==================== mem_access_unit
Figure 1. Routed metal, one colour a layer (mem_access_unit).
(2 px per um)
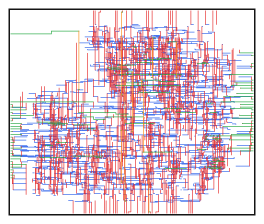

--- src/rtl/mips_mem_pkg.sv ---
// Shared encodings, FSM states and helpers for the MEM-stage byte-serial access unit.
package mips_mem_pkg;

    localparam logic [1:0] MEM_SIZE_B = 2'b00;
    localparam logic [1:0] MEM_SIZE_H = 2'b01;
    localparam logic [1:0] MEM_SIZE_W = 2'b10;

    typedef enum logic [1:0] {
        IDLE,
        ACCESS,
        DONE
    } lsu_state_t;

    function automatic logic [2:0] size_to_n(input logic [1:0] size);
        case (size)
            MEM_SIZE_B: size_to_n = 3'd1;
            MEM_SIZE_H: size_to_n = 3'd2;
            default:    size_to_n = 3'd4;
        endcase
    endfunction

    function automatic logic is_misaligned(input logic [1:0] size, input logic [1:0] addr);
        case (size)
            MEM_SIZE_B: is_misaligned = 1'b0;
            MEM_SIZE_H: is_misaligned = addr[0];
            default:    is_misaligned = (addr != 2'b00);
        endcase
    endfunction

endpackage

--- src/rtl/mem_access_unit_load_extend.sv ---
// Sign/zero extension of the assembled big-endian load word by access size.
module load_extend
    import mips_mem_pkg::*;
(
    input  logic [31:0] asm_i,
    input  logic [1:0]  size_i,
    input  logic        unsigned_i,
    output logic [31:0] data_o
);

    logic sb, sh;

    assign sb = ~unsigned_i & asm_i[7];
    assign sh = ~unsigned_i & asm_i[15];

    always_comb begin
        data_o = asm_i;
        case (size_i)
            MEM_SIZE_B: data_o = {{24{sb}}, asm_i[7:0]};
            MEM_SIZE_H: data_o = {{16{sh}}, asm_i[15:0]};
            default:    data_o = asm_i;
        endcase
    end

endmodule

--- src/rtl/mem_access_unit.sv ---
// MEM-stage initiator: splits loads/stores into big-endian byte transfers on bmem_*.
// Optional MISALIGN_TRAP_EN: misaligned half/word accesses trap instead of issuing transfers.
module mem_access_unit
    import mips_mem_pkg::*;
#(
    parameter int ADDR_W = 10
) (
    input  logic              clk,
    input  logic              rst_n,
    input  logic              Mem_Read_M,
    input  logic              Mem_Write_M,
    input  logic [1:0]        Mem_Size_M,
    input  logic              Mem_Unsigned_M,
    input  logic [31:0]       ALU_Result_M,
    input  logic [31:0]       Write_Data_M,
    output logic [31:0]       Read_Data_M,
    output logic              Stall_M,
    output logic              Misalign_M,
    output logic              bmem_req,
    output logic              bmem_we,
    output logic [ADDR_W-1:0] bmem_addr,
    output logic [7:0]        bmem_wdata,
    input  logic [7:0]        bmem_rdata,
    input  logic              bmem_ack
);

    lsu_state_t        state_q, state_d;
    logic [1:0]        idx_q, idx_d;
    logic [ADDR_W-1:0] addr_q, addr_d;
    logic [31:0]       wdat_q, wdat_d;
    logic [1:0]        size_q, size_d;
    logic              uns_q, uns_d;
    logic              we_q, we_d;
    logic [31:0]       asm_q, asm_d;
    logic [31:0]       rdata_q, rdata_d;
    logic              mis_q, mis_d;

    logic [2:0]  n_q;
    logic [2:0]  sh_q;
    logic        last;
    logic        acc;
    logic        req_in;
    logic [31:0] asm_nxt;
    logic [31:0] ext;
    logic        unused_hi;

    assign unused_hi = ^ALU_Result_M[31:ADDR_W];

    assign n_q     = size_to_n(size_q);
    assign last    = ({1'b0, idx_q} == n_q - 3'd1);
    assign sh_q    = n_q - 3'd1 - {1'b0, idx_q};
    assign asm_nxt = {asm_q[23:0], bmem_rdata};
    assign acc     = (state_q == ACCESS);
    assign req_in  = Mem_Read_M | Mem_Write_M;

    load_extend u_ext (
        .asm_i      (asm_nxt),
        .size_i     (size_q),
        .unsigned_i (uns_q),
        .data_o     (ext)
    );

    always_comb begin
        state_d = state_q;
        idx_d   = idx_q;
        addr_d  = addr_q;
        wdat_d  = wdat_q;
        size_d  = size_q;
        uns_d   = uns_q;
        we_d    = we_q;
        asm_d   = asm_q;
        rdata_d = rdata_q;
        mis_d   = 1'b0;
        case (state_q)
            IDLE: begin
                if (req_in) begin
                    addr_d  = ALU_Result_M[ADDR_W-1:0];
                    wdat_d  = Write_Data_M;
                    size_d  = Mem_Size_M;
                    uns_d   = Mem_Unsigned_M;
                    we_d    = Mem_Write_M;
                    idx_d   = 2'd0;
                    asm_d   = '0;
                    state_d = ACCESS;
`ifdef MISALIGN_TRAP_EN
                    if (is_misaligned(Mem_Size_M, ALU_Result_M[1:0])) begin
                        state_d = DONE;
                        mis_d   = 1'b1;
                    end
`endif
                end
            end
            ACCESS: begin
                if (bmem_ack) begin
                    idx_d = idx_q + 2'd1;
                    asm_d = asm_nxt;
                    if (last) begin
                        idx_d   = 2'd0;
                        state_d = DONE;
                        if (!we_q) rdata_d = ext;
                    end
                end
            end
            DONE:    state_d = IDLE;
            default: state_d = IDLE;
        endcase
    end

    always_ff @(posedge clk or negedge rst_n) begin
        if (!rst_n) begin
            state_q <= IDLE;
            idx_q   <= '0;
            addr_q  <= '0;
            wdat_q  <= '0;
            size_q  <= '0;
            uns_q   <= 1'b0;
            we_q    <= 1'b0;
            asm_q   <= '0;
            rdata_q <= '0;
            mis_q   <= 1'b0;
        end else begin
            state_q <= state_d;
            idx_q   <= idx_d;
            addr_q  <= addr_d;
            wdat_q  <= wdat_d;
            size_q  <= size_d;
            uns_q   <= uns_d;
            we_q    <= we_d;
            asm_q   <= asm_d;
            rdata_q <= rdata_d;
            mis_q   <= mis_d;
        end
    end

    // Byte k of an N-byte datum sits (N-1-k) bytes up from bit 0.
    assign bmem_req    = acc;
    assign bmem_we     = acc & we_q;
    assign bmem_addr   = acc ? addr_q + ADDR_W'(idx_q) : '0;
    assign bmem_wdata  = (acc & we_q) ? 8'(wdat_q >> {sh_q, 3'b000}) : 8'h00;
    assign Read_Data_M = rdata_q;
    assign Stall_M     = rst_n & (((state_q == IDLE) & req_in) | acc);

`ifdef MISALIGN_TRAP_EN
    assign Misalign_M = mis_q;
`else
    logic unused_mis;
    assign unused_mis = mis_q;
    assign Misalign_M = 1'b0;
`endif

endmodule

--- config.mk ---
export PLATFORM = sky130hd
export DESIGN_NAME = mem_access_unit
export DESIGN_NICKNAME = d
export VERILOG_FILES = /design/src/rtl/mips_mem_pkg.sv /design/src/rtl/mem_access_unit_load_extend.sv /design/src/rtl/mem_access_unit.sv
export SDC_FILE = /design/constraint.sdc
export NUM_CORES = 1
export LEC_CHECK = 0
export ABC_AREA = 1
export CORE_AREA = 5 5 117 97
export CTS_CLUSTER_DIAMETER = 120
export DETAILED_ROUTE_END_ITERATION = 7
export DIE_AREA = 0 0 122 102
export PLACE_DENSITY = 0.87
export SETUP_SLACK_MARGIN = 0.02
export SKIP_LAST_GASP = 1
export SYNTH_ARGS = -nofsm -noshare
export SYNTH_HDL_FRONTEND = slang
export SYNTH_SLANG_ARGS = --single-unit
--- constraint.sdc ---
create_clock -name clk -period 5.3 [get_ports clk]
set_input_delay 1.325 -clock clk [delete_from_list [all_inputs] [get_ports clk]]
set_output_delay 1.325 -clock clk [all_outputs]
set_load 0.005 [all_outputs]
==================== midi_voice_allocator
## src/rtl/midi_voice_allocator.sv

```systemverilog
// Polyphonic voice allocator: assigns MIDI note events to voice slots, retriggering
// matching notes, filling free slots, or stealing the least-recently-allocated slot.
module midi_voice_allocator #(
  parameter int NUM_VOICES = 4,
  parameter int NOTE_W     = 7,
  parameter int VEL_W      = 8
) (
  input  logic                         Clock,
  input  logic                         Reset,
  input  logic                         evValid,
  output logic                         evReady,
  input  logic                         evNoteOn,
  input  logic [NOTE_W-1:0]            evNote,
  input  logic [VEL_W-1:0]             evVelocity,
  output logic [NUM_VOICES-1:0]        voiceActive,
  output logic [NUM_VOICES*NOTE_W-1:0] voiceNote,
  output logic [NUM_VOICES*VEL_W-1:0]  voiceVelocity,
  output logic [NUM_VOICES-1:0]        voiceStart,
  output logic [NUM_VOICES-1:0]        voiceStop,
  output logic [7:0]                   stealCount
);
  localparam int IDX_W = $clog2(NUM_VOICES);

  typedef enum logic [1:0] {IDLE, SEARCH, COMMIT} stateE;
  typedef enum logic [1:0] {ACT_NONE, ACT_START, ACT_STEAL, ACT_RELEASE} actionE;

  stateE stateReg, stateNext;
  logic  accept, searchEn, commitEn;

  logic              isOnReg;
  logic [NOTE_W-1:0] noteReg;
  logic [VEL_W-1:0]  velReg;

  logic [NUM_VOICES-1:0] activeReg, startReg, stopReg;
  logic [NOTE_W-1:0]     noteArr [NUM_VOICES];
  logic [VEL_W-1:0]      velArr  [NUM_VOICES];
  logic [IDX_W-1:0]      rankArr [NUM_VOICES];
  logic [7:0]            stealReg;

  logic             matchFound, freeFound;
  logic [IDX_W-1:0] matchIdx, freeIdx, oldestIdx;
  actionE           actionNext, actionReg;
  logic [IDX_W-1:0] tgtNext, tgtReg;

  always_ff @(posedge Clock or posedge Reset) begin
    if (Reset) stateReg <= IDLE;
    else       stateReg <= stateNext;
  end

  always_comb begin
    stateNext = stateReg;
    case (stateReg)
      IDLE:    if (accept) stateNext = SEARCH;
      SEARCH:  stateNext = COMMIT;
      COMMIT:  stateNext = IDLE;
      default: stateNext = IDLE;
    endcase
  end

  always_comb begin
    evReady  = (stateReg == IDLE) & ~Reset;
    accept   = evValid & evReady;
    searchEn = (stateReg == SEARCH);
    commitEn = (stateReg == COMMIT);
  end

  // Velocity-0 note-on is folded into a note-off at capture time.
  always_ff @(posedge Clock or posedge Reset) begin
    if (Reset) begin
      isOnReg <= 1'b0;
      noteReg <= '0;
      velReg  <= '0;
    end else if (accept) begin
      isOnReg <= evNoteOn & (evVelocity != '0);
      noteReg <= evNote;
      velReg  <= evVelocity;
    end
  end

  // Descending scan so the lowest matching index wins.
  always_comb begin
    matchFound = 1'b0;
    freeFound  = 1'b0;
    matchIdx   = '0;
    freeIdx    = '0;
    oldestIdx  = '0;
    for (int i = NUM_VOICES - 1; i >= 0; i--) begin
      if (activeReg[i] && (noteArr[i] == noteReg)) begin
        matchFound = 1'b1;
        matchIdx   = IDX_W'(i);
      end
      if (!activeReg[i]) begin
        freeFound = 1'b1;
        freeIdx   = IDX_W'(i);
      end
      if (rankArr[i] == IDX_W'(NUM_VOICES - 1)) oldestIdx = IDX_W'(i);
    end
  end

  always_comb begin
    actionNext = ACT_NONE;
    tgtNext    = '0;
    if (isOnReg) begin
      if (matchFound) begin
        actionNext = ACT_START;
        tgtNext    = matchIdx;
      end else if (freeFound) begin
        actionNext = ACT_START;
        tgtNext    = freeIdx;
      end else begin
        actionNext = ACT_STEAL;
        tgtNext    = oldestIdx;
      end
    end else if (matchFound) begin
      actionNext = ACT_RELEASE;
      tgtNext    = matchIdx;
    end
  end

  always_ff @(posedge Clock or posedge Reset) begin
    if (Reset) begin
      actionReg <= ACT_NONE;
      tgtReg    <= '0;
    end else if (searchEn) begin
      actionReg <= actionNext;
      tgtReg    <= tgtNext;
    end
  end

  always_ff @(posedge Clock or posedge Reset) begin
    if (Reset) begin
      activeReg <= '0;
      startReg  <= '0;
      stopReg   <= '0;
      stealReg  <= '0;
      for (int i = 0; i < NUM_VOICES; i++) begin
        noteArr[i] <= '0;
        velArr[i]  <= '0;
        rankArr[i] <= IDX_W'(i);
      end
    end else begin
      startReg <= '0;
      stopReg  <= '0;
      if (commitEn) begin
        case (actionReg)
          ACT_START, ACT_STEAL: begin
            activeReg[tgtReg] <= 1'b1;
            noteArr[tgtReg]   <= noteReg;
            velArr[tgtReg]    <= velReg;
            startReg[tgtReg]  <= 1'b1;
            // Move the target to the front; younger slots age by one.
            for (int i = 0; i < NUM_VOICES; i++) begin
              if (IDX_W'(i) == tgtReg)              rankArr[i] <= '0;
              else if (rankArr[i] < rankArr[tgtReg]) rankArr[i] <= rankArr[i] + 1'b1;
            end
            if (actionReg == ACT_STEAL) begin
              stopReg[tgtReg] <= 1'b1;
              if (stealReg != 8'hFF) stealReg <= stealReg + 8'd1;
            end
          end
          ACT_RELEASE: begin
            activeReg[tgtReg] <= 1'b0;
            stopReg[tgtReg]   <= 1'b1;
          end
          default: ;
        endcase
      end
    end
  end

  generate
    for (genvar gi = 0; gi < NUM_VOICES; gi++) begin : g_pack
      assign voiceNote[gi*NOTE_W +: NOTE_W]    = noteArr[gi];
      assign voiceVelocity[gi*VEL_W +: VEL_W]  = velArr[gi];
    end
  endgenerate

  assign voiceActive = activeReg;
  assign voiceStart  = startReg;
  assign voiceStop   = stopReg;
  assign stealCount  = stealReg;
endmodule
```

## config.mk

```make
export PLATFORM = sky130hd
export DESIGN_NAME = midi_voice_allocator
export DESIGN_NICKNAME = d
export VERILOG_FILES = /design/src/rtl/midi_voice_allocator.sv
export SDC_FILE = /design/constraint.sdc
export NUM_CORES = 1
export LEC_CHECK = 0
export CAP_MARGIN = 25
export CELL_PAD_IN_SITES_DETAIL_PLACEMENT = 0
export CELL_PAD_IN_SITES_GLOBAL_PLACEMENT = 1
export CORE_MARGIN = 5
export CORE_UTILIZATION = 40
export CTS_BUF_LIST = sky130_fd_sc_hd__clkbuf_8
export CTS_CLUSTER_DIAMETER = 50
export CTS_CLUSTER_SIZE = 40
export DETAILED_ROUTE_END_ITERATION = 10
export GPL_TIMING_DRIVEN = 0
export HOLD_SLACK_MARGIN = 0.05
export PLACE_DENSITY_LB_ADDON = 0.1
export SLEW_MARGIN = 20
export SYNTH_ARGS = -nofsm -noshare
export SYNTH_HDL_FRONTEND = slang
export SYNTH_SLANG_ARGS = --single-unit
```

## constraint.sdc

```tcl
create_clock -name Clock -period 3.9 [get_ports Clock]
set_input_delay 0.39 -clock Clock [delete_from_list [all_inputs] [get_ports Clock]]
set_output_delay 0.39 -clock Clock [all_outputs]
set_load 0.02 [all_outputs]
```

==================== alu_writeback
**src/rtl/cpu_pkg.sv**
```systemverilog
// Shared constants, status bit map, write-back state encoding and held-op record
// for the ALU write-back stage.
package cpu_pkg;

  localparam int DATA_W = 20;
  localparam int ADDR_W = 4;
  localparam int STAT_W = 13;
  localparam int HALF_W = 10;

  localparam int ST_Z    = 0;
  localparam int ST_S    = 1;
  localparam int ST_C    = 2;
  localparam int ST_MODE = 3;
  localparam int ST_TRAP = 4;

  localparam int FE_Z = 0;
  localparam int FE_S = 1;
  localparam int FE_C = 2;

  typedef enum logic [1:0] {
    IDLE = 2'd0,
    WR_A = 2'd1,
    WR_B = 2'd2
  } wb_state_e;

  typedef struct packed {
    logic              mode;
    logic              dual;
    logic [ADDR_W-1:0] dest_a;
    logic [DATA_W-1:0] data_a;
    logic [ADDR_W-1:0] dest_b;
    logic [DATA_W-1:0] data_b;
    logic [2:0]        flag_we;
    logic              zero;
    logic              sign;
    logic              carry;
  } wb_op_t;

  // Half-word results only carry their low HALF_W bits to the register file.
  function automatic logic [DATA_W-1:0] size_data(input logic [DATA_W-1:0] d,
                                                  input logic full);
    logic [DATA_W-1:0] r;
    if (full) begin
      r = d;
    end else begin
      r = {{(DATA_W-HALF_W){1'b0}}, d[HALF_W-1:0]};
    end
    return r;
  endfunction

endpackage

```
**src/rtl/alu_status_reg.sv**
```systemverilog
// 13-bit status register: flag commit, trap set/clear and the trap-gated
// software write, merged with trap > software write > flag commit.
module alu_status_reg
  import cpu_pkg::*;
(
  input  logic              clk,
  input  logic              rst,
  input  logic              commit,
  input  logic              commit_mode,
  input  logic [2:0]        flag_we,
  input  logic              flag_zero,
  input  logic              flag_sign,
  input  logic              flag_carry,
  input  logic              trap_set,
  input  logic              trap_clr,
  input  logic              stat_we,
  input  logic [STAT_W-1:0] stat_wdata,
  output logic [STAT_W-1:0] status_reg,
  output logic              trap_flag
);

  logic [STAT_W-1:0] stat_q;
  logic [STAT_W-1:0] merge_s;
  logic [STAT_W-1:0] stat_d;

  // Next status value; software write replaces a same-edge flag commit entirely.
  always_comb begin
    merge_s = stat_q;
    if (stat_we && stat_q[ST_TRAP]) begin
      merge_s = stat_wdata;
    end else if (commit) begin
      merge_s[ST_Z]    = flag_we[FE_Z] ? flag_zero  : stat_q[ST_Z];
      merge_s[ST_S]    = flag_we[FE_S] ? flag_sign  : stat_q[ST_S];
      merge_s[ST_C]    = flag_we[FE_C] ? flag_carry : stat_q[ST_C];
      merge_s[ST_MODE] = commit_mode;
    end else begin
      merge_s = stat_q;
    end
    stat_d          = merge_s;
    stat_d[ST_TRAP] = trap_set ? 1'b1 : (trap_clr ? 1'b0 : merge_s[ST_TRAP]);
  end

  // Status register state.
  always_ff @(posedge clk or posedge rst) begin
    if (rst) begin
      stat_q <= {STAT_W{1'b0}};
    end else begin
      stat_q <= stat_d;
    end
  end

  assign status_reg = stat_q;
  assign trap_flag  = stat_q[ST_TRAP];

endmodule

```
**src/rtl/alu_writeback.sv**
```systemverilog
// ALU write-back stage: one-entry holding register, write-port sequencer
// (one cycle for single ops, two for swap) and the status register.
module alu_writeback
  import cpu_pkg::*;
(
  input  logic              clk,
  input  logic              rst,
  input  logic              res_valid,
  output logic              res_ready,
  input  logic              res_mode,
  input  logic              res_dual,
  input  logic [ADDR_W-1:0] res_dest_a,
  input  logic [DATA_W-1:0] res_data_a,
  input  logic [ADDR_W-1:0] res_dest_b,
  input  logic [DATA_W-1:0] res_data_b,
  input  logic [2:0]        res_flag_we,
  input  logic              res_zero,
  input  logic              res_sign,
  input  logic              res_carry,
  input  logic              trap_set,
  input  logic              trap_clr,
  input  logic              stat_we,
  input  logic [STAT_W-1:0] stat_wdata,
  output logic              rf_we,
  output logic [ADDR_W-1:0] rf_waddr,
  output logic [DATA_W-1:0] rf_wdata,
  output logic [STAT_W-1:0] status_reg,
  output logic              trap_flag
);

  wb_state_e         state_q, state_d;
  wb_op_t            hold_q, hold_d;
  logic              ready_q, ready_d;
  logic              rf_we_q, rf_we_d;
  logic [ADDR_W-1:0] rf_waddr_q, rf_waddr_d;
  logic [DATA_W-1:0] rf_wdata_q, rf_wdata_d;
  logic              transfer_s;
  logic              commit_s;

  // Sequencer next state; ready and rf_* are precomputed from the next state so they register cleanly.
  always_comb begin
    transfer_s = res_valid && ready_q;
    hold_d     = hold_q;
    if (transfer_s) begin
      hold_d = '{mode: res_mode, dual: res_dual, dest_a: res_dest_a, data_a: res_data_a,
                 dest_b: res_dest_b, data_b: res_data_b, flag_we: res_flag_we,
                 zero: res_zero, sign: res_sign, carry: res_carry};
    end else begin
      hold_d = hold_q;
    end

    case (state_q)
      IDLE:    state_d = transfer_s ? WR_A : IDLE;
      WR_A: begin
        if (hold_q.dual) begin
          state_d = WR_B;
        end else begin
          state_d = transfer_s ? WR_A : IDLE;
        end
      end
      WR_B:    state_d = transfer_s ? WR_A : IDLE;
      default: state_d = IDLE;
    endcase

    ready_d = (state_d != WR_A) || !hold_d.dual;
    rf_we_d = (state_d != IDLE);
    case (state_d)
      WR_A: begin
        rf_waddr_d = hold_d.dest_a;
        rf_wdata_d = size_data(hold_d.data_a, hold_d.mode);
      end
      WR_B: begin
        rf_waddr_d = hold_d.dest_b;
        rf_wdata_d = size_data(hold_d.data_b, hold_d.mode);
      end
      default: begin
        rf_waddr_d = {ADDR_W{1'b0}};
        rf_wdata_d = {DATA_W{1'b0}};
      end
    endcase
  end

  // Sequencer, holding register and write-port registers.
  always_ff @(posedge clk or posedge rst) begin
    if (rst) begin
      state_q    <= IDLE;
      hold_q     <= '0;
      ready_q    <= 1'b1;
      rf_we_q    <= 1'b0;
      rf_waddr_q <= {ADDR_W{1'b0}};
      rf_wdata_q <= {DATA_W{1'b0}};
    end else begin
      state_q    <= state_d;
      hold_q     <= hold_d;
      ready_q    <= ready_d;
      rf_we_q    <= rf_we_d;
      rf_waddr_q <= rf_waddr_d;
      rf_wdata_q <= rf_wdata_d;
    end
  end

  assign commit_s  = (state_q == WR_A);
  assign res_ready = ready_q;
  assign rf_we     = rf_we_q;
  assign rf_waddr  = rf_waddr_q;
  assign rf_wdata  = rf_wdata_q;

  alu_status_reg u_status (
    .clk         (clk),
    .rst         (rst),
    .commit      (commit_s),
    .commit_mode (hold_q.mode),
    .flag_we     (hold_q.flag_we),
    .flag_zero   (hold_q.zero),
    .flag_sign   (hold_q.sign),
    .flag_carry  (hold_q.carry),
    .trap_set    (trap_set),
    .trap_clr    (trap_clr),
    .stat_we     (stat_we),
    .stat_wdata  (stat_wdata),
    .status_reg  (status_reg),
    .trap_flag   (trap_flag)
  );

endmodule

```
**config.mk**
```make
export PLATFORM = sky130hd
export DESIGN_NAME = alu_writeback
export DESIGN_NICKNAME = d
export VERILOG_FILES = /design/src/rtl/cpu_pkg.sv /design/src/rtl/alu_status_reg.sv /design/src/rtl/alu_writeback.sv
export SDC_FILE = /design/constraint.sdc
export NUM_CORES = 1
export LEC_CHECK = 0
export ABC_AREA = 0
export ABC_CLOCK_PERIOD_IN_PS = 3070
export CORE_MARGIN = 10
export CORE_UTILIZATION = 48
export DETAILED_ROUTE_END_ITERATION = 10
export PLACE_DENSITY = 0.88
export SYNTH_ARGS = -nofsm -noshare
export SYNTH_HDL_FRONTEND = slang
export SYNTH_HIERARCHICAL = 1
export SYNTH_SLANG_ARGS = --single-unit
```
**constraint.sdc**
```tcl
create_clock -name clk -period 3.07 [get_ports clk]
set_input_delay 0.614 -clock clk [delete_from_list [all_inputs] [get_ports clk]]
set_output_delay 0.614 -clock clk [all_outputs]
set_load 0.01 [all_outputs]
```
==================== uart_seri_verici
[config.mk]
export PLATFORM = sky130hd
export DESIGN_NAME = uart_seri_verici
export DESIGN_NICKNAME = d
export VERILOG_FILES = /design/src/rtl/uart_seri_verici.sv
export SDC_FILE = /design/constraint.sdc
export NUM_CORES = 1
export LEC_CHECK = 0
export ABC_AREA = 0
export CAP_MARGIN = 20
export CORE_MARGIN = 2
export CORE_UTILIZATION = 50
export DETAILED_ROUTE_END_ITERATION = 8
export PLACE_DENSITY = 0.75
export SETUP_SLACK_MARGIN = 0.4
export SYNTH_ARGS = -nofsm -noshare
export SYNTH_HDL_FRONTEND = slang
export SYNTH_SLANG_ARGS = --single-unit
export TNS_END_PERCENT = 50
[constraint.sdc]
create_clock -name clk_i -period 2.2 [get_ports clk_i]
set_input_delay 0.33 -clock clk_i [delete_from_list [all_inputs] [get_ports clk_i]]
set_output_delay 0.33 -clock clk_i [all_outputs]
set_load 0.02 [all_outputs]
[src/rtl/uart_seri_verici.sv]
// UART serial transmitter: pulls bytes from a FWFT FIFO and shifts them out LSB-first.
// Define UART_PARITE_EN to insert an even-parity bit after the MSB.
module uart_seri_verici #(
  parameter int unsigned DATA_BIT = 8,
  parameter int unsigned STOP_BIT = 1
) (
  input  logic                clk_i,
  input  logic                rst_i,
  input  logic                tx_en_i,
  input  logic [15:0]         baud_div_i,
  input  logic                veri_gecerli_i,
  input  logic [DATA_BIT-1:0] veri_i,
  output logic                consume_o,
  output logic                tx_o,
  output logic                hazir_o
);

  localparam int unsigned CntW = $clog2(DATA_BIT + 1);

  typedef enum logic [2:0] {
    StBosta,
    StBasla,
    StVeri,
`ifdef UART_PARITE_EN
    StParite,
`endif
    StDur
  } durum_e;

  durum_e              durum_q, durum_d;
  logic [15:0]         sayac_q, sayac_d;
  logic [15:0]         per_q, per_d;
  logic [CntW-1:0]     bit_q, bit_d;
  logic [DATA_BIT-1:0] shift_q, shift_d;
  logic                tx_q, tx_d;
  logic                hazir_q;
  logic                baslat;
  logic                yeni_cerceve;
  logic                sayac_bitti;
  logic [15:0]         per_yeni;
`ifdef UART_PARITE_EN
  logic                parite_q, parite_d;
`endif

  // Reset gates the pop so no byte is lost while the FSM is held in BOSTA.
  assign yeni_cerceve = tx_en_i & veri_gecerli_i & ~rst_i;
  // Counters hold period-1 so a divisor of 0 and 1 both give one-cycle bits.
  assign per_yeni     = (baud_div_i == 16'd0) ? 16'd0 : baud_div_i - 16'd1;
  assign sayac_bitti  = (sayac_q == 16'd0);

  always_comb begin
    durum_d   = durum_q;
    sayac_d   = sayac_q;
    per_d     = per_q;
    bit_d     = bit_q;
    shift_d   = shift_q;
    tx_d      = tx_q;
    consume_o = 1'b0;
    baslat    = 1'b0;
`ifdef UART_PARITE_EN
    parite_d  = parite_q;
`endif

    unique case (durum_q)
      StBosta: begin
        if (yeni_cerceve) baslat = 1'b1;
      end
      StBasla: begin
        if (sayac_bitti) begin
          durum_d = StVeri;
          tx_d    = shift_q[0];
          sayac_d = per_q;
          bit_d   = '0;
        end else begin
          sayac_d = sayac_q - 16'd1;
        end
      end
      StVeri: begin
        if (sayac_bitti) begin
          sayac_d = per_q;
          if (bit_q == CntW'(DATA_BIT - 1)) begin
`ifdef UART_PARITE_EN
            durum_d = StParite;
            tx_d    = parite_q;
`else
            durum_d = StDur;
            tx_d    = 1'b1;
            bit_d   = '0;
`endif
          end else begin
            bit_d   = bit_q + CntW'(1);
            shift_d = shift_q >> 1;
            tx_d    = shift_d[0];
          end
        end else begin
          sayac_d = sayac_q - 16'd1;
        end
      end
`ifdef UART_PARITE_EN
      StParite: begin
        if (sayac_bitti) begin
          durum_d = StDur;
          tx_d    = 1'b1;
          sayac_d = per_q;
          bit_d   = '0;
        end else begin
          sayac_d = sayac_q - 16'd1;
        end
      end
`endif
      StDur: begin
        if (sayac_bitti) begin
          if (bit_q == CntW'(STOP_BIT - 1)) begin
            if (yeni_cerceve) baslat = 1'b1;
            else              durum_d = StBosta;
          end else begin
            bit_d   = bit_q + CntW'(1);
            sayac_d = per_q;
          end
        end else begin
          sayac_d = sayac_q - 16'd1;
        end
      end
      default: durum_d = StBosta;
    endcase

    // Frame start is shared by BOSTA and the last stop cycle (back-to-back frames).
    if (baslat) begin
      consume_o = 1'b1;
      shift_d   = veri_i;
      per_d     = per_yeni;
      sayac_d   = per_yeni;
      tx_d      = 1'b0;
      durum_d   = StBasla;
`ifdef UART_PARITE_EN
      parite_d  = ^veri_i;
`endif
    end
  end

  always_ff @(posedge clk_i) begin
    if (rst_i) begin
      durum_q  <= StBosta;
      sayac_q  <= '0;
      per_q    <= '0;
      bit_q    <= '0;
      shift_q  <= '0;
      tx_q     <= 1'b1;
      hazir_q  <= 1'b1;
`ifdef UART_PARITE_EN
      parite_q <= 1'b0;
`endif
    end else begin
      durum_q  <= durum_d;
      sayac_q  <= sayac_d;
      per_q    <= per_d;
      bit_q    <= bit_d;
      shift_q  <= shift_d;
      tx_q     <= tx_d;
      hazir_q  <= (durum_d == StBosta);
`ifdef UART_PARITE_EN
      parite_q <= parite_d;
`endif
    end
  end

  assign tx_o    = tx_q;
  assign hazir_o = hazir_q;

endmodule

Figure 2. Where the registers sit (alu_writeback).
(2 px per um) Other sequential cells in the stronger grey, the rest of the logic in the fainter grey.
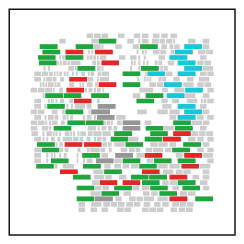
colour	netlist name	sequential cells
red	rf_wdata	20
green	hold_q	56
cyan	u_status/status_reg	13
flop share of the area: 0.442
seq pwr: 0.00159 W

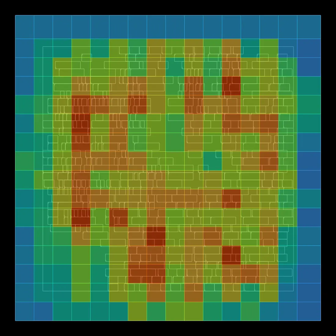
Figure 3: alu_writeback, routing congestion.
Global Route Usage Sum: 0.157
Most Used Layer, Global Route: met2
post-layout util: 0.666
met3 Use GR: 0.0517
GR Util met2: 0.263

==> Changelog: implementation, alu_writeback <==
### Implementation results

- Status: finished, final reports clean
- CP required: 3.32 ns
- Synth Seq Share: 0.596
- Core Region: 0.00826 sq mm
- Yosys warns: 6
- Lkg Pwr: 2.49 nW
- Worst r2r path cells: 4
- Mapped Avg Cell Area: 12.1 sq um
- Dpl hpwl: 7470 um
- NonClk Buf Share: 0.223
- Post-synth top area cell: dfrtp_1
- Antenna diodes: 0
- CP Launch Type: input pin
- CTS clk-pin slew, worst paths: 0.10 ns
- Min cycle time layout: 2.33 ns
- Met3 Routed Length: 614 um
- Hold Startpoint: hold_q[45]
- Post-Layout Cell Count: 559
- Placed Instances: 543
- Vias: 3028
- CTS tree: done
- PnR worst setup slack: 0.736 ns
- Biggest consumer: sequential cells
- Tightest Pin Transition: 0.819 ns
- Number of setup violations in the final report: 0
- Most common reg cell: dfrtp_1
- Post-DP Area: 0.00530 sq mm
- Crit. End Element: flop
- 1st-pass router iterations: 4
- Flip-flops with a built-in enable: 0
- Registers: 97
- Initial drt markers: 154
- Synth flops: 97
- First-pass GRT wire length: 16300 um
- Initial antenna violation count: 0
- Synth unique cells: 30
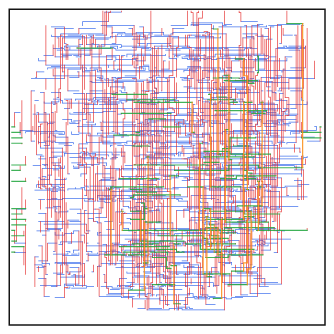
Figure 4: uart_seri_verici, routed metal, one colour a layer.
(4 px per um)
colour	layer	wire length
blue	M1	3820 um
green	M3	655 um
orange	M4	484 um
red	M2	4720 um
wire per inst: 18.1 um
Global Route Usage Sum: 0.287
Vias: 3230
drt total wl: 9680 um

==> Changelog: implementation, uart_seri_verici <==
### Implementation results

- Hold endpoint: per_q[5]
- Synth unique cells: 55
- Min cycle time layout: 2.34 ns
- Flip-flops with a built-in enable: 0
- First-pass GRT wire length: 14100 um
- Largest cells by area: dfxtp_1 35%, nand2_1 6.4%, a21oi_1 5.6%
- XOR-XNOR Cells, Area Fraction: 0.0631
- M1 WL: 3820 um
- Hold Startpoint: per_q[5]
- CP Launch Point: bit_q[0]
- Crit-path leading delay family: simple AND/OR/NAND/NOR gates
- Status: complete, but fails checks
- Adder share: 0.0225
- Crit path capture: sayac_q[6]
- Most frequent cell after synthesis: dfxtp_1
- Final TNS setup: -1.14 ns
- Failing checks: negative setup slack
- Largest regs: per_q (16), sayac_q (16), shift_q (8)
- Seq pwr: 0.000936 W
- Top cell excl fill/tap: buf_4
- Crit path max fanout: 6
- Post-CTS Resized: 70
- Slew margin rel.: 0.569
- Crit. End Element: flop
- Worst min path class: flop to flop
- RSZ-0062 raised after global routing: true
- Clk pwr share: 0.244
- Number of setup violations in the final report: 16
- Post-Layout Cell Count: 534
- Slowest-stage cell, CP: or4_4
- Biggest consumer: sequential cells
- DRT antenna net count: 0
- PnR worst setup slack: -0.142 ns
- Clock buffer count: 6
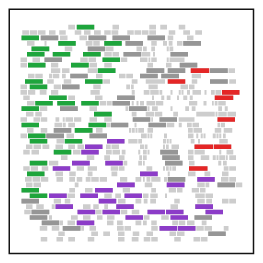
Figure 5: midi_voice_allocator, where the registers sit.
(2 px per um) Other sequential cells in the stronger grey, the rest of the logic in the fainter grey.
colour	netlist name	sequential cells
purple	voiceNote	28
green	voiceVelocity	32
red	rankArr	8
Seq. cell area: 0.00276 sq mm
flop share of the area: 0.432

==> Changelog: implementation, midi_voice_allocator <==
### Implementation results

- Clock sinks: 110
- Mapped Avg Cell Area: 13.2 sq um
- Antenna diodes: 0
- DRT antenna net count: 0
- CP Launch Type: flop
- Via/cell ratio: 4.86
- Ratio of cells with drive above 1 in the final layout: 0.256
- Placed Instances: 644
- Reg-to-Reg Start: tgtReg[0]
- Layout area overhead: 28.7%
- Core utilization at floorplan: 0.410
- CTS clk-pin slew, worst paths: 0.11 ns
- N_taps: 168
- Final Max Tran Viols: 0
- Synth unique cells: 47
- PnR Total Power: 0.00332 W
- FILL cells: 1079
- Sw Share: 0.339
- CP required: 4.21 ns
- Worst path max stage delay: 0.56 ns
- Global Route Usage Sum: 0.163
- Crit path cell chain: buf_2, mux4_1, inv_1, ha_1, o21ai_2, nand2_2, mux2_4, a22o_1
- Post-layout util: 0.527
- Multi-input comb cells: 238
- Crit path DAT: 2.59 ns
- Simple Share, Synth: 0.0819
- CP Launch Point: tgtReg[0]
- Met3 Use GR: 0.0699
- Max-area cell share: 0.534
- Synth flops: 110
- GR Util met1: 0.207
- Top cell excl fill/tap: dfrtp_1
- RSZ-0062 raised after global routing: false
- Nets: 518
- Full die area: 0.0147 sq mm
- Seq pwr: 0.00152 W
- Status: finished, final reports clean
- GR Util met2: 0.261
- Post-CTS Resized: 0
- PnR worst setup slack: 1.62 ns
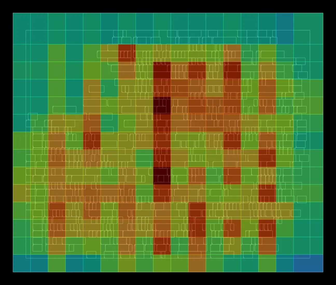
Figure 6: mem_access_unit, routing congestion.
met3 Use GR: 0.0415
GR Util met2: 0.346
Most Used Layer, Global Route: met2

About Figure 1:
colour	layer	wire length
green	M3	818 um
red	M2	6150 um
orange	M4	289 um
blue	M1	5320 um
drt total wl: 12600 um
Vias: 4332
wire per inst: 14.9 um
Global Route Usage Sum: 0.208

==> Changelog: implementation, mem_access_unit <==
### Implementation results

- CTS Buf Count: 9
- CTS H-tree depth: 3
- First-pass GRT wire length: 20800 um
- Status: finished, final reports clean
- Initial drt markers: 379
- PnR Total Power: 0.00402 W
- Multi-input comb cells: 420
- Lkg Pwr: 3.17 nW
- Flop share of the area: 0.418
- Top cell category: sequential cells
- Via/cell ratio: 5.13
- R2R setup slack: 1.68 ns
- Maximum vdd drop: 0.000343 V
- Port bufs: 110
- Core Region: 0.0100 sq mm
- Floorplan Nets: 689
- Cell-internal power: 0.00238 W
- Mapped Avg Cell Area: 8.07 sq um
- Full die area: 0.0124 sq mm
- Vias in the first global route: 4335
- Met2 routed WL: 6150 um
- Final TNS setup: 0 ns
- CTS clk-pin slew, worst paths: 0.07 ns
- CTS Hold Bufs: 0
- Final Hold Vio Count: 0
- Combinational share of cell area: 0.297
- Main logic family: simple AND/OR/NAND/NOR gates
- Core utilization at floorplan: 0.485
- Top routing layer in use: met4
- Synth Seq Share: 0.545

==================== fifo_stream_out
Figure 7. Clock distribution (fifo_stream_out).
(8 px per um)
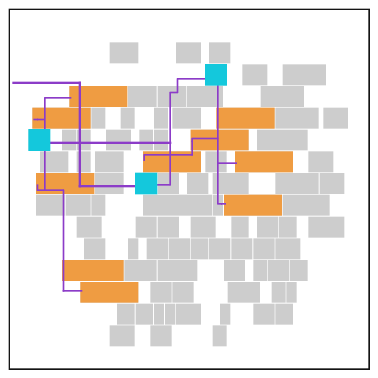

$ cat src/rtl/fifo_stream_pkg.sv
// Shared types for the FIFO read-side stream stage.
// Holds the word-count FSM encoding and the transfer counter width.
package fifo_stream_pkg;

    typedef enum logic [1:0] {
        S_EMPTY,
        S_ONE,
        S_TWO
    } fs_state_t;

    localparam int XFER_CNT_W = 16;

endpackage

$ cat src/rtl/fifo_stream_out.sv
// Show-ahead FIFO to registered valid/ready stream with a 2-entry skid buffer.
// Optional take counter on o_xfer_cnt when FIFO_STREAM_XFER_CNT_EN is defined.
module fifo_stream_out
    import fifo_stream_pkg::*;
#(
    parameter int DATA_W = 4
) (
    input  logic              clk,
    input  logic              rstn,
    input  logic              i_fifo_empty,
    input  logic [DATA_W-1:0] i_fifo_rddata,
    output logic              o_fifo_rden,
    input  logic              i_flush,
    output logic              o_m_valid,
    output logic [DATA_W-1:0] o_m_data,
    input  logic              i_m_ready,
`ifdef FIFO_STREAM_XFER_CNT_EN
    output logic [XFER_CNT_W-1:0] o_xfer_cnt,
`endif
    output logic              o_idle
);

    fs_state_t         r_state;
    logic [DATA_W-1:0] r_out;
    logic [DATA_W-1:0] r_skid;
    logic              w_pop;
    logic              w_take;

    // Pop depends only on registered state and FIFO flags, never on ready.
    assign w_pop = rstn & ~i_fifo_empty & ~i_flush & (r_state != S_TWO);
    assign w_take = o_m_valid & i_m_ready;

    assign o_fifo_rden = w_pop;
    assign o_m_valid   = (r_state != S_EMPTY);
    assign o_idle      = (r_state == S_EMPTY);
    assign o_m_data    = r_out;

    always_ff @(posedge clk) begin
        if (!rstn) begin
            r_state <= S_EMPTY;
            r_out   <= '0;
            r_skid  <= '0;
        end else if (i_flush) begin
            r_state <= S_EMPTY;
        end else begin
            case (r_state)
                S_EMPTY: begin
                    if (w_pop) begin
                        r_out   <= i_fifo_rddata;
                        r_state <= S_ONE;
                    end
                end
                S_ONE: begin
                    if (w_take && w_pop) begin
                        r_out <= i_fifo_rddata;
                    end else if (w_take) begin
                        r_state <= S_EMPTY;
                    end else if (w_pop) begin
                        r_skid  <= i_fifo_rddata;
                        r_state <= S_TWO;
                    end
                end
                S_TWO: begin
                    if (w_take) begin
                        r_out   <= r_skid;
                        r_state <= S_ONE;
                    end
                end
                default: r_state <= S_EMPTY;
            endcase
        end
    end

`ifdef FIFO_STREAM_XFER_CNT_EN
    logic [XFER_CNT_W-1:0] r_xfer_cnt;

    // Counts accepted transfers; flush does not clear it.
    always_ff @(posedge clk) begin
        if (!rstn) begin
            r_xfer_cnt <= '0;
        end else if (w_take) begin
            r_xfer_cnt <= r_xfer_cnt + XFER_CNT_W'(1);
        end
    end

    assign o_xfer_cnt = r_xfer_cnt;
`endif

endmodule

$ cat config.mk
export PLATFORM = sky130hd
export DESIGN_NAME = fifo_stream_out
export DESIGN_NICKNAME = d
export VERILOG_FILES = /design/src/rtl/fifo_stream_pkg.sv /design/src/rtl/fifo_stream_out.sv
export SDC_FILE = /design/constraint.sdc
export NUM_CORES = 1
export LEC_CHECK = 0
export CELL_PAD_IN_SITES_DETAIL_PLACEMENT = 0
export CELL_PAD_IN_SITES_GLOBAL_PLACEMENT = 1
export CORE_MARGIN = 2
export CORE_UTILIZATION = 32
export DETAILED_ROUTE_END_ITERATION = 8
export PLACE_DENSITY = 0.76
export SETUP_SLACK_MARGIN = 0.1
export SYNTH_ARGS = -nofsm -noshare
export SYNTH_HDL_FRONTEND = slang
export SYNTH_SLANG_ARGS = --single-unit
$ cat constraint.sdc
create_clock -name clk -period 1.4 [get_ports clk]
set_input_delay 0.21 -clock clk [delete_from_list [all_inputs] [get_ports clk]]
set_output_delay 0.21 -clock clk [all_outputs]
set_load 0.02 [all_outputs]
==================== ps2_kb_ascii_fifo
[config.mk]
export PLATFORM = sky130hd
export DESIGN_NAME = ps2_kb_ascii_fifo
export DESIGN_NICKNAME = d
export VERILOG_FILES = /design/src/rtl/ps2_kb_ascii_fifo.sv
export SDC_FILE = /design/constraint.sdc
export NUM_CORES = 1
export LEC_CHECK = 0
export CORE_MARGIN = 3
export CORE_UTILIZATION = 30
export CTS_BUF_LIST = sky130_fd_sc_hd__clkbuf_4 sky130_fd_sc_hd__clkbuf_8
export CTS_CLUSTER_SIZE = 28
export DETAILED_ROUTE_END_ITERATION = 10
export SLEW_MARGIN = 25
export SYNTH_ARGS = -nofsm -noshare
export SYNTH_HDL_FRONTEND = slang
export SYNTH_SLANG_ARGS = --single-unit
[constraint.sdc]
create_clock -name clk -period 4 [get_ports clk]
set_input_delay 0.6 -clock clk [delete_from_list [all_inputs] [get_ports clk]]
set_output_delay 0.6 -clock clk [all_outputs]
set_load 0.01 [all_outputs]
[src/rtl/ps2_kb_ascii_fifo.sv]
// PS/2 keyboard front end: pin synchronisers, clock glitch filter, frame receiver,
// Set-2 make/break decoder with Shift/Caps tracking, and an ASCII FIFO.
//
// state   | meaning
// IDLE    | waiting for a code or prefix
// EXT     | E0 seen, next code is an extended key
// BRK     | F0 seen, next code is a key release
// EXT_BRK | E0 F0 seen, next code is an extended release
module ps2_kb_ascii_fifo #(
    parameter int FILTER_LEN  = 8,
    parameter int FIFO_AW     = 3,
    parameter int TIMEOUT_CYC = 200000
) (
    input  logic       clk,
    input  logic       Reset,
    input  logic       ps2d,
    input  logic       ps2c,
    input  logic       DoRead,
    output logic [7:0] ascii_code,
    output logic       kb_buf_empty,
    output logic       kb_buf_full,
    output logic       caps_lock,
    output logic       shift_held,
    output logic       rx_error,
    output logic       overflow
);
    localparam int FCW   = $clog2(FILTER_LEN + 1);
    localparam int TCW   = $clog2(TIMEOUT_CYC + 1);
    localparam int DEPTH = 2 ** FIFO_AW;

    typedef enum logic [1:0] {ST_IDLE, ST_EXT, ST_BRK, ST_EXT_BRK} dec_state_t;

    logic [1:0]         c_sync, d_sync;
    logic [FCW-1:0]     flt_cnt;
    logic               c_flt, c_flt_q, fall;
    logic [9:0]         shreg;
    logic [10:0]        frame;
    logic [3:0]         bit_cnt;
    logic [TCW-1:0]     idle_cnt;
    logic               byte_stb, frame_ok;
    logic [7:0]         byte_data;
    dec_state_t         state, state_nx;
    logic               make_stb, brk_stb;
    logic               shift_l, shift_r, caps_down;
    logic [7:0]         lc, dlo, dhi, misc, chr;
    logic               chr_vld, wr_req, do_wr, do_rd;
    logic [7:0]         mem [DEPTH];
    logic [FIFO_AW-1:0] wr_ptr, rd_ptr;
    logic [FIFO_AW:0]   count;

    always_ff @(posedge clk or posedge Reset) begin
        if (Reset) begin
            c_sync <= 2'b11;
            d_sync <= 2'b11;
        end else begin
            c_sync <= {c_sync[0], ps2c};
            d_sync <= {d_sync[0], ps2d};
        end
    end

    // Filtered level flips only after FILTER_LEN consecutive disagreeing samples
    always_ff @(posedge clk or posedge Reset) begin
        if (Reset) begin
            flt_cnt <= FCW'(FILTER_LEN - 1);
            c_flt   <= 1'b1;
            c_flt_q <= 1'b1;
        end else begin
            c_flt_q <= c_flt;
            if (c_sync[1] == c_flt) begin
                flt_cnt <= FCW'(FILTER_LEN - 1);
            end else if (flt_cnt == '0) begin
                c_flt   <= c_sync[1];
                flt_cnt <= FCW'(FILTER_LEN - 1);
            end else begin
                flt_cnt <= flt_cnt - 1'b1;
            end
        end
    end

    assign fall     = c_flt_q & ~c_flt;
    assign frame    = {d_sync[1], shreg};
    assign frame_ok = ~frame[0] & frame[10] & (^frame[9:1]);

    always_ff @(posedge clk or posedge Reset) begin
        if (Reset) begin
            shreg     <= '0;
            bit_cnt   <= '0;
            idle_cnt  <= TCW'(TIMEOUT_CYC - 1);
            byte_stb  <= 1'b0;
            byte_data <= '0;
            rx_error  <= 1'b0;
        end else begin
            byte_stb <= 1'b0;
            rx_error <= 1'b0;
            if (fall) begin
                idle_cnt <= TCW'(TIMEOUT_CYC - 1);
                if (bit_cnt == 4'd10) begin
                    bit_cnt   <= '0;
                    byte_stb  <= frame_ok;
                    rx_error  <= ~frame_ok;
                    byte_data <= frame[8:1];
                end else begin
                    bit_cnt <= bit_cnt + 1'b1;
                    shreg   <= frame[10:1];
                end
            end else begin
                if (idle_cnt != '0) idle_cnt <= idle_cnt - 1'b1;
                else if (bit_cnt != '0) bit_cnt <= '0;
            end
        end
    end

    always_ff @(posedge clk or posedge Reset) begin
        if (Reset) state <= ST_IDLE;
        else       state <= state_nx;
    end

    always_comb begin
        state_nx = state;
        make_stb = 1'b0;
        brk_stb  = 1'b0;
        if (byte_stb) begin
            case (state)
                ST_IDLE: begin
                    if (byte_data == 8'hE0)      state_nx = ST_EXT;
                    else if (byte_data == 8'hF0) state_nx = ST_BRK;
                    else                         make_stb = 1'b1;
                end
                ST_EXT:  state_nx = (byte_data == 8'hF0) ? ST_EXT_BRK : ST_IDLE;
                ST_BRK: begin
                    brk_stb  = 1'b1;
                    state_nx = ST_IDLE;
                end
                default: state_nx = ST_IDLE;
            endcase
        end
    end

    // caps_down blocks typematic repeats of Caps Lock from toggling again
    always_ff @(posedge clk or posedge Reset) begin
        if (Reset) begin
            shift_l   <= 1'b0;
            shift_r   <= 1'b0;
            caps_lock <= 1'b0;
            caps_down <= 1'b0;
        end else if (make_stb) begin
            case (byte_data)
                8'h12: shift_l <= 1'b1;
                8'h59: shift_r <= 1'b1;
                8'h58: begin
                    if (!caps_down) caps_lock <= ~caps_lock;
                    caps_down <= 1'b1;
                end
                default: ;
            endcase
        end else if (brk_stb) begin
            case (byte_data)
                8'h12: shift_l   <= 1'b0;
                8'h59: shift_r   <= 1'b0;
                8'h58: caps_down <= 1'b0;
                default: ;
            endcase
        end
    end

    assign shift_held = shift_l | shift_r;

    always_comb begin
        lc   = '0;
        dlo  = '0;
        dhi  = '0;
        misc = '0;
        case (byte_data)
            8'h1C: lc = "a";  8'h32: lc = "b";  8'h21: lc = "c";  8'h23: lc = "d";
            8'h24: lc = "e";  8'h2B: lc = "f";  8'h34: lc = "g";  8'h33: lc = "h";
            8'h43: lc = "i";  8'h3B: lc = "j";  8'h42: lc = "k";  8'h4B: lc = "l";
            8'h3A: lc = "m";  8'h31: lc = "n";  8'h44: lc = "o";  8'h4D: lc = "p";
            8'h15: lc = "q";  8'h2D: lc = "r";  8'h1B: lc = "s";  8'h2C: lc = "t";
            8'h3C: lc = "u";  8'h2A: lc = "v";  8'h1D: lc = "w";  8'h22: lc = "x";
            8'h35: lc = "y";  8'h1A: lc = "z";
            8'h45: begin dlo = "0"; dhi = ")"; end
            8'h16: begin dlo = "1"; dhi = "!"; end
            8'h1E: begin dlo = "2"; dhi = "@"; end
            8'h26: begin dlo = "3"; dhi = "#"; end
            8'h25: begin dlo = "4"; dhi = "$"; end
            8'h2E: begin dlo = "5"; dhi = "%"; end
            8'h36: begin dlo = "6"; dhi = "^"; end
            8'h3D: begin dlo = "7"; dhi = "&"; end
            8'h3E: begin dlo = "8"; dhi = "*"; end
            8'h46: begin dlo = "9"; dhi = "("; end
            8'h29: misc = 8'h20;
            8'h5A: misc = 8'h0D;
            8'h66: misc = 8'h08;
            8'h0D: misc = 8'h09;
            8'h76: misc = 8'h1B;
            default: ;
        endcase
        chr_vld = 1'b1;
        if (lc != '0)        chr = (shift_held ^ caps_lock) ? lc - 8'h20 : lc;
        else if (dlo != '0)  chr = shift_held ? dhi : dlo;
        else if (misc != '0) chr = misc;
        else begin
            chr     = '0;
            chr_vld = 1'b0;
        end
    end

    assign wr_req       = make_stb & chr_vld;
    assign kb_buf_empty = (count == '0);
    assign kb_buf_full  = (count == (FIFO_AW + 1)'(DEPTH));
    assign do_rd        = DoRead & ~kb_buf_empty;
    assign do_wr        = wr_req & (~kb_buf_full | do_rd);
    assign ascii_code   = kb_buf_empty ? 8'h00 : mem[rd_ptr];

    always_ff @(posedge clk) begin
        if (do_wr) mem[wr_ptr] <= chr;
    end

    always_ff @(posedge clk or posedge Reset) begin
        if (Reset) begin
            wr_ptr   <= '0;
            rd_ptr   <= '0;
            count    <= '0;
            overflow <= 1'b0;
        end else begin
            if (do_wr) wr_ptr <= wr_ptr + 1'b1;
            if (do_rd) rd_ptr <= rd_ptr + 1'b1;
            case ({do_wr, do_rd})
                2'b10:   count <= count + 1'b1;
                2'b01:   count <= count - 1'b1;
                default: ;
            endcase
            if (wr_req && kb_buf_full && !DoRead) overflow <= 1'b1;
        end
    end
endmodule
Figure 8. Routed metal, one colour a layer (fifo_stream_out).
(6 px per um)
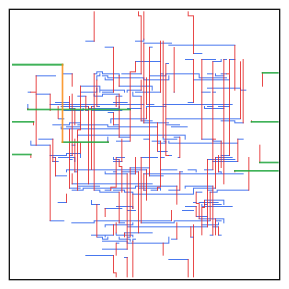
colour	layer	wire length
blue	M1	633 um
green	M3	56.4 um
orange	M4	12.9 um
red	M2	619 um
drt total wl: 1320 um
Global Route Usage Sum: 0.154
wire per inst: 12.5 um
Vias: 540

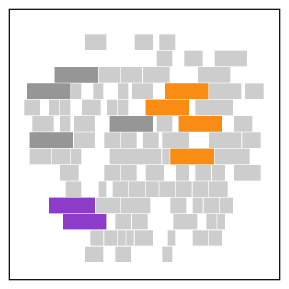
Figure 9: fifo_stream_out, where the registers sit.
(6 px per um) Other sequential cells in the stronger grey, the rest of the logic in the fainter grey.
colour	netlist name	sequential cells
orange	o_m_data	4
purple	r_state	2
not coloured	4
seq pwr: 0.000299 W
Seq. cell area: 201 sq um
flop share of the area: 0.226
post-layout util: 0.577

Notes on Figure 7 above:
[purple] clock wires | length: 134 um
[cyan] clock-net drivers | count: 3
[orange] flip-flops | count: 10
routed clock nets	4
worst clock skew: 0.00258 ns
Clk pwr share: 0.292
P_clk: 0.000186 W
clk latency of the worst-skew pair: 0.26 ns

==> Changelog: implementation, fifo_stream_out <==
### Implementation results

- Status: finished, final reports clean
- Crit path max fanout: 5
- Multi-input comb cells: 46
- Top cell category: multi-input combinational cells
- Maximum vdd drop: 0.000497 V
- Synth flops: 10
- Tightest Pin Transition: 0.301 ns
- Placed Instances: 101
- Min cycle time layout: 1.30 ns
- Crit. End Element: flop
- Synthesized cell area: 533 sq um
- PnR worst setup slack: 0.0964 ns
- Crit path buf inv count: 1
- Net switching power figure: 0.000166 W
- Synth unique cells: 21
- Number of max-cap violations: 0
- Nets: 101
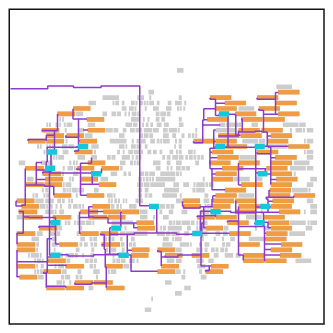
Figure 10: ps2_kb_ascii_fifo, clock distribution.
(2 px per um)
[orange] flip-flops | count: 133
[purple] clock wires | length: 1600 um
[cyan] clock-net drivers | count: 17
routed clock nets	18
worst clock skew: 0.00940 ns
Clk pwr share: 0.315

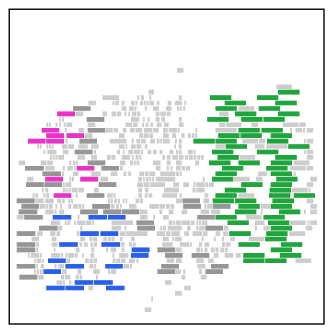
Figure 11: ps2_kb_ascii_fifo, where the registers sit.
(2 px per um) Other sequential cells in the stronger grey, the rest of the logic in the fainter grey.
colour	netlist name	sequential cells	where
green	mem	64	right middle
magenta	shreg	10	left middle
blue	idle_cnt	18	bottom left
not coloured	41
Seq. cell area: 0.00367 sq mm
seq pwr: 0.00187 W
post-layout util: 0.354
flop share of the area: 0.469

==> Changelog: implementation, ps2_kb_ascii_fifo <==
### Implementation results

- Lkg Pwr: 3.01 nW
- Max-area cell share: 0.282
- Core Region: 0.0221 sq mm
- Post-Layout Cell Count: 910
- Hold path depth: 0
- Adder share: 0.0231
- Comb pwr share: 0.200
- Most common reg cell: edfxtp_1
- M1 WL: 6310 um
- CP Launch Point: byte_data[5]
- Crit path buf inv count: 2
- Clock buffer count: 17
- Final clock-cell share: 0.0559
- Ratio of cells with drive above 1 in the final layout: 0.194
- RSZ-0062 raised after global routing: false
- Yosys Chip Area: 0.00681 sq mm
- Crit path max fanout: 15
- Slew margin rel.: 0.368
- Hold endpoint: d_sync[1]
- Wire per inst: 15.0 um
- Worst r2r path cells: 15
- Combinational share of cell area: 0.374
- Io pins: 19
- Layout area overhead: 15.0%
- MI comb area: 0.00293 sq mm
- R2R setup slack: 0.36 ns
- Status: finished, final reports clean
- PnR Total Power: 0.00386 W
- Port bufs: 18
- CTS tree: done
- P_clk: 0.00122 W
- Commonest cells post-synth: 76 x nand2_1, 64 x edfxtp_1, 49 x dfrtp_1
- Pin count of the biggest net entering global routing: 31
- Yosys cell count: 584
- Hold WS: 0.358 ns

==> gallery <==
Routing congestion.
picture 1
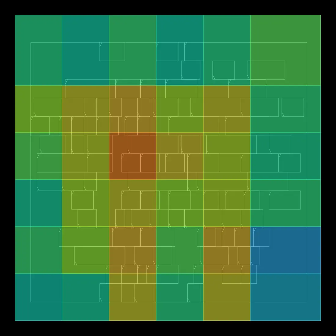
picture 2
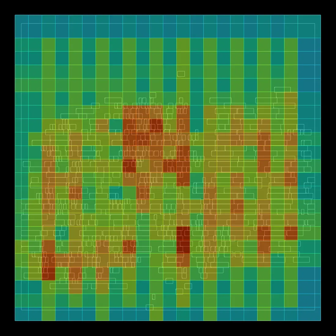
Of these, highest track usage: picture 1
picture 2 -> ps2_kb_ascii_fifo
picture 1 -> fifo_stream_out


==================== bank_wbuffer_flat
Figure 12. M3 wires (bank_wbuffer_flat).
(1 px per um) Cells faint in the background.
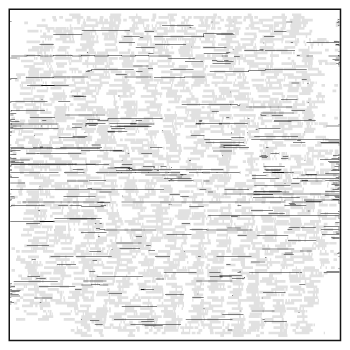

--- src/rtl/bank_wbuffer_if.sv ---
// Bus bundle for the per-bank write data buffer.
// master: xbar/ISU/SRAM-controller side; slave: the buffer itself.
interface bank_wbuffer_if #(
   parameter int ENTRIES = 8,
   parameter int CNTW    = $clog2(ENTRIES + 1)
);
   logic            xbar_wbuf_valid_i;
   logic            xbar_wbuf_ready_o;
   logic [127:0]    xbar_wbuf_data_i;
   logic [7:0]      wbuf_xbar_id_o;
   logic            sc_wbuf_req_valid_i;
   logic [7:0]      sc_wbuf_req_wbuffer_id_i;
   logic            sc_wbuf_rtn_valid_o;
   logic [127:0]    sc_wbuf_rtn_data_o;
   logic [CNTW-1:0] wbuf_cnt_o;
   logic            wbuf_err_o;

   modport master (
      output xbar_wbuf_valid_i, xbar_wbuf_data_i,
      output sc_wbuf_req_valid_i, sc_wbuf_req_wbuffer_id_i,
      input  xbar_wbuf_ready_o, wbuf_xbar_id_o,
      input  sc_wbuf_rtn_valid_o, sc_wbuf_rtn_data_o,
      input  wbuf_cnt_o, wbuf_err_o
   );

   modport slave (
      input  xbar_wbuf_valid_i, xbar_wbuf_data_i,
      input  sc_wbuf_req_valid_i, sc_wbuf_req_wbuffer_id_i,
      output xbar_wbuf_ready_o, wbuf_xbar_id_o,
      output sc_wbuf_rtn_valid_o, sc_wbuf_rtn_data_o,
      output wbuf_cnt_o, wbuf_err_o
   );
endinterface

--- src/rtl/bank_wbuffer.sv ---
// Per-bank write data buffer: captures xbar write data into the lowest free
// entry and hands back its ID; the SRAM controller later reads the entry by
// ID, getting the data one cycle later while the entry is released.
// Optional macro WBUF_ERR_CHECK_EN enables the sticky protocol error flag.
module bank_wbuffer #(
   parameter int ENTRIES = 8,
   parameter int CNTW    = $clog2(ENTRIES + 1)
) (
   input logic              clk_i,
   input logic              rst_i,
   bank_wbuffer_if.slave    bus
);
   localparam int IDW = (ENTRIES > 1) ? $clog2(ENTRIES) : 1;

   logic [ENTRIES-1:0] valid_q;
   logic [127:0]       data_q [ENTRIES];
   logic [CNTW-1:0]    cnt_q;
   logic               rtn_valid_q;
   logic [127:0]       rtn_data_q;
   logic               err_q;

   logic [IDW-1:0]     alloc_idx;
   logic               free_any;
   logic               alloc;
   logic [IDW-1:0]     req_idx;
   logic               req_in_range;
   logic               release_hit;

   // Priority encoder: the lowest free entry is the next one handed out
   always_comb begin
      alloc_idx = '0;
      free_any  = 1'b0;
      for (int i = ENTRIES - 1; i >= 0; i--) begin
         if (!valid_q[i]) begin
            alloc_idx = IDW'(i);
            free_any  = 1'b1;
         end
      end
   end

   assign alloc        = bus.xbar_wbuf_valid_i & free_any;
   assign req_idx      = bus.sc_wbuf_req_wbuffer_id_i[IDW-1:0];
   assign req_in_range = ({1'b0, bus.sc_wbuf_req_wbuffer_id_i} < 9'(ENTRIES));
   assign release_hit  = bus.sc_wbuf_req_valid_i & req_in_range & valid_q[req_idx];

   // Entry occupancy: release first, then allocation, so a fresh write always lands
   always_ff @(posedge clk_i or posedge rst_i) begin
      if (rst_i) begin
         valid_q <= '0;
      end else begin
         if (release_hit) valid_q[req_idx]   <= 1'b0;
         if (alloc)       valid_q[alloc_idx] <= 1'b1;
      end
   end

   // Data storage is never reset; an entry is meaningful only once written
   always_ff @(posedge clk_i) begin
      if (alloc) data_q[alloc_idx] <= bus.xbar_wbuf_data_i;
   end

   // Occupancy count tracks successful allocations minus real releases
   always_ff @(posedge clk_i or posedge rst_i) begin
      if (rst_i) cnt_q <= '0;
      else       cnt_q <= cnt_q + CNTW'(alloc) - CNTW'(release_hit);
   end

   // Return path: one-cycle pulse, data held until the next request
   always_ff @(posedge clk_i or posedge rst_i) begin
      if (rst_i) begin
         rtn_valid_q <= 1'b0;
         rtn_data_q  <= '0;
      end else if (bus.sc_wbuf_req_valid_i) begin
         rtn_valid_q <= 1'b1;
         rtn_data_q  <= req_in_range ? data_q[req_idx] : 128'd0;
      end else begin
         rtn_valid_q <= 1'b0;
      end
   end

`ifdef WBUF_ERR_CHECK_EN
   logic [4:0] stall_cnt;
   logic       stalled;
   logic       bad_req;

   assign stalled = bus.xbar_wbuf_valid_i & ~free_any;
   assign bad_req = bus.sc_wbuf_req_valid_i & ~(req_in_range & valid_q[req_idx]);

   // Count consecutive stalled offers; any break in the stall restarts the count
   always_ff @(posedge clk_i or posedge rst_i) begin
      if (rst_i)               stall_cnt <= '0;
      else if (!stalled)       stall_cnt <= '0;
      else if (stall_cnt != 5'd31) stall_cnt <= stall_cnt + 5'd1;
   end

   // Sticky error: bad request, or an offer stalled beyond sixteen cycles
   always_ff @(posedge clk_i or posedge rst_i) begin
      if (rst_i) err_q <= 1'b0;
      else if (bad_req || (stalled && stall_cnt >= 5'd16)) err_q <= 1'b1;
   end
`else
   assign err_q = 1'b0;
`endif

   assign bus.xbar_wbuf_ready_o   = free_any;
   assign bus.wbuf_xbar_id_o      = 8'(alloc_idx);
   assign bus.sc_wbuf_rtn_valid_o = rtn_valid_q;
   assign bus.sc_wbuf_rtn_data_o  = rtn_data_q;
   assign bus.wbuf_cnt_o          = cnt_q;
   assign bus.wbuf_err_o          = err_q;
endmodule

--- src/flat_wrapper.sv ---
// flat-port wrapper written by rule: the top's interface ports become plain ports
module bank_wbuffer_flat 
#(
   parameter int ENTRIES = 8,
   parameter int CNTW    = $clog2(ENTRIES + 1)
)
  (clk_i, rst_i, bus_xbar_wbuf_valid_i, bus_xbar_wbuf_data_i, bus_sc_wbuf_req_valid_i, bus_sc_wbuf_req_wbuffer_id_i, bus_xbar_wbuf_ready_o, bus_wbuf_xbar_id_o, bus_sc_wbuf_rtn_valid_o, bus_sc_wbuf_rtn_data_o, bus_wbuf_cnt_o, bus_wbuf_err_o);
  bank_wbuffer_if #(.ENTRIES(ENTRIES), .CNTW(CNTW)) bus_i ();
  input logic clk_i;
  input logic rst_i;
  input wire logic [$bits(bus_i.xbar_wbuf_valid_i)-1:0] bus_xbar_wbuf_valid_i;
  input wire logic [$bits(bus_i.xbar_wbuf_data_i)-1:0] bus_xbar_wbuf_data_i;
  input wire logic [$bits(bus_i.sc_wbuf_req_valid_i)-1:0] bus_sc_wbuf_req_valid_i;
  input wire logic [$bits(bus_i.sc_wbuf_req_wbuffer_id_i)-1:0] bus_sc_wbuf_req_wbuffer_id_i;
  output wire logic [$bits(bus_i.xbar_wbuf_ready_o)-1:0] bus_xbar_wbuf_ready_o;
  output wire logic [$bits(bus_i.wbuf_xbar_id_o)-1:0] bus_wbuf_xbar_id_o;
  output wire logic [$bits(bus_i.sc_wbuf_rtn_valid_o)-1:0] bus_sc_wbuf_rtn_valid_o;
  output wire logic [$bits(bus_i.sc_wbuf_rtn_data_o)-1:0] bus_sc_wbuf_rtn_data_o;
  output wire logic [$bits(bus_i.wbuf_cnt_o)-1:0] bus_wbuf_cnt_o;
  output wire logic [$bits(bus_i.wbuf_err_o)-1:0] bus_wbuf_err_o;
  assign bus_i.xbar_wbuf_valid_i = bus_xbar_wbuf_valid_i;
  assign bus_i.xbar_wbuf_data_i = bus_xbar_wbuf_data_i;
  assign bus_i.sc_wbuf_req_valid_i = bus_sc_wbuf_req_valid_i;
  assign bus_i.sc_wbuf_req_wbuffer_id_i = bus_sc_wbuf_req_wbuffer_id_i;
  assign bus_xbar_wbuf_ready_o = bus_i.xbar_wbuf_ready_o;
  assign bus_wbuf_xbar_id_o = bus_i.wbuf_xbar_id_o;
  assign bus_sc_wbuf_rtn_valid_o = bus_i.sc_wbuf_rtn_valid_o;
  assign bus_sc_wbuf_rtn_data_o = bus_i.sc_wbuf_rtn_data_o;
  assign bus_wbuf_cnt_o = bus_i.wbuf_cnt_o;
  assign bus_wbuf_err_o = bus_i.wbuf_err_o;
  bank_wbuffer #(.ENTRIES(ENTRIES), .CNTW(CNTW)) u_core (.clk_i(clk_i), .rst_i(rst_i), .bus(bus_i));
endmodule
--- config.mk ---
export PLATFORM = sky130hd
export DESIGN_NAME = bank_wbuffer_flat
export DESIGN_NICKNAME = d
export VERILOG_FILES = /design/src/rtl/bank_wbuffer_if.sv /design/src/rtl/bank_wbuffer.sv /design/src/flat_wrapper.sv
export SDC_FILE = /design/constraint.sdc
export NUM_CORES = 1
export LEC_CHECK = 0
export ABC_AREA = 1
export CELL_PAD_IN_SITES_DETAIL_PLACEMENT = 0
export CELL_PAD_IN_SITES_GLOBAL_PLACEMENT = 2
export CORE_UTILIZATION = 41
export DETAILED_ROUTE_END_ITERATION = 10
export PLACE_DENSITY_LB_ADDON = 0.1
export SLEW_MARGIN = 20
export SYNTH_ARGS = -nofsm -noshare
export SYNTH_HDL_FRONTEND = slang
export SYNTH_SLANG_ARGS = --single-unit
--- constraint.sdc ---
create_clock -name clk_i -period 6.13 [get_ports clk_i]
set_clock_uncertainty 0.2 [all_clocks]
set_input_delay 1.226 -clock clk_i [delete_from_list [all_inputs] [get_ports clk_i]]
set_output_delay 1.226 -clock clk_i [all_outputs]
set_load 0.02 [all_outputs]
==================== mips_multicycle_ctrl
$ cat config.mk
export PLATFORM = sky130hd
export DESIGN_NAME = mips_multicycle_ctrl
export DESIGN_NICKNAME = d
export VERILOG_FILES = /design/src/rtl/mips_multicycle_ctrl.sv
export SDC_FILE = /design/constraint.sdc
export NUM_CORES = 1
export LEC_CHECK = 0
export CAP_MARGIN = 15
export CORE_UTILIZATION = 52
export CTS_CLUSTER_SIZE = 30
export DETAILED_ROUTE_END_ITERATION = 7
export PLACE_DENSITY_LB_ADDON = 0.2
export SKIP_CTS_REPAIR_TIMING = 1
export SYNTH_ARGS = -nofsm -noshare
export SYNTH_HDL_FRONTEND = slang
export SYNTH_SLANG_ARGS = --single-unit
$ cat constraint.sdc
create_clock -name clk -period 3.9 [get_ports clk]
set_input_delay 0.39 -clock clk [delete_from_list [all_inputs] [get_ports clk]]
set_output_delay 0.39 -clock clk [all_outputs]
set_load 0.005 [all_outputs]
$ cat src/rtl/mips_multicycle_ctrl.sv
// Main control FSM for the multicycle MIPS datapath, with a retired-instruction counter.
// Optional MEM_WAIT_EN adds a mem_ready handshake that stalls FETCH, MEMRD and MEMWR.
module mips_multicycle_ctrl #(
  parameter int CNT_W = 32
) (
  input  logic             clk,
  input  logic             reset,
  input  logic [5:0]       opcode,
  input  logic             zero,
`ifdef MEM_WAIT_EN
  input  logic             mem_ready,
`endif
  output logic             ir_write,
  output logic             pc_write,
  output logic             branch,
  output logic             mem_write,
  output logic             reg_write,
  output logic             iord,
  output logic             mem_to_reg,
  output logic             reg_dst,
  output logic             alu_src_a,
  output logic             pc_en,
  output logic [1:0]       alu_src_b,
  output logic [1:0]       pc_src,
  output logic [1:0]       alu_op,
  output logic [3:0]       state,
  output logic             illegal_op,
  output logic [CNT_W-1:0] instr_retired
);

  typedef enum logic [3:0] {
    S_FETCH   = 4'd0,
    S_DECODE  = 4'd1,
    S_MEMADR  = 4'd2,
    S_MEMRD   = 4'd3,
    S_MEMWB   = 4'd4,
    S_MEMWR   = 4'd5,
    S_RTYPEEX = 4'd6,
    S_RTYPEWB = 4'd7,
    S_BEQEX   = 4'd8,
    S_ADDIEX  = 4'd9,
    S_ADDIWB  = 4'd10,
    S_JEX     = 4'd11
  } state_t;

  localparam logic [5:0] OP_RTYPE = 6'b000000;
  localparam logic [5:0] OP_LW    = 6'b100011;
  localparam logic [5:0] OP_SW    = 6'b101011;
  localparam logic [5:0] OP_BEQ   = 6'b000100;
  localparam logic [5:0] OP_ADDI  = 6'b001000;
  localparam logic [5:0] OP_J     = 6'b000010;

  state_t           state_q, state_d;
  logic [CNT_W-1:0] cnt_q, cnt_d;
  logic             retire;
  logic             mem_rdy;

`ifdef MEM_WAIT_EN
  assign mem_rdy = mem_ready;
`else
  assign mem_rdy = 1'b1;
`endif

  always_comb begin
    state_d = S_FETCH;
    retire  = 1'b0;
    case (state_q)
      S_FETCH:  state_d = mem_rdy ? S_DECODE : S_FETCH;
      S_DECODE: begin
        case (opcode)
          OP_LW, OP_SW: state_d = S_MEMADR;
          OP_RTYPE:     state_d = S_RTYPEEX;
          OP_BEQ:       state_d = S_BEQEX;
          OP_ADDI:      state_d = S_ADDIEX;
          OP_J:         state_d = S_JEX;
          default:      state_d = S_FETCH;
        endcase
      end
      S_MEMADR:  state_d = (opcode == OP_SW) ? S_MEMWR : S_MEMRD;
      S_MEMRD:   state_d = mem_rdy ? S_MEMWB : S_MEMRD;
      S_MEMWB:   retire  = 1'b1;
      S_MEMWR: begin
        state_d = mem_rdy ? S_FETCH : S_MEMWR;
        retire  = mem_rdy;
      end
      S_RTYPEEX: state_d = S_RTYPEWB;
      S_RTYPEWB: retire  = 1'b1;
      S_BEQEX:   retire  = 1'b1;
      S_ADDIEX:  state_d = S_ADDIWB;
      S_ADDIWB:  retire  = 1'b1;
      S_JEX:     retire  = 1'b1;
      default:   state_d = S_FETCH;
    endcase
    cnt_d = retire ? cnt_q + CNT_W'(1) : cnt_q;
  end

  always_ff @(posedge clk) begin
    if (reset) begin
      state_q <= S_FETCH;
      cnt_q   <= '0;
    end else begin
      state_q <= state_d;
      cnt_q   <= cnt_d;
    end
  end

  // Moore decode of the state register; reset masks everything so no strobe leaks out.
  always_comb begin
    ir_write      = 1'b0;
    pc_write      = 1'b0;
    branch        = 1'b0;
    mem_write     = 1'b0;
    reg_write     = 1'b0;
    iord          = 1'b0;
    mem_to_reg    = 1'b0;
    reg_dst       = 1'b0;
    alu_src_a     = 1'b0;
    alu_src_b     = 2'b00;
    pc_src        = 2'b00;
    alu_op        = 2'b00;
    illegal_op    = 1'b0;
    state         = 4'd0;
    instr_retired = '0;
    if (!reset) begin
      state         = state_q;
      instr_retired = cnt_q;
      case (state_q)
        S_FETCH: begin
          ir_write  = mem_rdy;
          pc_write  = mem_rdy;
          alu_src_b = 2'b01;
        end
        S_DECODE: begin
          alu_src_b = 2'b11;
          case (opcode)
            OP_LW, OP_SW, OP_RTYPE, OP_BEQ, OP_ADDI, OP_J: illegal_op = 1'b0;
            default:                                       illegal_op = 1'b1;
          endcase
        end
        S_MEMADR: begin
          alu_src_a = 1'b1;
          alu_src_b = 2'b10;
        end
        S_MEMRD: iord = 1'b1;
        S_MEMWB: begin
          mem_to_reg = 1'b1;
          reg_write  = 1'b1;
        end
        S_MEMWR: begin
          iord      = 1'b1;
          mem_write = 1'b1;
        end
        S_RTYPEEX: begin
          alu_src_a = 1'b1;
          alu_op    = 2'b10;
        end
        S_RTYPEWB: begin
          reg_dst   = 1'b1;
          reg_write = 1'b1;
        end
        S_BEQEX: begin
          alu_src_a = 1'b1;
          alu_op    = 2'b01;
          pc_src    = 2'b01;
          branch    = 1'b1;
        end
        S_ADDIEX: begin
          alu_src_a = 1'b1;
          alu_src_b = 2'b10;
        end
        S_ADDIWB: reg_write = 1'b1;
        S_JEX: begin
          pc_src   = 2'b10;
          pc_write = 1'b1;
        end
        default: ;
      endcase
    end
    pc_en = pc_write | (branch & zero);
  end

endmodule

==================== ab_seq_gen
<file path="src/rtl/ab_seq_pkg.sv">
// Shared definitions for the A/B serial stimulus sequencer: default sizes and
// the playback state encoding.
package ab_seq_pkg;

  localparam int DEPTH_DEF  = 8;
  localparam int HOLD_W_DEF = 6;

  typedef enum logic [1:0] {
    ST_IDLE = 2'd0,
    ST_PLAY = 2'd1,
    ST_FIN  = 2'd2
  } state_e;

endpackage

</file>
<file path="src/rtl/ab_seq_mem.sv">
// Program store for the sequencer: one synchronous write port and one
// combinational read port.
module ab_seq_mem #(
  parameter  int DEPTH = 8,
  parameter  int WIDTH = 8,
  localparam int AW    = $clog2(DEPTH)
) (
  input  logic             clk,
  input  logic             wr_en_i,
  input  logic [AW-1:0]    wr_addr_i,
  input  logic [WIDTH-1:0] wr_data_i,
  input  logic [AW-1:0]    rd_addr_i,
  output logic [WIDTH-1:0] rd_data_o
);

  logic [WIDTH-1:0] mem_q [DEPTH];

  // NOTE: the array has no reset; the program must survive rst, and a
  // resettable array cannot be mapped onto RAM.
  always_ff @(posedge clk) begin
    if (wr_en_i) mem_q[wr_addr_i] <= wr_data_i;
  end

  assign rd_data_o = mem_q[rd_addr_i];

endmodule

</file>
<file path="src/rtl/ab_seq_gen.sv">
// Programmable A/B serial stimulus generator: plays entries {A, B, hold} from
// a small program memory, each held for hold+1 cycles, once or looping.
module ab_seq_gen
  import ab_seq_pkg::*;
#(
  parameter int DEPTH  = DEPTH_DEF,
  parameter int HOLD_W = HOLD_W_DEF
) (
  input  logic                     clk,
  input  logic                     rst,
  input  logic                     wr_en,
  input  logic [$clog2(DEPTH)-1:0] wr_addr,
  input  logic [HOLD_W+1:0]        wr_data,
  input  logic [$clog2(DEPTH)-1:0] len,
  input  logic                     start,
  input  logic                     loop,
  input  logic                     stop,
  output logic                     A,
  output logic                     B,
  output logic                     busy,
  output logic                     done,
  output logic [$clog2(DEPTH)-1:0] step
);

  localparam int AW = $clog2(DEPTH);
  localparam int EW = HOLD_W + 2;

  state_e            state_q, state_d;
  logic [AW-1:0]     step_q, step_d;
  logic [AW-1:0]     len_q, len_d;
  logic              loop_q, loop_d;
  logic [HOLD_W-1:0] cnt_q, cnt_d;
  logic              a_q, a_d;
  logic              b_q, b_d;

  logic              mem_we;
  logic              last;
  logic [AW-1:0]     rd_addr;
  logic [EW-1:0]     rd_data;
  logic [EW-1:0]     entry;

  // The program is frozen while playing.
  assign mem_we = wr_en && (state_q != ST_PLAY);

  ab_seq_mem #(
    .DEPTH (DEPTH),
    .WIDTH (EW)
  ) u_mem (
    .clk       (clk),
    .wr_en_i   (mem_we),
    .wr_addr_i (wr_addr),
    .wr_data_i (wr_data),
    .rd_addr_i (rd_addr),
    .rd_data_o (rd_data)
  );

  assign last    = (step_q == len_q);
  // The read port always presents the entry that would be loaded next.
  assign rd_addr = (state_q == ST_PLAY && !last) ? step_q + 1'b1 : '0;
  // Forward a same-cycle write so a start sees the entry being written.
  assign entry   = (mem_we && (wr_addr == rd_addr)) ? wr_data : rd_data;

  // NOTE: every variable gets a default before the case so no path can
  // leave it unassigned and infer a latch.
  always_comb begin
    state_d = state_q;
    step_d  = step_q;
    len_d   = len_q;
    loop_d  = loop_q;
    cnt_d   = cnt_q;
    a_d     = a_q;
    b_d     = b_q;

    unique case (state_q)
      ST_IDLE: begin
        if (start && !stop) begin
          state_d            = ST_PLAY;
          len_d              = len;
          loop_d             = loop;
          step_d             = '0;
          {a_d, b_d, cnt_d}  = entry;
        end
      end
      ST_PLAY: begin
        if (stop) begin
          state_d = ST_IDLE;
          step_d  = '0;
          cnt_d   = '0;
          a_d     = 1'b0;
          b_d     = 1'b0;
        end else if (cnt_q != '0) begin
          cnt_d = cnt_q - 1'b1;
        end else if (!last || loop_q) begin
          step_d            = rd_addr;
          {a_d, b_d, cnt_d} = entry;
        end else begin
          state_d = ST_FIN;
          step_d  = '0;
          cnt_d   = '0;
          a_d     = 1'b0;
          b_d     = 1'b0;
        end
      end
      ST_FIN: begin
        state_d = ST_IDLE;
      end
      default: begin
        state_d = ST_IDLE;
        step_d  = '0;
        cnt_d   = '0;
        a_d     = 1'b0;
        b_d     = 1'b0;
      end
    endcase
  end

  // NOTE: state registers use non-blocking assignments so every flop samples
  // the pre-edge values regardless of statement order.
  always_ff @(posedge clk) begin
    if (!rst) begin
      state_q <= ST_IDLE;
      step_q  <= '0;
      len_q   <= '0;
      loop_q  <= 1'b0;
      cnt_q   <= '0;
      a_q     <= 1'b0;
      b_q     <= 1'b0;
    end else begin
      state_q <= state_d;
      step_q  <= step_d;
      len_q   <= len_d;
      loop_q  <= loop_d;
      cnt_q   <= cnt_d;
      a_q     <= a_d;
      b_q     <= b_d;
    end
  end

  assign A    = a_q;
  assign B    = b_q;
  assign busy = (state_q == ST_PLAY);
  assign done = (state_q == ST_FIN);
  assign step = step_q;

endmodule

</file>
<file path="config.mk">
export PLATFORM = sky130hd
export DESIGN_NAME = ab_seq_gen
export DESIGN_NICKNAME = d
export VERILOG_FILES = /design/src/rtl/ab_seq_pkg.sv /design/src/rtl/ab_seq_mem.sv /design/src/rtl/ab_seq_gen.sv
export SDC_FILE = /design/constraint.sdc
export NUM_CORES = 1
export LEC_CHECK = 0
export CAP_MARGIN = 10
export CORE_ASPECT_RATIO = 1.25
export CORE_MARGIN = 5
export CORE_UTILIZATION = 58
export DETAILED_ROUTE_END_ITERATION = 16
export MAX_ROUTING_LAYER = met4
export PLACE_DENSITY = 0.79
export SLEW_MARGIN = 25
export SYNTH_ARGS = -nofsm -noshare
export SYNTH_HDL_FRONTEND = slang
export SYNTH_SLANG_ARGS = --single-unit
</file>
<file path="constraint.sdc">
create_clock -name clk -period 2.62 [get_ports clk]
set_input_delay 0.393 -clock clk [delete_from_list [all_inputs] [get_ports clk]]
set_output_delay 0.393 -clock clk [all_outputs]
set_load 0.01 [all_outputs]
</file>
==================== router_in_port
===== config.mk =====
export PLATFORM = sky130hd
export DESIGN_NAME = router_in_port
export DESIGN_NICKNAME = d
export VERILOG_FILES = /design/src/rtl/router_in_port_pkg.sv /design/src/rtl/router_in_port_fifo.sv /design/src/rtl/router_in_port.sv
export SDC_FILE = /design/constraint.sdc
export NUM_CORES = 1
export LEC_CHECK = 0
export CAP_MARGIN = 40
export CELL_PAD_IN_SITES_DETAIL_PLACEMENT = 2
export CELL_PAD_IN_SITES_GLOBAL_PLACEMENT = 2
export CORE_MARGIN = 4
export CORE_UTILIZATION = 39
export CTS_CLUSTER_SIZE = 28
export DETAILED_ROUTE_END_ITERATION = 7
export HOLD_SLACK_MARGIN = 0.02
export PLACE_DENSITY = 0.81
export SYNTH_ARGS = -nofsm -noshare
export SYNTH_HDL_FRONTEND = slang
export SYNTH_SLANG_ARGS = --single-unit

===== constraint.sdc =====
create_clock -name clock -period 5.8 [get_ports clock]
set_input_delay 1.16 -clock clock [delete_from_list [all_inputs] [get_ports clock]]
set_output_delay 1.16 -clock clock [all_outputs]
set_load 0.01 [all_outputs]

===== src/rtl/router_in_port_pkg.sv =====
// router_in_port_pkg: shared NoC router types, constants and the routing table.
package router_in_port_pkg;
    localparam int NUM_PORTS = 4;
    localparam int MAX_NODE = 5;
    localparam int PORT_W = $clog2(NUM_PORTS);

    typedef struct packed {
        logic [3:0]  src;
        logic [3:0]  dest;
        logic [23:0] data;
    } pkt_t;

    typedef struct packed {
        logic              ok;
        logic [PORT_W-1:0] port;
    } route_t;

    typedef enum logic [1:0] {IDLE, B1, B2, B3} state_t;

    function automatic route_t route_port(input int routerid, input logic [3:0] dest);
        route_port = '0;
        if (dest <= 4'(MAX_NODE)) begin
            if (routerid == 0) begin
                route_port.ok = 1'b1;
                route_port.port = dest == 4'd0 ? 2'd0 : dest == 4'd1 ? 2'd2 : dest == 4'd2 ? 2'd3 : 2'd1;
            end else if (routerid == 1) begin
                route_port.ok = 1'b1;
                route_port.port = dest < 4'd3 ? 2'd3 : dest == 4'd3 ? 2'd0 : dest == 4'd4 ? 2'd1 : 2'd2;
            end
        end
    endfunction
endpackage


===== src/rtl/router_in_port_fifo.sv =====
// pkt_fifo: circular packet buffer with power-of-two depth and wrapping pointers.
module pkt_fifo #(
    parameter int DEPTH = 2,
    parameter int WIDTH = 34,
    localparam int AW = $clog2(DEPTH),
    localparam int CW = AW + 1
) (
    input  logic             clock,
    input  logic             reset,
    input  logic [WIDTH-1:0] data_in,
    input  logic             we,
    input  logic             re,
    output logic [WIDTH-1:0] data_out,
    output logic             full,
    output logic             empty,
    output logic [CW-1:0]    count
);
    logic [WIDTH-1:0] mem [DEPTH];
    logic [AW-1:0] wp, rp;
    logic wr, rd;

    assign full = count == CW'(DEPTH);
    assign empty = count == '0;
    assign wr = we && !full;
    assign rd = re && !empty;
    assign data_out = mem[rp];

    always_ff @(posedge clock) begin
        if (reset) begin
            wp <= '0;
            rp <= '0;
            count <= '0;
        end else begin
            wp <= wp + AW'(wr);
            rp <= rp + AW'(rd);
            count <= count + CW'(wr) - CW'(rd);
            if (wr)
                mem[wp] <= data_in;
        end
    end
endmodule


===== src/rtl/router_in_port.sv =====
// router_in_port: deserialises 4-byte node packets, routes them and buffers them for the switch.
module router_in_port
    import router_in_port_pkg::*;
#(
    parameter int ROUTERID = 0,
    parameter int DEPTH = 2
) (
    input  logic              clock,
    input  logic              reset,
    input  logic              put_inbound,
    input  logic [7:0]        payload_inbound,
    output logic              free_inbound,
    output logic              pkt_valid,
    output pkt_t              pkt,
    output logic [PORT_W-1:0] pkt_port,
    input  logic              pkt_ready,
    output logic              err_drop
);
    localparam int CW = $clog2(DEPTH) + 1;

    state_t state, next;
    logic [7:0] hdr, b1, b2;
    logic push, drop, empty, full;
    logic [CW-1:0] count;
    logic [PORT_W+31:0] head;
    route_t rt;

    assign rt = route_port(ROUTERID, hdr[3:0]);
    assign free_inbound = (state == IDLE) && (count < CW'(DEPTH));
    assign pkt_valid = !empty;
    assign {pkt_port, pkt} = head;

    pkt_fifo #(.DEPTH(DEPTH), .WIDTH(PORT_W + 32)) u_fifo (
        .clock    (clock),
        .reset    (reset),
        .data_in  ({rt.port, hdr, b1, b2, payload_inbound}),
        .we       (push),
        .re       (pkt_valid && pkt_ready),
        .data_out (head),
        .full     (full),
        .empty    (empty),
        .count    (count)
    );

    always_ff @(posedge clock) begin
        if (reset) begin
            state <= IDLE;
            hdr <= '0;
            b1 <= '0;
            b2 <= '0;
            err_drop <= 1'b0;
        end else begin
            state <= next;
            err_drop <= drop;
            if (state == IDLE && put_inbound && free_inbound)
                hdr <= payload_inbound;
            if (state == B1 && put_inbound)
                b1 <= payload_inbound;
            if (state == B2 && put_inbound)
                b2 <= payload_inbound;
        end
    end

    // Last byte comes straight from the link, so the push lands on the edge ending B3.
    always_comb begin
        next = state;
        case (state)
            IDLE: next = put_inbound && free_inbound ? B1 : IDLE;
            B1:   next = put_inbound ? B2 : IDLE;
            B2:   next = put_inbound ? B3 : IDLE;
            B3:   next = IDLE;
        endcase
        push = state == B3 && put_inbound && rt.ok && !full;
        drop = state != IDLE && (!put_inbound || (state == B3 && !rt.ok));
    end
endmodule

Figure 13. Routed metal, one colour a layer (mips_multicycle_ctrl).
(4 px per um)
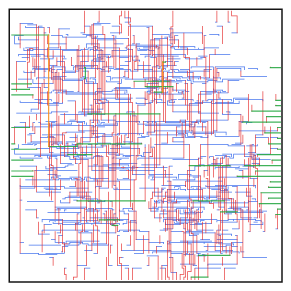
colour	layer	wire length
green	M3	266 um
orange	M4	35.4 um
blue	M1	2470 um
red	M2	2390 um
drt total wl: 5160 um
wire per inst: 13.0 um
Vias: 2230
Global Route Usage Sum: 0.237

==> Changelog: implementation, mips_multicycle_ctrl <==
### Implementation results

- Status: finished, final reports clean
- Via/cell ratio: 5.62
- Top routing layer in use: met4
- # DRC: 0
- Synth Seq Share: 0.320
- Largest cells by area: dfxtp_1 32%, nor2b_1 9.4%, nor2_1 7.3%
- Fraction of registers with async set/reset: 0
- Clock tree buffer depth: 2
- Multi-input comb cells: 235
- Met3 Use GR: 0.0490
- DRT antenna net count: 0
- Critical path class: input pin to primary output
- RePlAce Congestion: 0.846
- Seq pwr share: 0.529
- Simple Share, Synth: 0.434
- Flop share of the area: 0.245
- CTS clk-pin slew, worst paths: 0.07 ns
- Worst min path class: flop to flop
- Most numerous logic cells after layout: 60 x clkdlybuf4s50_1, 44 x nor2_1, 36 x dfxtp_1
- Registers: 36
- Comb pwr share: 0.078
- CP Launch Type: input pin
- Initial antenna violation count: 0
- Crit path max fanout: 38
- Combinational share of cell area: 0.486
- Largest regs: cnt_q (32), state_q (4)
- Post-synth top area cell: dfxtp_1
- Yosys Chip Area: 0.00225 sq mm
- Number of max-cap violations: 0
- Worst path max stage delay: 0.50 ns
- CP required: 3.51 ns
- Clock buffer count: 8
- Hold Startpoint: cnt_q[26]
- Rows: 23
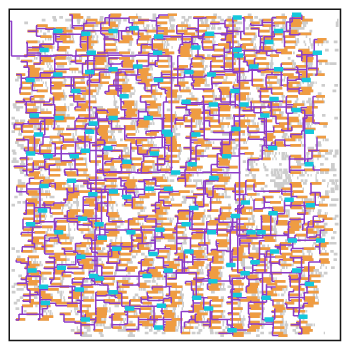
Figure 14: bank_wbuffer_flat, clock distribution.
(1 px per um)
[purple] clock wires | length: 13900 um
[cyan] clock-net drivers | count: 121
[orange] flip-flops | count: 1165
routed clock nets	122
P_clk: 0.00725 W
clk latency of the worst-skew pair: 0.70 ns
Clk pwr share: 0.380

Notes on Figure 12 above:
main direction	horizontal
nets with wire on the layer	259
wire length on this layer	7240 um
longest straight run	164 um
Vias: 26800
drt total wl: 125000 um
met3 Use GR: 0.0394

==> Changelog: implementation, bank_wbuffer_flat <==
### Implementation results

- FILL cells: 9095
- Global Route Usage Sum: 0.230
- Mux area share: 0
- Status: finished, final reports clean
- Ratio of cells with drive above 1 in the final layout: 0.0676
- Root Driver: clkbuf_16
- Comb pwr share: 0.102
- Post-Layout Cell Count: 5312
- Clock buffer count: 177
- N_taps: 1391
- Clock sinks: 1165
- Final period util: 0.641
- Top cell category: sequential cells
- Port bufs: 276
- Maximum vdd drop: 0.000226 V
- Worst min path class: flop to flop
- Final Hold Vio Count: 0
- Main logic family: simple AND/OR/NAND/NOR gates
- Final clock-cell share: 0.0751
- Fin area: 0.0525 sq mm
- Crit path cell chain: nand2_1, nor2_1, o21ai_0, inv_1, clkdlybuf4s50_1
- Seq. cell area: 0.0343 sq mm
- Nets: 3958
- Final Max Tran Viols: 0
- Number of max-cap violations: 0
- CP Depth: 5
- Biggest consumer: sequential cells
- Synth flops: 1165
- GR Util met1: 0.326
- Full die area: 0.109 sq mm
- Core Region: 0.106 sq mm
- Min cycle time layout: 3.93 ns
- Post-synth top area cell: edfxtp_1
- Hold endpoint: u_core.bus.sc_wbuf_rtn_data_o[6]
- Slew margin rel.: 0.284
- Wire per inst: 23.5 um
- Multi-input comb cells: 1869
- DRT antenna net count: 0
- Crit path max fanout: 9
- Seq pwr: 0.00988 W
- Largest register FFs: 1024
- Most Used Layer, Global Route: met2
- CP Launch Point: u_core.valid_q[0]
- CTS Hold Bufs: 0
- Post-CTS Setup Inserts: 0
- Via/cell ratio: 5.04
- Top cell excl fill/tap: edfxtp_1
- Vias in the first global route: 26600
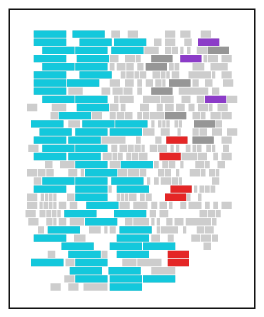
Figure 15: ab_seq_gen, where the registers sit.
(3 px per um) Other sequential cells in the stronger grey, the rest of the logic in the fainter grey.
colour	netlist name	sequential cells
red	cnt_q	6
cyan	u_mem.mem_q	64
purple	len_q	3
not coloured	8
Seq. cell area: 0.00226 sq mm
post-layout util: 0.695

==> Changelog: implementation, ab_seq_gen <==
### Implementation results

- CTS Buf Count: 9
- Wire per inst: 18.1 um
- Status: finished, final reports clean
- Die Y: 99.1 um
- CP required: 2.23 ns
- Met3 Use GR: 0.0371
- Max-area cell share: 0.521
- Hold Startpoint: loop_q
- Flop share of the area: 0.528
- Commonest cells post-synth: 64 x edfxtp_1, 23 x nor2_1, 17 x dfxtp_1
- Hold WS: 0.531 ns
- First-pass GRT wire length: 12000 um
- CTS tree: done
- Post-Layout Cell Count: 414
- DRT antenna net count: 0
- N_taps: 85
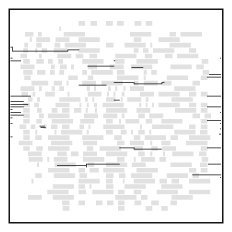
Figure 16: router_in_port, M3 wires.
(2 px per um) Cells faint in the background.
nets with wire on the layer	31
longest straight run	27.8 um
wire length on this layer	269 um
share of all routed wire	3.5%
Vias: 2093
met3 Use GR: 0.0419
drt total wl: 7620 um

==> Changelog: implementation, router_in_port <==
### Implementation results

- CP Launch Type: flop
- Most numerous logic cells after layout: 68 x edfxtp_1, 48 x clkdlybuf4s50_1, 35 x mux2_2
- Mux area share: 0.148
- Crit-path leading delay family: buffers and inverters
- Port bufs: 48
- Flop share of the area: 0.590
- Floorplan Nets: 253
- CP required: 4.64 ns
- RSZ-0062 raised after global routing: false
- Synth flops: 99
- Post-CTS Resized: 0
- Fraction of registers with async set/reset: 0
- Max-area cell share: 0.546
- Vias in the first global route: 2377
- Post-layout util: 0.486
- Clk pwr share: 0.270
- Dpl hpwl: 5110 um
- Comb pwr: 0.000257 W
- Maximum vdd drop: 0.000146 V
- XOR-XNOR Cells, Area Fraction: 0.0117
- Biggest consumer: sequential cells
- Antenna diodes: 0
- Most frequent cell after synthesis: edfxtp_1
- Worst reg2reg endpoint: u_fifo.mem[1][16]
- CTS Hold Bufs: 0
- Dpl ws: 2.37 ns
- CP Depth: 3
- Multi-input comb cells: 126
- Status: finished, final reports clean
- Ratio of cells with drive above 1 in the final layout: 0.207
- Main logic family: multiplexers
- Number of setup violations in the final report: 0
- Full die area: 0.0112 sq mm
- CTS tree: done
- Yosys Chip Area: 0.00374 sq mm
- R2R setup slack: 3.58 ns
- M1 WL: 3190 um
- CTS H-tree depth: 3
- Most common reg cell: edfxtp_1
- GR Util met2: 0.263
- Post-DP Area: 0.00434 sq mm
- Seq. cell area: 0.00266 sq mm
- Nets: 302
- Inverters: 1
- Die Y: 106 um
- Log Warnings: 26
- Worst r2r path cells: 4
- Hold Startpoint: b2[4]

==================== k2_program_sequencer
File: src/rtl/k2_seq_pkg.sv
// k2_seq_pkg: shared state encoding and default widths for the K2 program sequencer.
package k2_seq_pkg;

  localparam int K2_SEQ_ADDR_W = 4;
  localparam int K2_SEQ_INST_W = 8;
  localparam int K2_SEQ_CYC_W  = 16;

  // Legacy-compatible state codes; the enum below is built on them.
  localparam logic [1:0] ST_IDLE = 2'd0;
  localparam logic [1:0] ST_LOAD = 2'd1;
  localparam logic [1:0] ST_RUN  = 2'd2;
  localparam logic [1:0] ST_DONE = 2'd3;

  typedef enum logic [1:0] {
    IDLE = ST_IDLE,
    LOAD = ST_LOAD,
    RUN  = ST_RUN,
    DONE = ST_DONE
  } seq_state_t;

endpackage

File: src/rtl/k2_prog_store.sv
// k2_prog_store: instruction register array with one write port, an
// asynchronous read port and a single-cycle bulk clear. A write in the same
// cycle as a clear lands on top of the cleared contents.
module k2_prog_store
  import k2_seq_pkg::*;
#(
  parameter int ADDR_W = K2_SEQ_ADDR_W,
  parameter int INST_W = K2_SEQ_INST_W
) (
  input  logic              clk,
  input  logic              rst,
  input  logic              clr,
  input  logic              we,
  input  logic [ADDR_W-1:0] waddr,
  input  logic [INST_W-1:0] wdata,
  input  logic [ADDR_W-1:0] raddr,
  output logic [INST_W-1:0] rdata
);

  localparam int DEPTH = 1 << ADDR_W;

  logic [INST_W-1:0] mem_reg [DEPTH];

  // Clear (reset or bulk) first, then let the write override its own entry.
  always_ff @(posedge clk) begin
    if (rst || clr) begin
      for (int i = 0; i < DEPTH; i++) begin
        mem_reg[i] <= '0;
      end
    end
    if (!rst && we) begin
      mem_reg[waddr] <= wdata;
    end
  end

  assign rdata = mem_reg[raddr];

endmodule

File: src/rtl/k2_program_sequencer.sv
// k2_program_sequencer: loads the K2 instruction store from a host stream,
// holds the core in reset outside RUN, and ends a run on jump-to-self or stop.
// Optional watchdog: define K2_SEQ_WATCHDOG_EN to add WDOG_LIMIT and timeout.
module k2_program_sequencer
  import k2_seq_pkg::*;
#(
  parameter int ADDR_W = K2_SEQ_ADDR_W,
  parameter int INST_W = K2_SEQ_INST_W,
  parameter int CYC_W  = K2_SEQ_CYC_W
`ifdef K2_SEQ_WATCHDOG_EN
  , parameter int WDOG_LIMIT = 1000
`endif
) (
  input  logic              clk,
  input  logic              rst,
  input  logic              load_valid,
  output logic              load_ready,
  input  logic [INST_W-1:0] load_data,
  input  logic              load_last,
  input  logic              start,
  input  logic              stop,
  output logic              cpu_rst_n,
  input  logic [ADDR_W-1:0] cpu_addr,
  output logic [INST_W-1:0] cpu_inst,
  output logic              busy,
  output logic              done,
  output logic              loaded,
  output logic [CYC_W-1:0]  cycle_count
`ifdef K2_SEQ_WATCHDOG_EN
  , output logic            timeout
`endif
);

  seq_state_t        state_reg, state_next;
  logic [ADDR_W-1:0] wr_ptr_reg, wr_ptr_next;
  logic [ADDR_W-1:0] prev_addr_reg, prev_addr_next;
  logic              run_seen_reg, run_seen_next;
  logic              loaded_reg, loaded_next;
  logic              done_reg, done_next;
  logic [CYC_W-1:0]  cycle_reg, cycle_next;
  logic              timeout_reg, timeout_next;
  logic              load_start;
  logic              store_we;

  k2_prog_store #(
    .ADDR_W (ADDR_W),
    .INST_W (INST_W)
  ) u_store (
    .clk   (clk),
    .rst   (rst),
    .clr   (load_start),
    .we    (store_we),
    .waddr (load_start ? '0 : wr_ptr_reg),
    .wdata (load_data),
    .raddr (cpu_addr),
    .rdata (cpu_inst)
  );

  // Next-state logic for the FSM, write pointer, address history and counter.
  always_comb begin
    state_next     = state_reg;
    wr_ptr_next    = wr_ptr_reg;
    prev_addr_next = prev_addr_reg;
    run_seen_next  = run_seen_reg;
    loaded_next    = loaded_reg;
    done_next      = done_reg;
    cycle_next     = cycle_reg;
    timeout_next   = timeout_reg;
    load_start     = 1'b0;
    store_we       = 1'b0;
    case (state_reg)
      IDLE, DONE: begin
        if (load_valid) begin
          // First word is taken immediately at address 0 while the store clears.
          load_start   = 1'b1;
          store_we     = 1'b1;
          wr_ptr_next  = ADDR_W'(1);
          done_next    = 1'b0;
          timeout_next = 1'b0;
          loaded_next  = load_last;
          state_next   = load_last ? IDLE : LOAD;
        end else if (start && loaded_reg) begin
          state_next    = RUN;
          cycle_next    = '0;
          done_next     = 1'b0;
          timeout_next  = 1'b0;
          run_seen_next = 1'b0;
        end
      end
      LOAD: begin
        if (load_valid) begin
          store_we    = 1'b1;
          wr_ptr_next = wr_ptr_reg + ADDR_W'(1);
          if (load_last || (&wr_ptr_reg)) begin
            loaded_next = 1'b1;
            state_next  = IDLE;
          end
        end
      end
      RUN: begin
        cycle_next     = (&cycle_reg) ? cycle_reg : cycle_reg + CYC_W'(1);
        prev_addr_next = cpu_addr;
        run_seen_next  = 1'b1;
        if (stop) begin
          state_next = IDLE;
          done_next  = 1'b0;
        end else if (run_seen_reg && (cpu_addr == prev_addr_reg)) begin
          state_next = DONE;
          done_next  = 1'b1;
        end
`ifdef K2_SEQ_WATCHDOG_EN
        else if (cycle_reg == CYC_W'(WDOG_LIMIT - 1)) begin
          state_next   = DONE;
          timeout_next = 1'b1;
          done_next    = 1'b0;
        end
`endif
      end
      default: state_next = IDLE;
    endcase
  end

  // Register all sequencer state; reset discards any partial program or run.
  always_ff @(posedge clk) begin
    if (rst) begin
      state_reg     <= IDLE;
      wr_ptr_reg    <= '0;
      prev_addr_reg <= '0;
      run_seen_reg  <= 1'b0;
      loaded_reg    <= 1'b0;
      done_reg      <= 1'b0;
      cycle_reg     <= '0;
      timeout_reg   <= 1'b0;
    end else begin
      state_reg     <= state_next;
      wr_ptr_reg    <= wr_ptr_next;
      prev_addr_reg <= prev_addr_next;
      run_seen_reg  <= run_seen_next;
      loaded_reg    <= loaded_next;
      done_reg      <= done_next;
      cycle_reg     <= cycle_next;
      timeout_reg   <= timeout_next;
    end
  end

  assign load_ready  = (state_reg == LOAD);
  assign cpu_rst_n   = (state_reg == RUN);
  assign busy        = (state_reg == LOAD) || (state_reg == RUN);
  assign done        = done_reg;
  assign loaded      = loaded_reg;
  assign cycle_count = cycle_reg;
`ifdef K2_SEQ_WATCHDOG_EN
  assign timeout     = timeout_reg;
`else
  logic unused_timeout;
  assign unused_timeout = timeout_reg;
`endif

endmodule

File: config.mk
export PLATFORM = sky130hd
export DESIGN_NAME = k2_program_sequencer
export DESIGN_NICKNAME = d
export VERILOG_FILES = /design/src/rtl/k2_seq_pkg.sv /design/src/rtl/k2_prog_store.sv /design/src/rtl/k2_program_sequencer.sv
export SDC_FILE = /design/constraint.sdc
export NUM_CORES = 1
export LEC_CHECK = 0
export CORE_UTILIZATION = 50
export CTS_BUF_LIST = sky130_fd_sc_hd__clkbuf_4
export DETAILED_ROUTE_END_ITERATION = 6
export GPL_TIMING_DRIVEN = 0
export PLACE_DENSITY = 0.69
export SLEW_MARGIN = 25
export SYNTH_ARGS = -nofsm -noshare
export SYNTH_HDL_FRONTEND = slang
export SYNTH_SLANG_ARGS = --single-unit
File: constraint.sdc
create_clock -name clk -period 7.01 [get_ports clk]
set_input_delay 1.402 -clock clk [delete_from_list [all_inputs] [get_ports clk]]
set_output_delay 1.402 -clock clk [all_outputs]
set_load 0.05 [all_outputs]
==================== reg_invert_bank
`src/rtl/reg_invert_bank.sv`:
```
// reg_invert_bank: registered, parametrised inverter bank between a tile's
// io_in and io_out pins. The input bus is synchronised first. The output
// register is then updated in one of four modes: invert, pass, rising-edge
// toggle or rotate. A load forces the synchronised input onto the output,
// en=0 holds the output, and changed flags every cycle in which io_out differs
// from its previous value.

module reg_invert_bank #(
   parameter int               WIDTH       = 8,
   parameter int               SYNC_STAGES = 2,
   parameter logic [WIDTH-1:0] RESET_VAL   = {WIDTH{1'b1}}
) (
   input  logic             clk,
   input  logic             rst_n,
   input  logic [WIDTH-1:0] io_in,
   input  logic [1:0]       mode,
   input  logic             en,
   input  logic             load,
   output logic [WIDTH-1:0] io_out,
   output logic             changed
);

   // The mode encoding matches the pin-level encoding, so a plain cast is enough.
   typedef enum logic [1:0] {
      MODE_INVERT = 2'b00,
      MODE_PASS   = 2'b01,
      MODE_TOGGLE = 2'b10,
      MODE_ROTATE = 2'b11
   } mode_t;

   mode_t                               mode_sel;
   logic [SYNC_STAGES-1:0][WIDTH-1:0]   sync_q;
   logic [WIDTH-1:0]                    din_s;
   logic [WIDTH-1:0]                    din_p;
   logic [WIDTH-1:0]                    din_rise;
   logic [WIDTH-1:0]                    dout;
   logic [WIDTH-1:0]                    dout_rot;
   logic [WIDTH-1:0]                    dout_next;
   logic                                changed_next;

   assign mode_sel = mode_t'(mode);

   // Synchroniser chain. io_in is asynchronous to clk, so it passes through
   // SYNC_STAGES flops before any logic looks at it. Reset clears every stage.
   // Data that is in flight when reset arrives is therefore thrown away rather
   // than leaking out after release.
   always_ff @(posedge clk or negedge rst_n) begin
      if (!rst_n) begin
         sync_q <= '0;
      end else begin
         sync_q[0] <= io_in;
         for (int i = 1; i < SYNC_STAGES; i++) begin
            sync_q[i] <= sync_q[i-1];
         end
      end
   end

   assign din_s = sync_q[SYNC_STAGES-1];

   // Edge-history register for TOGGLE. It follows din_s on every edge,
   // whatever the state of en, load and mode. Edges seen during a hold are
   // therefore absorbed and not replayed. Switching into TOGGLE also never
   // treats a level that is already high as a fresh edge.
   always_ff @(posedge clk or negedge rst_n) begin
      if (!rst_n) begin
         din_p <= '0;
      end else begin
         din_p <= din_s;
      end
   end

   assign din_rise = din_s & ~din_p;

   // Rotate-left-by-one. A single-bit bus has nothing to rotate, so in that
   // case the value simply recirculates.
   generate
      if (WIDTH == 1) begin : g_rot_narrow
         assign dout_rot = dout;
      end else begin : g_rot_wide
         assign dout_rot = {dout[WIDTH-2:0], dout[WIDTH-1]};
      end
   endgenerate

   // Next output value. load beats everything, including en=0. Otherwise
   // en=0 holds, and with en=1 the mode selects the transform. changed is
   // computed from the same next value, so it rises in the very cycle in which
   // the new io_out becomes visible.
   always_comb begin
      dout_next = dout;
      if (load) begin
         dout_next = din_s;
      end else if (en) begin
         case (mode_sel)
            MODE_INVERT: dout_next = ~din_s;
            MODE_PASS:   dout_next = din_s;
            MODE_TOGGLE: dout_next = dout ^ din_rise;
            MODE_ROTATE: dout_next = dout_rot;
            default:     dout_next = dout;
         endcase
      end
      changed_next = |(dout_next ^ dout);
   end

   // Output register and change flag. Both are plain flops, so there is no
   // combinational path from any input pin to io_out or changed.
   always_ff @(posedge clk or negedge rst_n) begin
      if (!rst_n) begin
         dout    <= RESET_VAL;
         changed <= 1'b0;
      end else begin
         dout    <= dout_next;
         changed <= changed_next;
      end
   end

   assign io_out = dout;

endmodule

```
`config.mk`:
```
export PLATFORM = sky130hd
export DESIGN_NAME = reg_invert_bank
export DESIGN_NICKNAME = d
export VERILOG_FILES = /design/src/rtl/reg_invert_bank.sv
export SDC_FILE = /design/constraint.sdc
export NUM_CORES = 1
export LEC_CHECK = 0
export CAP_MARGIN = 0
export CORE_UTILIZATION = 35
export DETAILED_ROUTE_END_ITERATION = 12
export HOLD_SLACK_MARGIN = 0.12
export MAX_ROUTING_LAYER = met4
export PLACE_DENSITY = 0.59
export REMOVE_ABC_BUFFERS = 1
export SLEW_MARGIN = 0
export SYNTH_ARGS = -nofsm -noshare
export SYNTH_HDL_FRONTEND = slang
export SYNTH_SLANG_ARGS = --single-unit
```
`constraint.sdc`:
```
create_clock -name clk -period 5 [get_ports clk]
set_input_delay 0.75 -clock clk [delete_from_list [all_inputs] [get_ports clk]]
set_output_delay 0.75 -clock clk [all_outputs]
set_load 0.01 [all_outputs]
```
==================== pipe_stage_reg
**src/rtl/pipe_stage_reg.sv**
```systemverilog
// Purpose  : generic inter-stage pipeline register with valid/ready handshake, flush-to-bubble and NOP-forcing of control.
// Latency  : 1 cycle from in_xfer to out_valid on an empty stage; 1 beat/cycle sustained in both SKID modes.
// Backpres.: SKID=1 holds up to 2 beats and drives a registered in_ready; SKID=0 holds 1 beat with combinational in_ready.
//
// Ports:
//   Clk, Reset            rising-edge clock, synchronous active-high reset
//   flush                 squash every held beat (redirect); a beat accepted in the same cycle is dropped
//   in_valid/in_ready     upstream handshake, in_ctrl/in_data payload
//   out_valid/out_ready   downstream handshake, out_ctrl/out_data payload
//   stall_cnt             saturating count of cycles with out_valid & ~out_ready
//   bubble_cnt            saturating count of non-reset cycles with out_valid=0
module pipe_stage_reg #(
  parameter int DATA_W = 32,
  parameter int CTRL_W = 16,
  parameter int SKID   = 1,
  parameter int STAT_W = 16
) (
  input  logic              Clk,
  input  logic              Reset,
  input  logic              flush,
  input  logic              in_valid,
  output logic              in_ready,
  input  logic [CTRL_W-1:0] in_ctrl,
  input  logic [DATA_W-1:0] in_data,
  output logic              out_valid,
  input  logic              out_ready,
  output logic [CTRL_W-1:0] out_ctrl,
  output logic [DATA_W-1:0] out_data,
  output logic [STAT_W-1:0] stall_cnt,
  output logic [STAT_W-1:0] bubble_cnt
);

  typedef enum logic [1:0] {
    ST_EMPTY = 2'd0,
    ST_ONE   = 2'd1,
    ST_FULL  = 2'd2
  } state_t;

  state_t            state_q, state_d;
  logic [CTRL_W-1:0] ctrl_q, ctrl_d;
  logic [DATA_W-1:0] data_q, data_d;
  logic [CTRL_W-1:0] skid_ctrl_q, skid_ctrl_d;
  logic [DATA_W-1:0] skid_data_q, skid_data_d;
  logic              rdy_q;
  logic [STAT_W-1:0] stall_q, stall_d;
  logic [STAT_W-1:0] bubble_q, bubble_d;

  logic valid;
  logic in_xfer;
  logic out_xfer;

  assign valid = (state_q != ST_EMPTY);

  // With SKID=1 the ready flop is the only source, so the upstream timing
  // path does not see out_ready. Reset gating keeps in_ready low while
  // Reset is held and lets it rise in the very first cycle after release.
  assign in_ready = ~Reset & ((SKID != 0) ? rdy_q : (out_ready | ~valid));

  assign in_xfer  = in_valid & in_ready;
  assign out_xfer = valid & out_ready;

  // The FULL state is only reachable when SKID=1: with SKID=0, in_ready in
  // ONE implies out_ready, so an accepted beat always replaces the main entry.
  always_comb begin
    state_d     = state_q;
    ctrl_d      = ctrl_q;
    data_d      = data_q;
    skid_ctrl_d = skid_ctrl_q;
    skid_data_d = skid_data_q;

    if (flush) begin
      // Main payload is left untouched so out_data keeps its last value.
      state_d     = ST_EMPTY;
      skid_ctrl_d = '0;
    end else begin
      case (state_q)
        ST_EMPTY: begin
          if (in_xfer) begin
            ctrl_d  = in_ctrl;
            data_d  = in_data;
            state_d = ST_ONE;
          end
        end
        ST_ONE: begin
          if (in_xfer && out_xfer) begin
            ctrl_d = in_ctrl;
            data_d = in_data;
          end else if (in_xfer) begin
            skid_ctrl_d = in_ctrl;
            skid_data_d = in_data;
            state_d     = ST_FULL;
          end else if (out_xfer) begin
            state_d = ST_EMPTY;
          end
        end
        ST_FULL: begin
          if (out_xfer) begin
            ctrl_d  = skid_ctrl_q;
            data_d  = skid_data_q;
            state_d = ST_ONE;
          end
        end
        default: state_d = ST_EMPTY;
      endcase
    end
  end

  // Saturating perf counters; they observe the current cycle's outputs.
  always_comb begin
    stall_d  = stall_q;
    bubble_d = bubble_q;
    if (valid && !out_ready && !(&stall_q)) begin
      stall_d = stall_q + 1'b1;
    end
    if (!valid && !(&bubble_q)) begin
      bubble_d = bubble_q + 1'b1;
    end
  end

  always_ff @(posedge Clk) begin
    if (Reset) begin
      state_q     <= ST_EMPTY;
      rdy_q       <= 1'b1;
      ctrl_q      <= '0;
      data_q      <= '0;
      skid_ctrl_q <= '0;
      skid_data_q <= '0;
      stall_q     <= '0;
      bubble_q    <= '0;
    end else begin
      state_q     <= state_d;
      rdy_q       <= (state_d != ST_FULL);
      ctrl_q      <= ctrl_d;
      data_q      <= data_d;
      skid_ctrl_q <= skid_ctrl_d;
      skid_data_q <= skid_data_d;
      stall_q     <= stall_d;
      bubble_q    <= bubble_d;
    end
  end

  assign out_valid  = valid;
  // An empty stage must look like a NOP so no enable leaks downstream.
  assign out_ctrl   = valid ? ctrl_q : '0;
  assign out_data   = data_q;
  assign stall_cnt  = stall_q;
  assign bubble_cnt = bubble_q;

endmodule

```
**config.mk**
```make
export PLATFORM = sky130hd
export DESIGN_NAME = pipe_stage_reg
export DESIGN_NICKNAME = d
export VERILOG_FILES = /design/src/rtl/pipe_stage_reg.sv
export SDC_FILE = /design/constraint.sdc
export NUM_CORES = 1
export LEC_CHECK = 0
export ABC_AREA = 1
export CORE_MARGIN = 2
export CORE_UTILIZATION = 55
export DETAILED_ROUTE_END_ITERATION = 10
export GPL_TIMING_DRIVEN = 0
export PLACE_DENSITY = 0.86
export SYNTH_ARGS = -nofsm -noshare
export SYNTH_HDL_FRONTEND = slang
export SYNTH_SLANG_ARGS = --single-unit
```
**constraint.sdc**
```tcl
create_clock -name Clk -period 4.05 [get_ports Clk]
set_clock_uncertainty 0.2 [all_clocks]
set_input_delay 1.215 -clock Clk [delete_from_list [all_inputs] [get_ports Clk]]
set_output_delay 1.215 -clock Clk [all_outputs]
set_load 0.05 [all_outputs]
```
Figure 17. Routing congestion (reg_invert_bank).
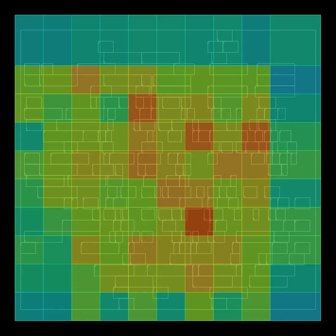
met3 Use GR: 0.0407
Most Used Layer, Global Route: met2
GR Util met2: 0.222
GR Util met1: 0.220

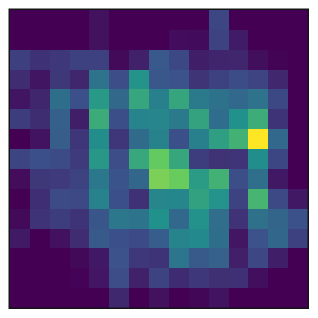
Figure 18: reg_invert_bank, wiring heat map.
(4 px per um) 15 x 15 tiles, from dark purple (low) to yellow (high), scaled to the fullest tile. Values are wire area over tile area, all layers added.
nearly empty tiles	25%
densest ninth of the die	middle
tiles over half the peak	9.8%
fullest tile	0.52
mean over tiles	0.11
emptiest ninth of the die	bottom left
wire per inst: 13.6 um
drt total wl: 3740 um

==> Changelog: implementation, reg_invert_bank <==
### Implementation results

- Synthesized cell area: 0.00183 sq mm
- Root Driver: clkbuf_8
- Worst r2r path cells: 6
- Post-synth top area cell: dfrtp_1
- Seq pwr share: 0.504
- Crit-path leading delay family: buffers and inverters
- CTS Hold Bufs: 0
- Met3 Routed Length: 223 um
- Clk pwr share: 0.287
- Fin area: 0.00214 sq mm
- Seq pwr: 0.000318 W
- R2R setup slack: 3.21 ns
- Layout area overhead: 16.7%
- XOR-XNOR Cells, Area Fraction: 0.0423
- M1 WL: 1810 um
- Status: finished, final reports clean
- Worst path max stage delay: 0.97 ns
- Hold WS: 0.347 ns
- Die Y: 74.4 um
- Pwr/cell area: 295 mW/mm^2
- Final TNS setup: 0 ns
- Mux area share: 0.0450
- Combinational share of cell area: 0.402
- Yosys Chip Area: 0.00183 sq mm
- CP Depth: 7
- RSZ-0062 raised after global routing: false
- Via/cell ratio: 5.31
- Peak Freq: 354 MHz
- Hold Startpoint: sync_q[0]
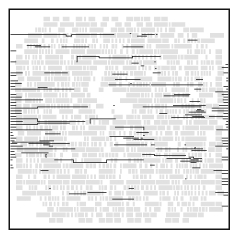
Figure 19: pipe_stage_reg, M3 wires.
(2 px per um) Cells faint in the background.
share of all routed wire	7.0%
nets with wire on the layer	122
main direction	horizontal
drt total wl: 16000 um
met3 Use GR: 0.0777
Vias: 6187

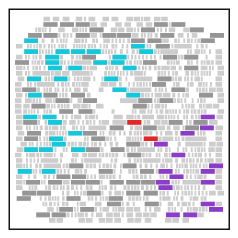
Figure 20: pipe_stage_reg, where the registers sit.
(2 px per um) Other sequential cells in the stronger grey, the rest of the logic in the fainter grey.
colour	netlist name	sequential cells
cyan	skid_data_q	32
red	state_q	2
purple	bubble_cnt	16
Seq. cell area: 0.00262 sq mm
flop share of the area: 0.322
seq pwr: 0.00134 W
post-layout util: 0.752

==> Changelog: implementation, pipe_stage_reg <==
### Implementation results

- Seq pwr share: 0.431
- Most frequent cell after synthesis: nand2_1
- Commonest cells post-synth: 228 x nand2_1, 203 x nor2_1, 131 x dfxtp_1
- Floorplan Nets: 949
- Port bufs: 133
- PnR worst setup slack: 0.109 ns
- CP Depth: 5
- Yosys warns: 0
- Hold Startpoint: skid_ctrl_q[1]
- Number of setup violations in the final report: 0
- Die X: 109 um
- Io pins: 135
- Cell-internal power: 0.00237 W
- Slew margin rel.: 0.627
- Synth Seq Share: 0.431
- # DRC: 0
- RePlAce Congestion: 0.853
- Final Max Tran Viols: 0
- Cells after synthesis: 894
- Top cell excl fill/tap: nand2_1
- Crit path buf inv count: 3
- PnR Total Power: 0.00311 W
- Clk latency of the worst-skew pair: 0.52 ns
- Plain + repair buffers: 179
- Status: finished, final reports clean
- GR Util met2: 0.463
- Largest cells by area: dfxtp_1 43%, nand2_1 14%, nor2_1 13%
- Inverters: 57
- Vias in the first global route: 5491
- Pin count of the biggest net entering global routing: 17
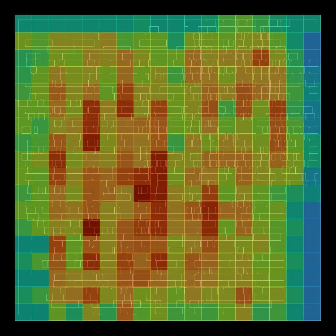
Figure 21: k2_program_sequencer, routing congestion.
GR Util met2: 0.358
wire per inst: 20.5 um

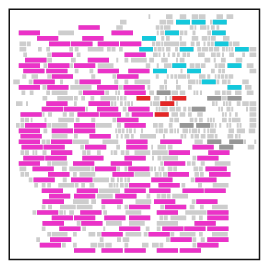
Figure 22: k2_program_sequencer, where the registers sit.
(2 px per um) Other sequential cells in the stronger grey, the rest of the logic in the fainter grey.
colour	netlist name	sequential cells
cyan	cycle_count	16
red	prev_addr_reg	4
magenta	u_store.mem_reg	128
not coloured	9
seq pwr: 0.00128 W
post-layout util: 0.581
flop share of the area: 0.522
Seq. cell area: 0.00442 sq mm

==> Changelog: implementation, k2_program_sequencer <==
### Implementation results

- Biggest consumer: sequential cells
- Synth unique cells: 52
- Crit path capture: cpu_inst[0]
- Status: finished, final reports clean
- PnR worst setup slack: 1.48 ns
- Dpl hpwl: 11700 um
- Plain + repair buffers: 77
- Top routing layer in use: met4
- Reg-to-Reg Start: state_reg[0]
- Min cycle time layout: 5.53 ns
- Largest cells by area: edfxtp_1 51%, mux4_2 12%, and2_1 11%
- Clock tree buffer depth: 2
- Worst reg2reg endpoint: u_store.mem_reg[3][5]
- Critical path class: input pin to primary output
- Mapped Avg Cell Area: 13.2 sq um
- RePlAce Congestion: 0.841
- Root Driver: clkbuf_4
- Crit path max fanout: 10
- Worst clock skew: 0.0123 ns
- CTS H-tree depth: 4
- Vias: 4773
- Final TNS setup: 0 ns
- Worst path max stage delay: 0.73 ns
- Max-area cell share: 0.514
- GR Util met1: 0.322
- Most common reg cell: edfxtp_1
- Synth flops: 157
- Pwr/cell area: 312 mW/mm^2
- Die X: 124 um

==> layout pictures side by side <==
Clock distribution.
Plate I
(3 px per um)
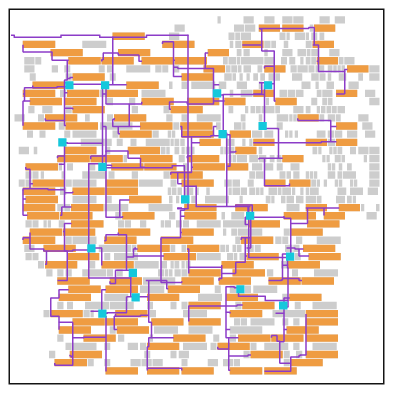
Plate II
(3 px per um)
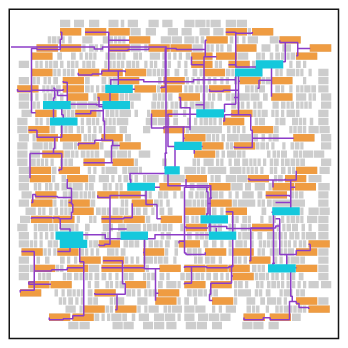
Plate III
(4 px per um)
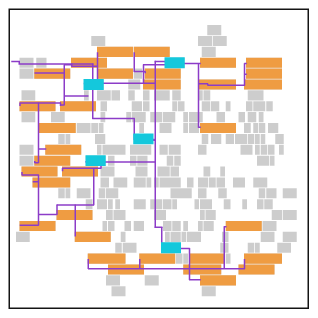
Plate II: pipe_stage_reg
Plate III: reg_invert_bank
Plate I: k2_program_sequencer

Key to Plate I:
[purple] clock wires | length: 1780 um
[cyan] clock-net drivers | count: 17
[orange] flip-flops | count: 157
routed clock nets	18
flops lie	widely spread



==> notes/layouts.md <==
Pictures saved along the way, in no particular order.

Where the registers sit.
(a)
(4 px per um) Other sequential cells in the stronger grey, the rest of the logic in the fainter grey.
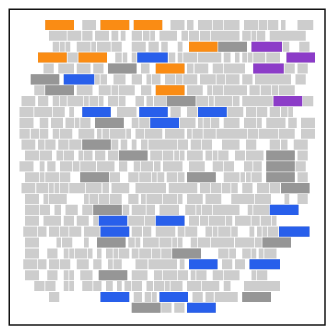
(b)
(1 px per um) Other sequential cells in the stronger grey, the rest of the logic in the fainter grey.
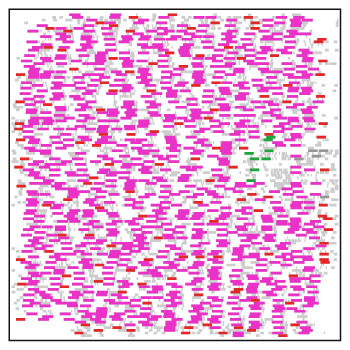
(c)
(2 px per um) Other sequential cells in the stronger grey, the rest of the logic in the fainter grey.
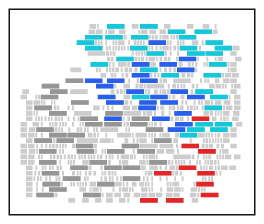
(d)
(4 px per um) Other cells in grey.
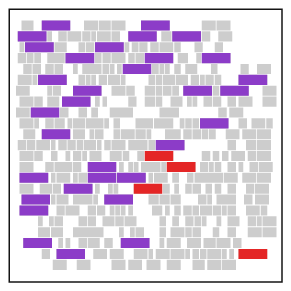
(e)
(2 px per um) Other sequential cells in the stronger grey, the rest of the logic in the fainter grey.
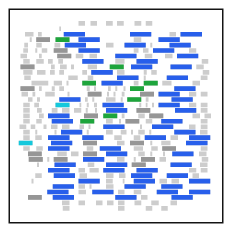
For router_in_port, see (e).
For uart_seri_verici, see (a).
For mips_multicycle_ctrl, see (d).
For mem_access_unit, see (c).
For bank_wbuffer_flat, see (b).
Of these, largest die: (b)
Of these, most sequential cells: (b)


==> screenshots <==
Clock distribution.
shot_01.png
(4 px per um)
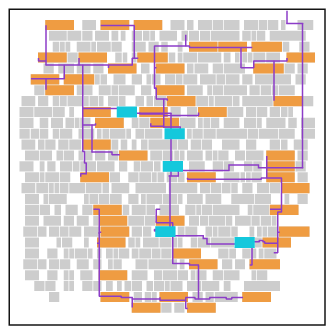
shot_02.png
(6 px per um)
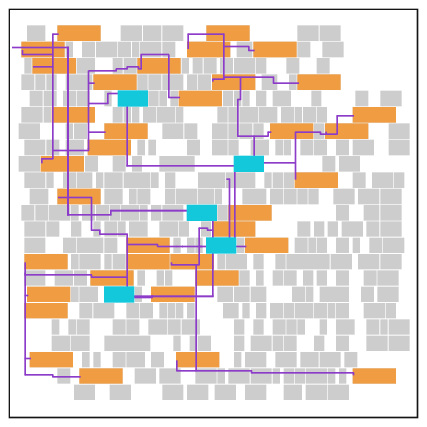
shot_03.png
(3 px per um)
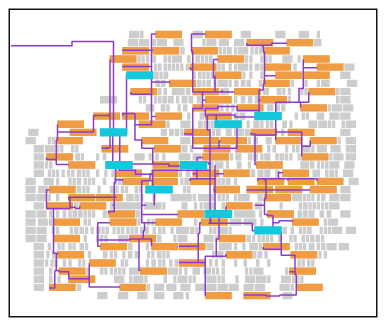
shot_04.png
(3 px per um)
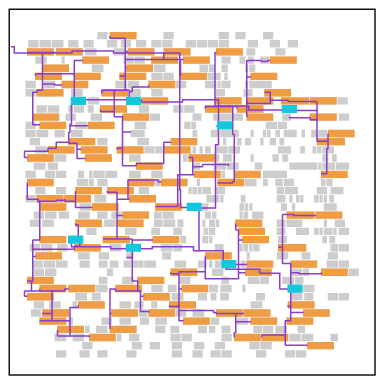
shot_05.png
(4 px per um)
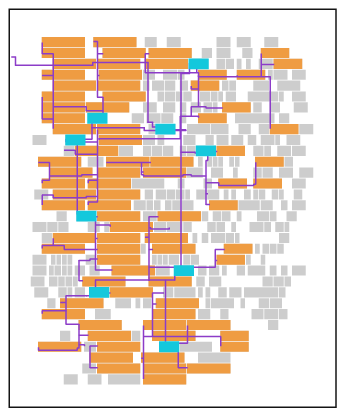
shot_06.png
(4 px per um)
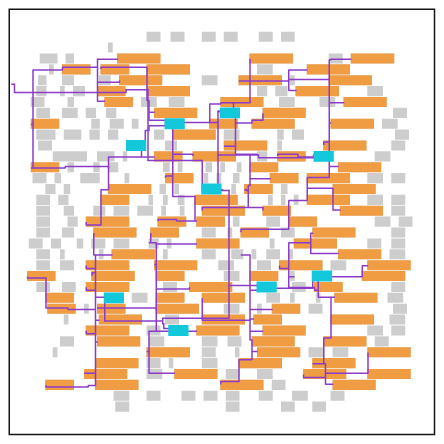
The one with the fewest sequential cells is shot_02.png.
The one with the largest die is shot_04.png.
For uart_seri_verici, see shot_01.png.
For router_in_port, see shot_06.png.
For midi_voice_allocator, see shot_04.png.
For ab_seq_gen, see shot_05.png.
For mips_multicycle_ctrl, see shot_02.png.
For mem_access_unit, see shot_03.png.

Key to shot_03.png:
[cyan] clock-net drivers | count: 9
[purple] clock wires | length: 1190 um
[orange] flip-flops | count: 106
routed clock nets	10

No activity file was given, so power comes from the tool's default toggle rates.
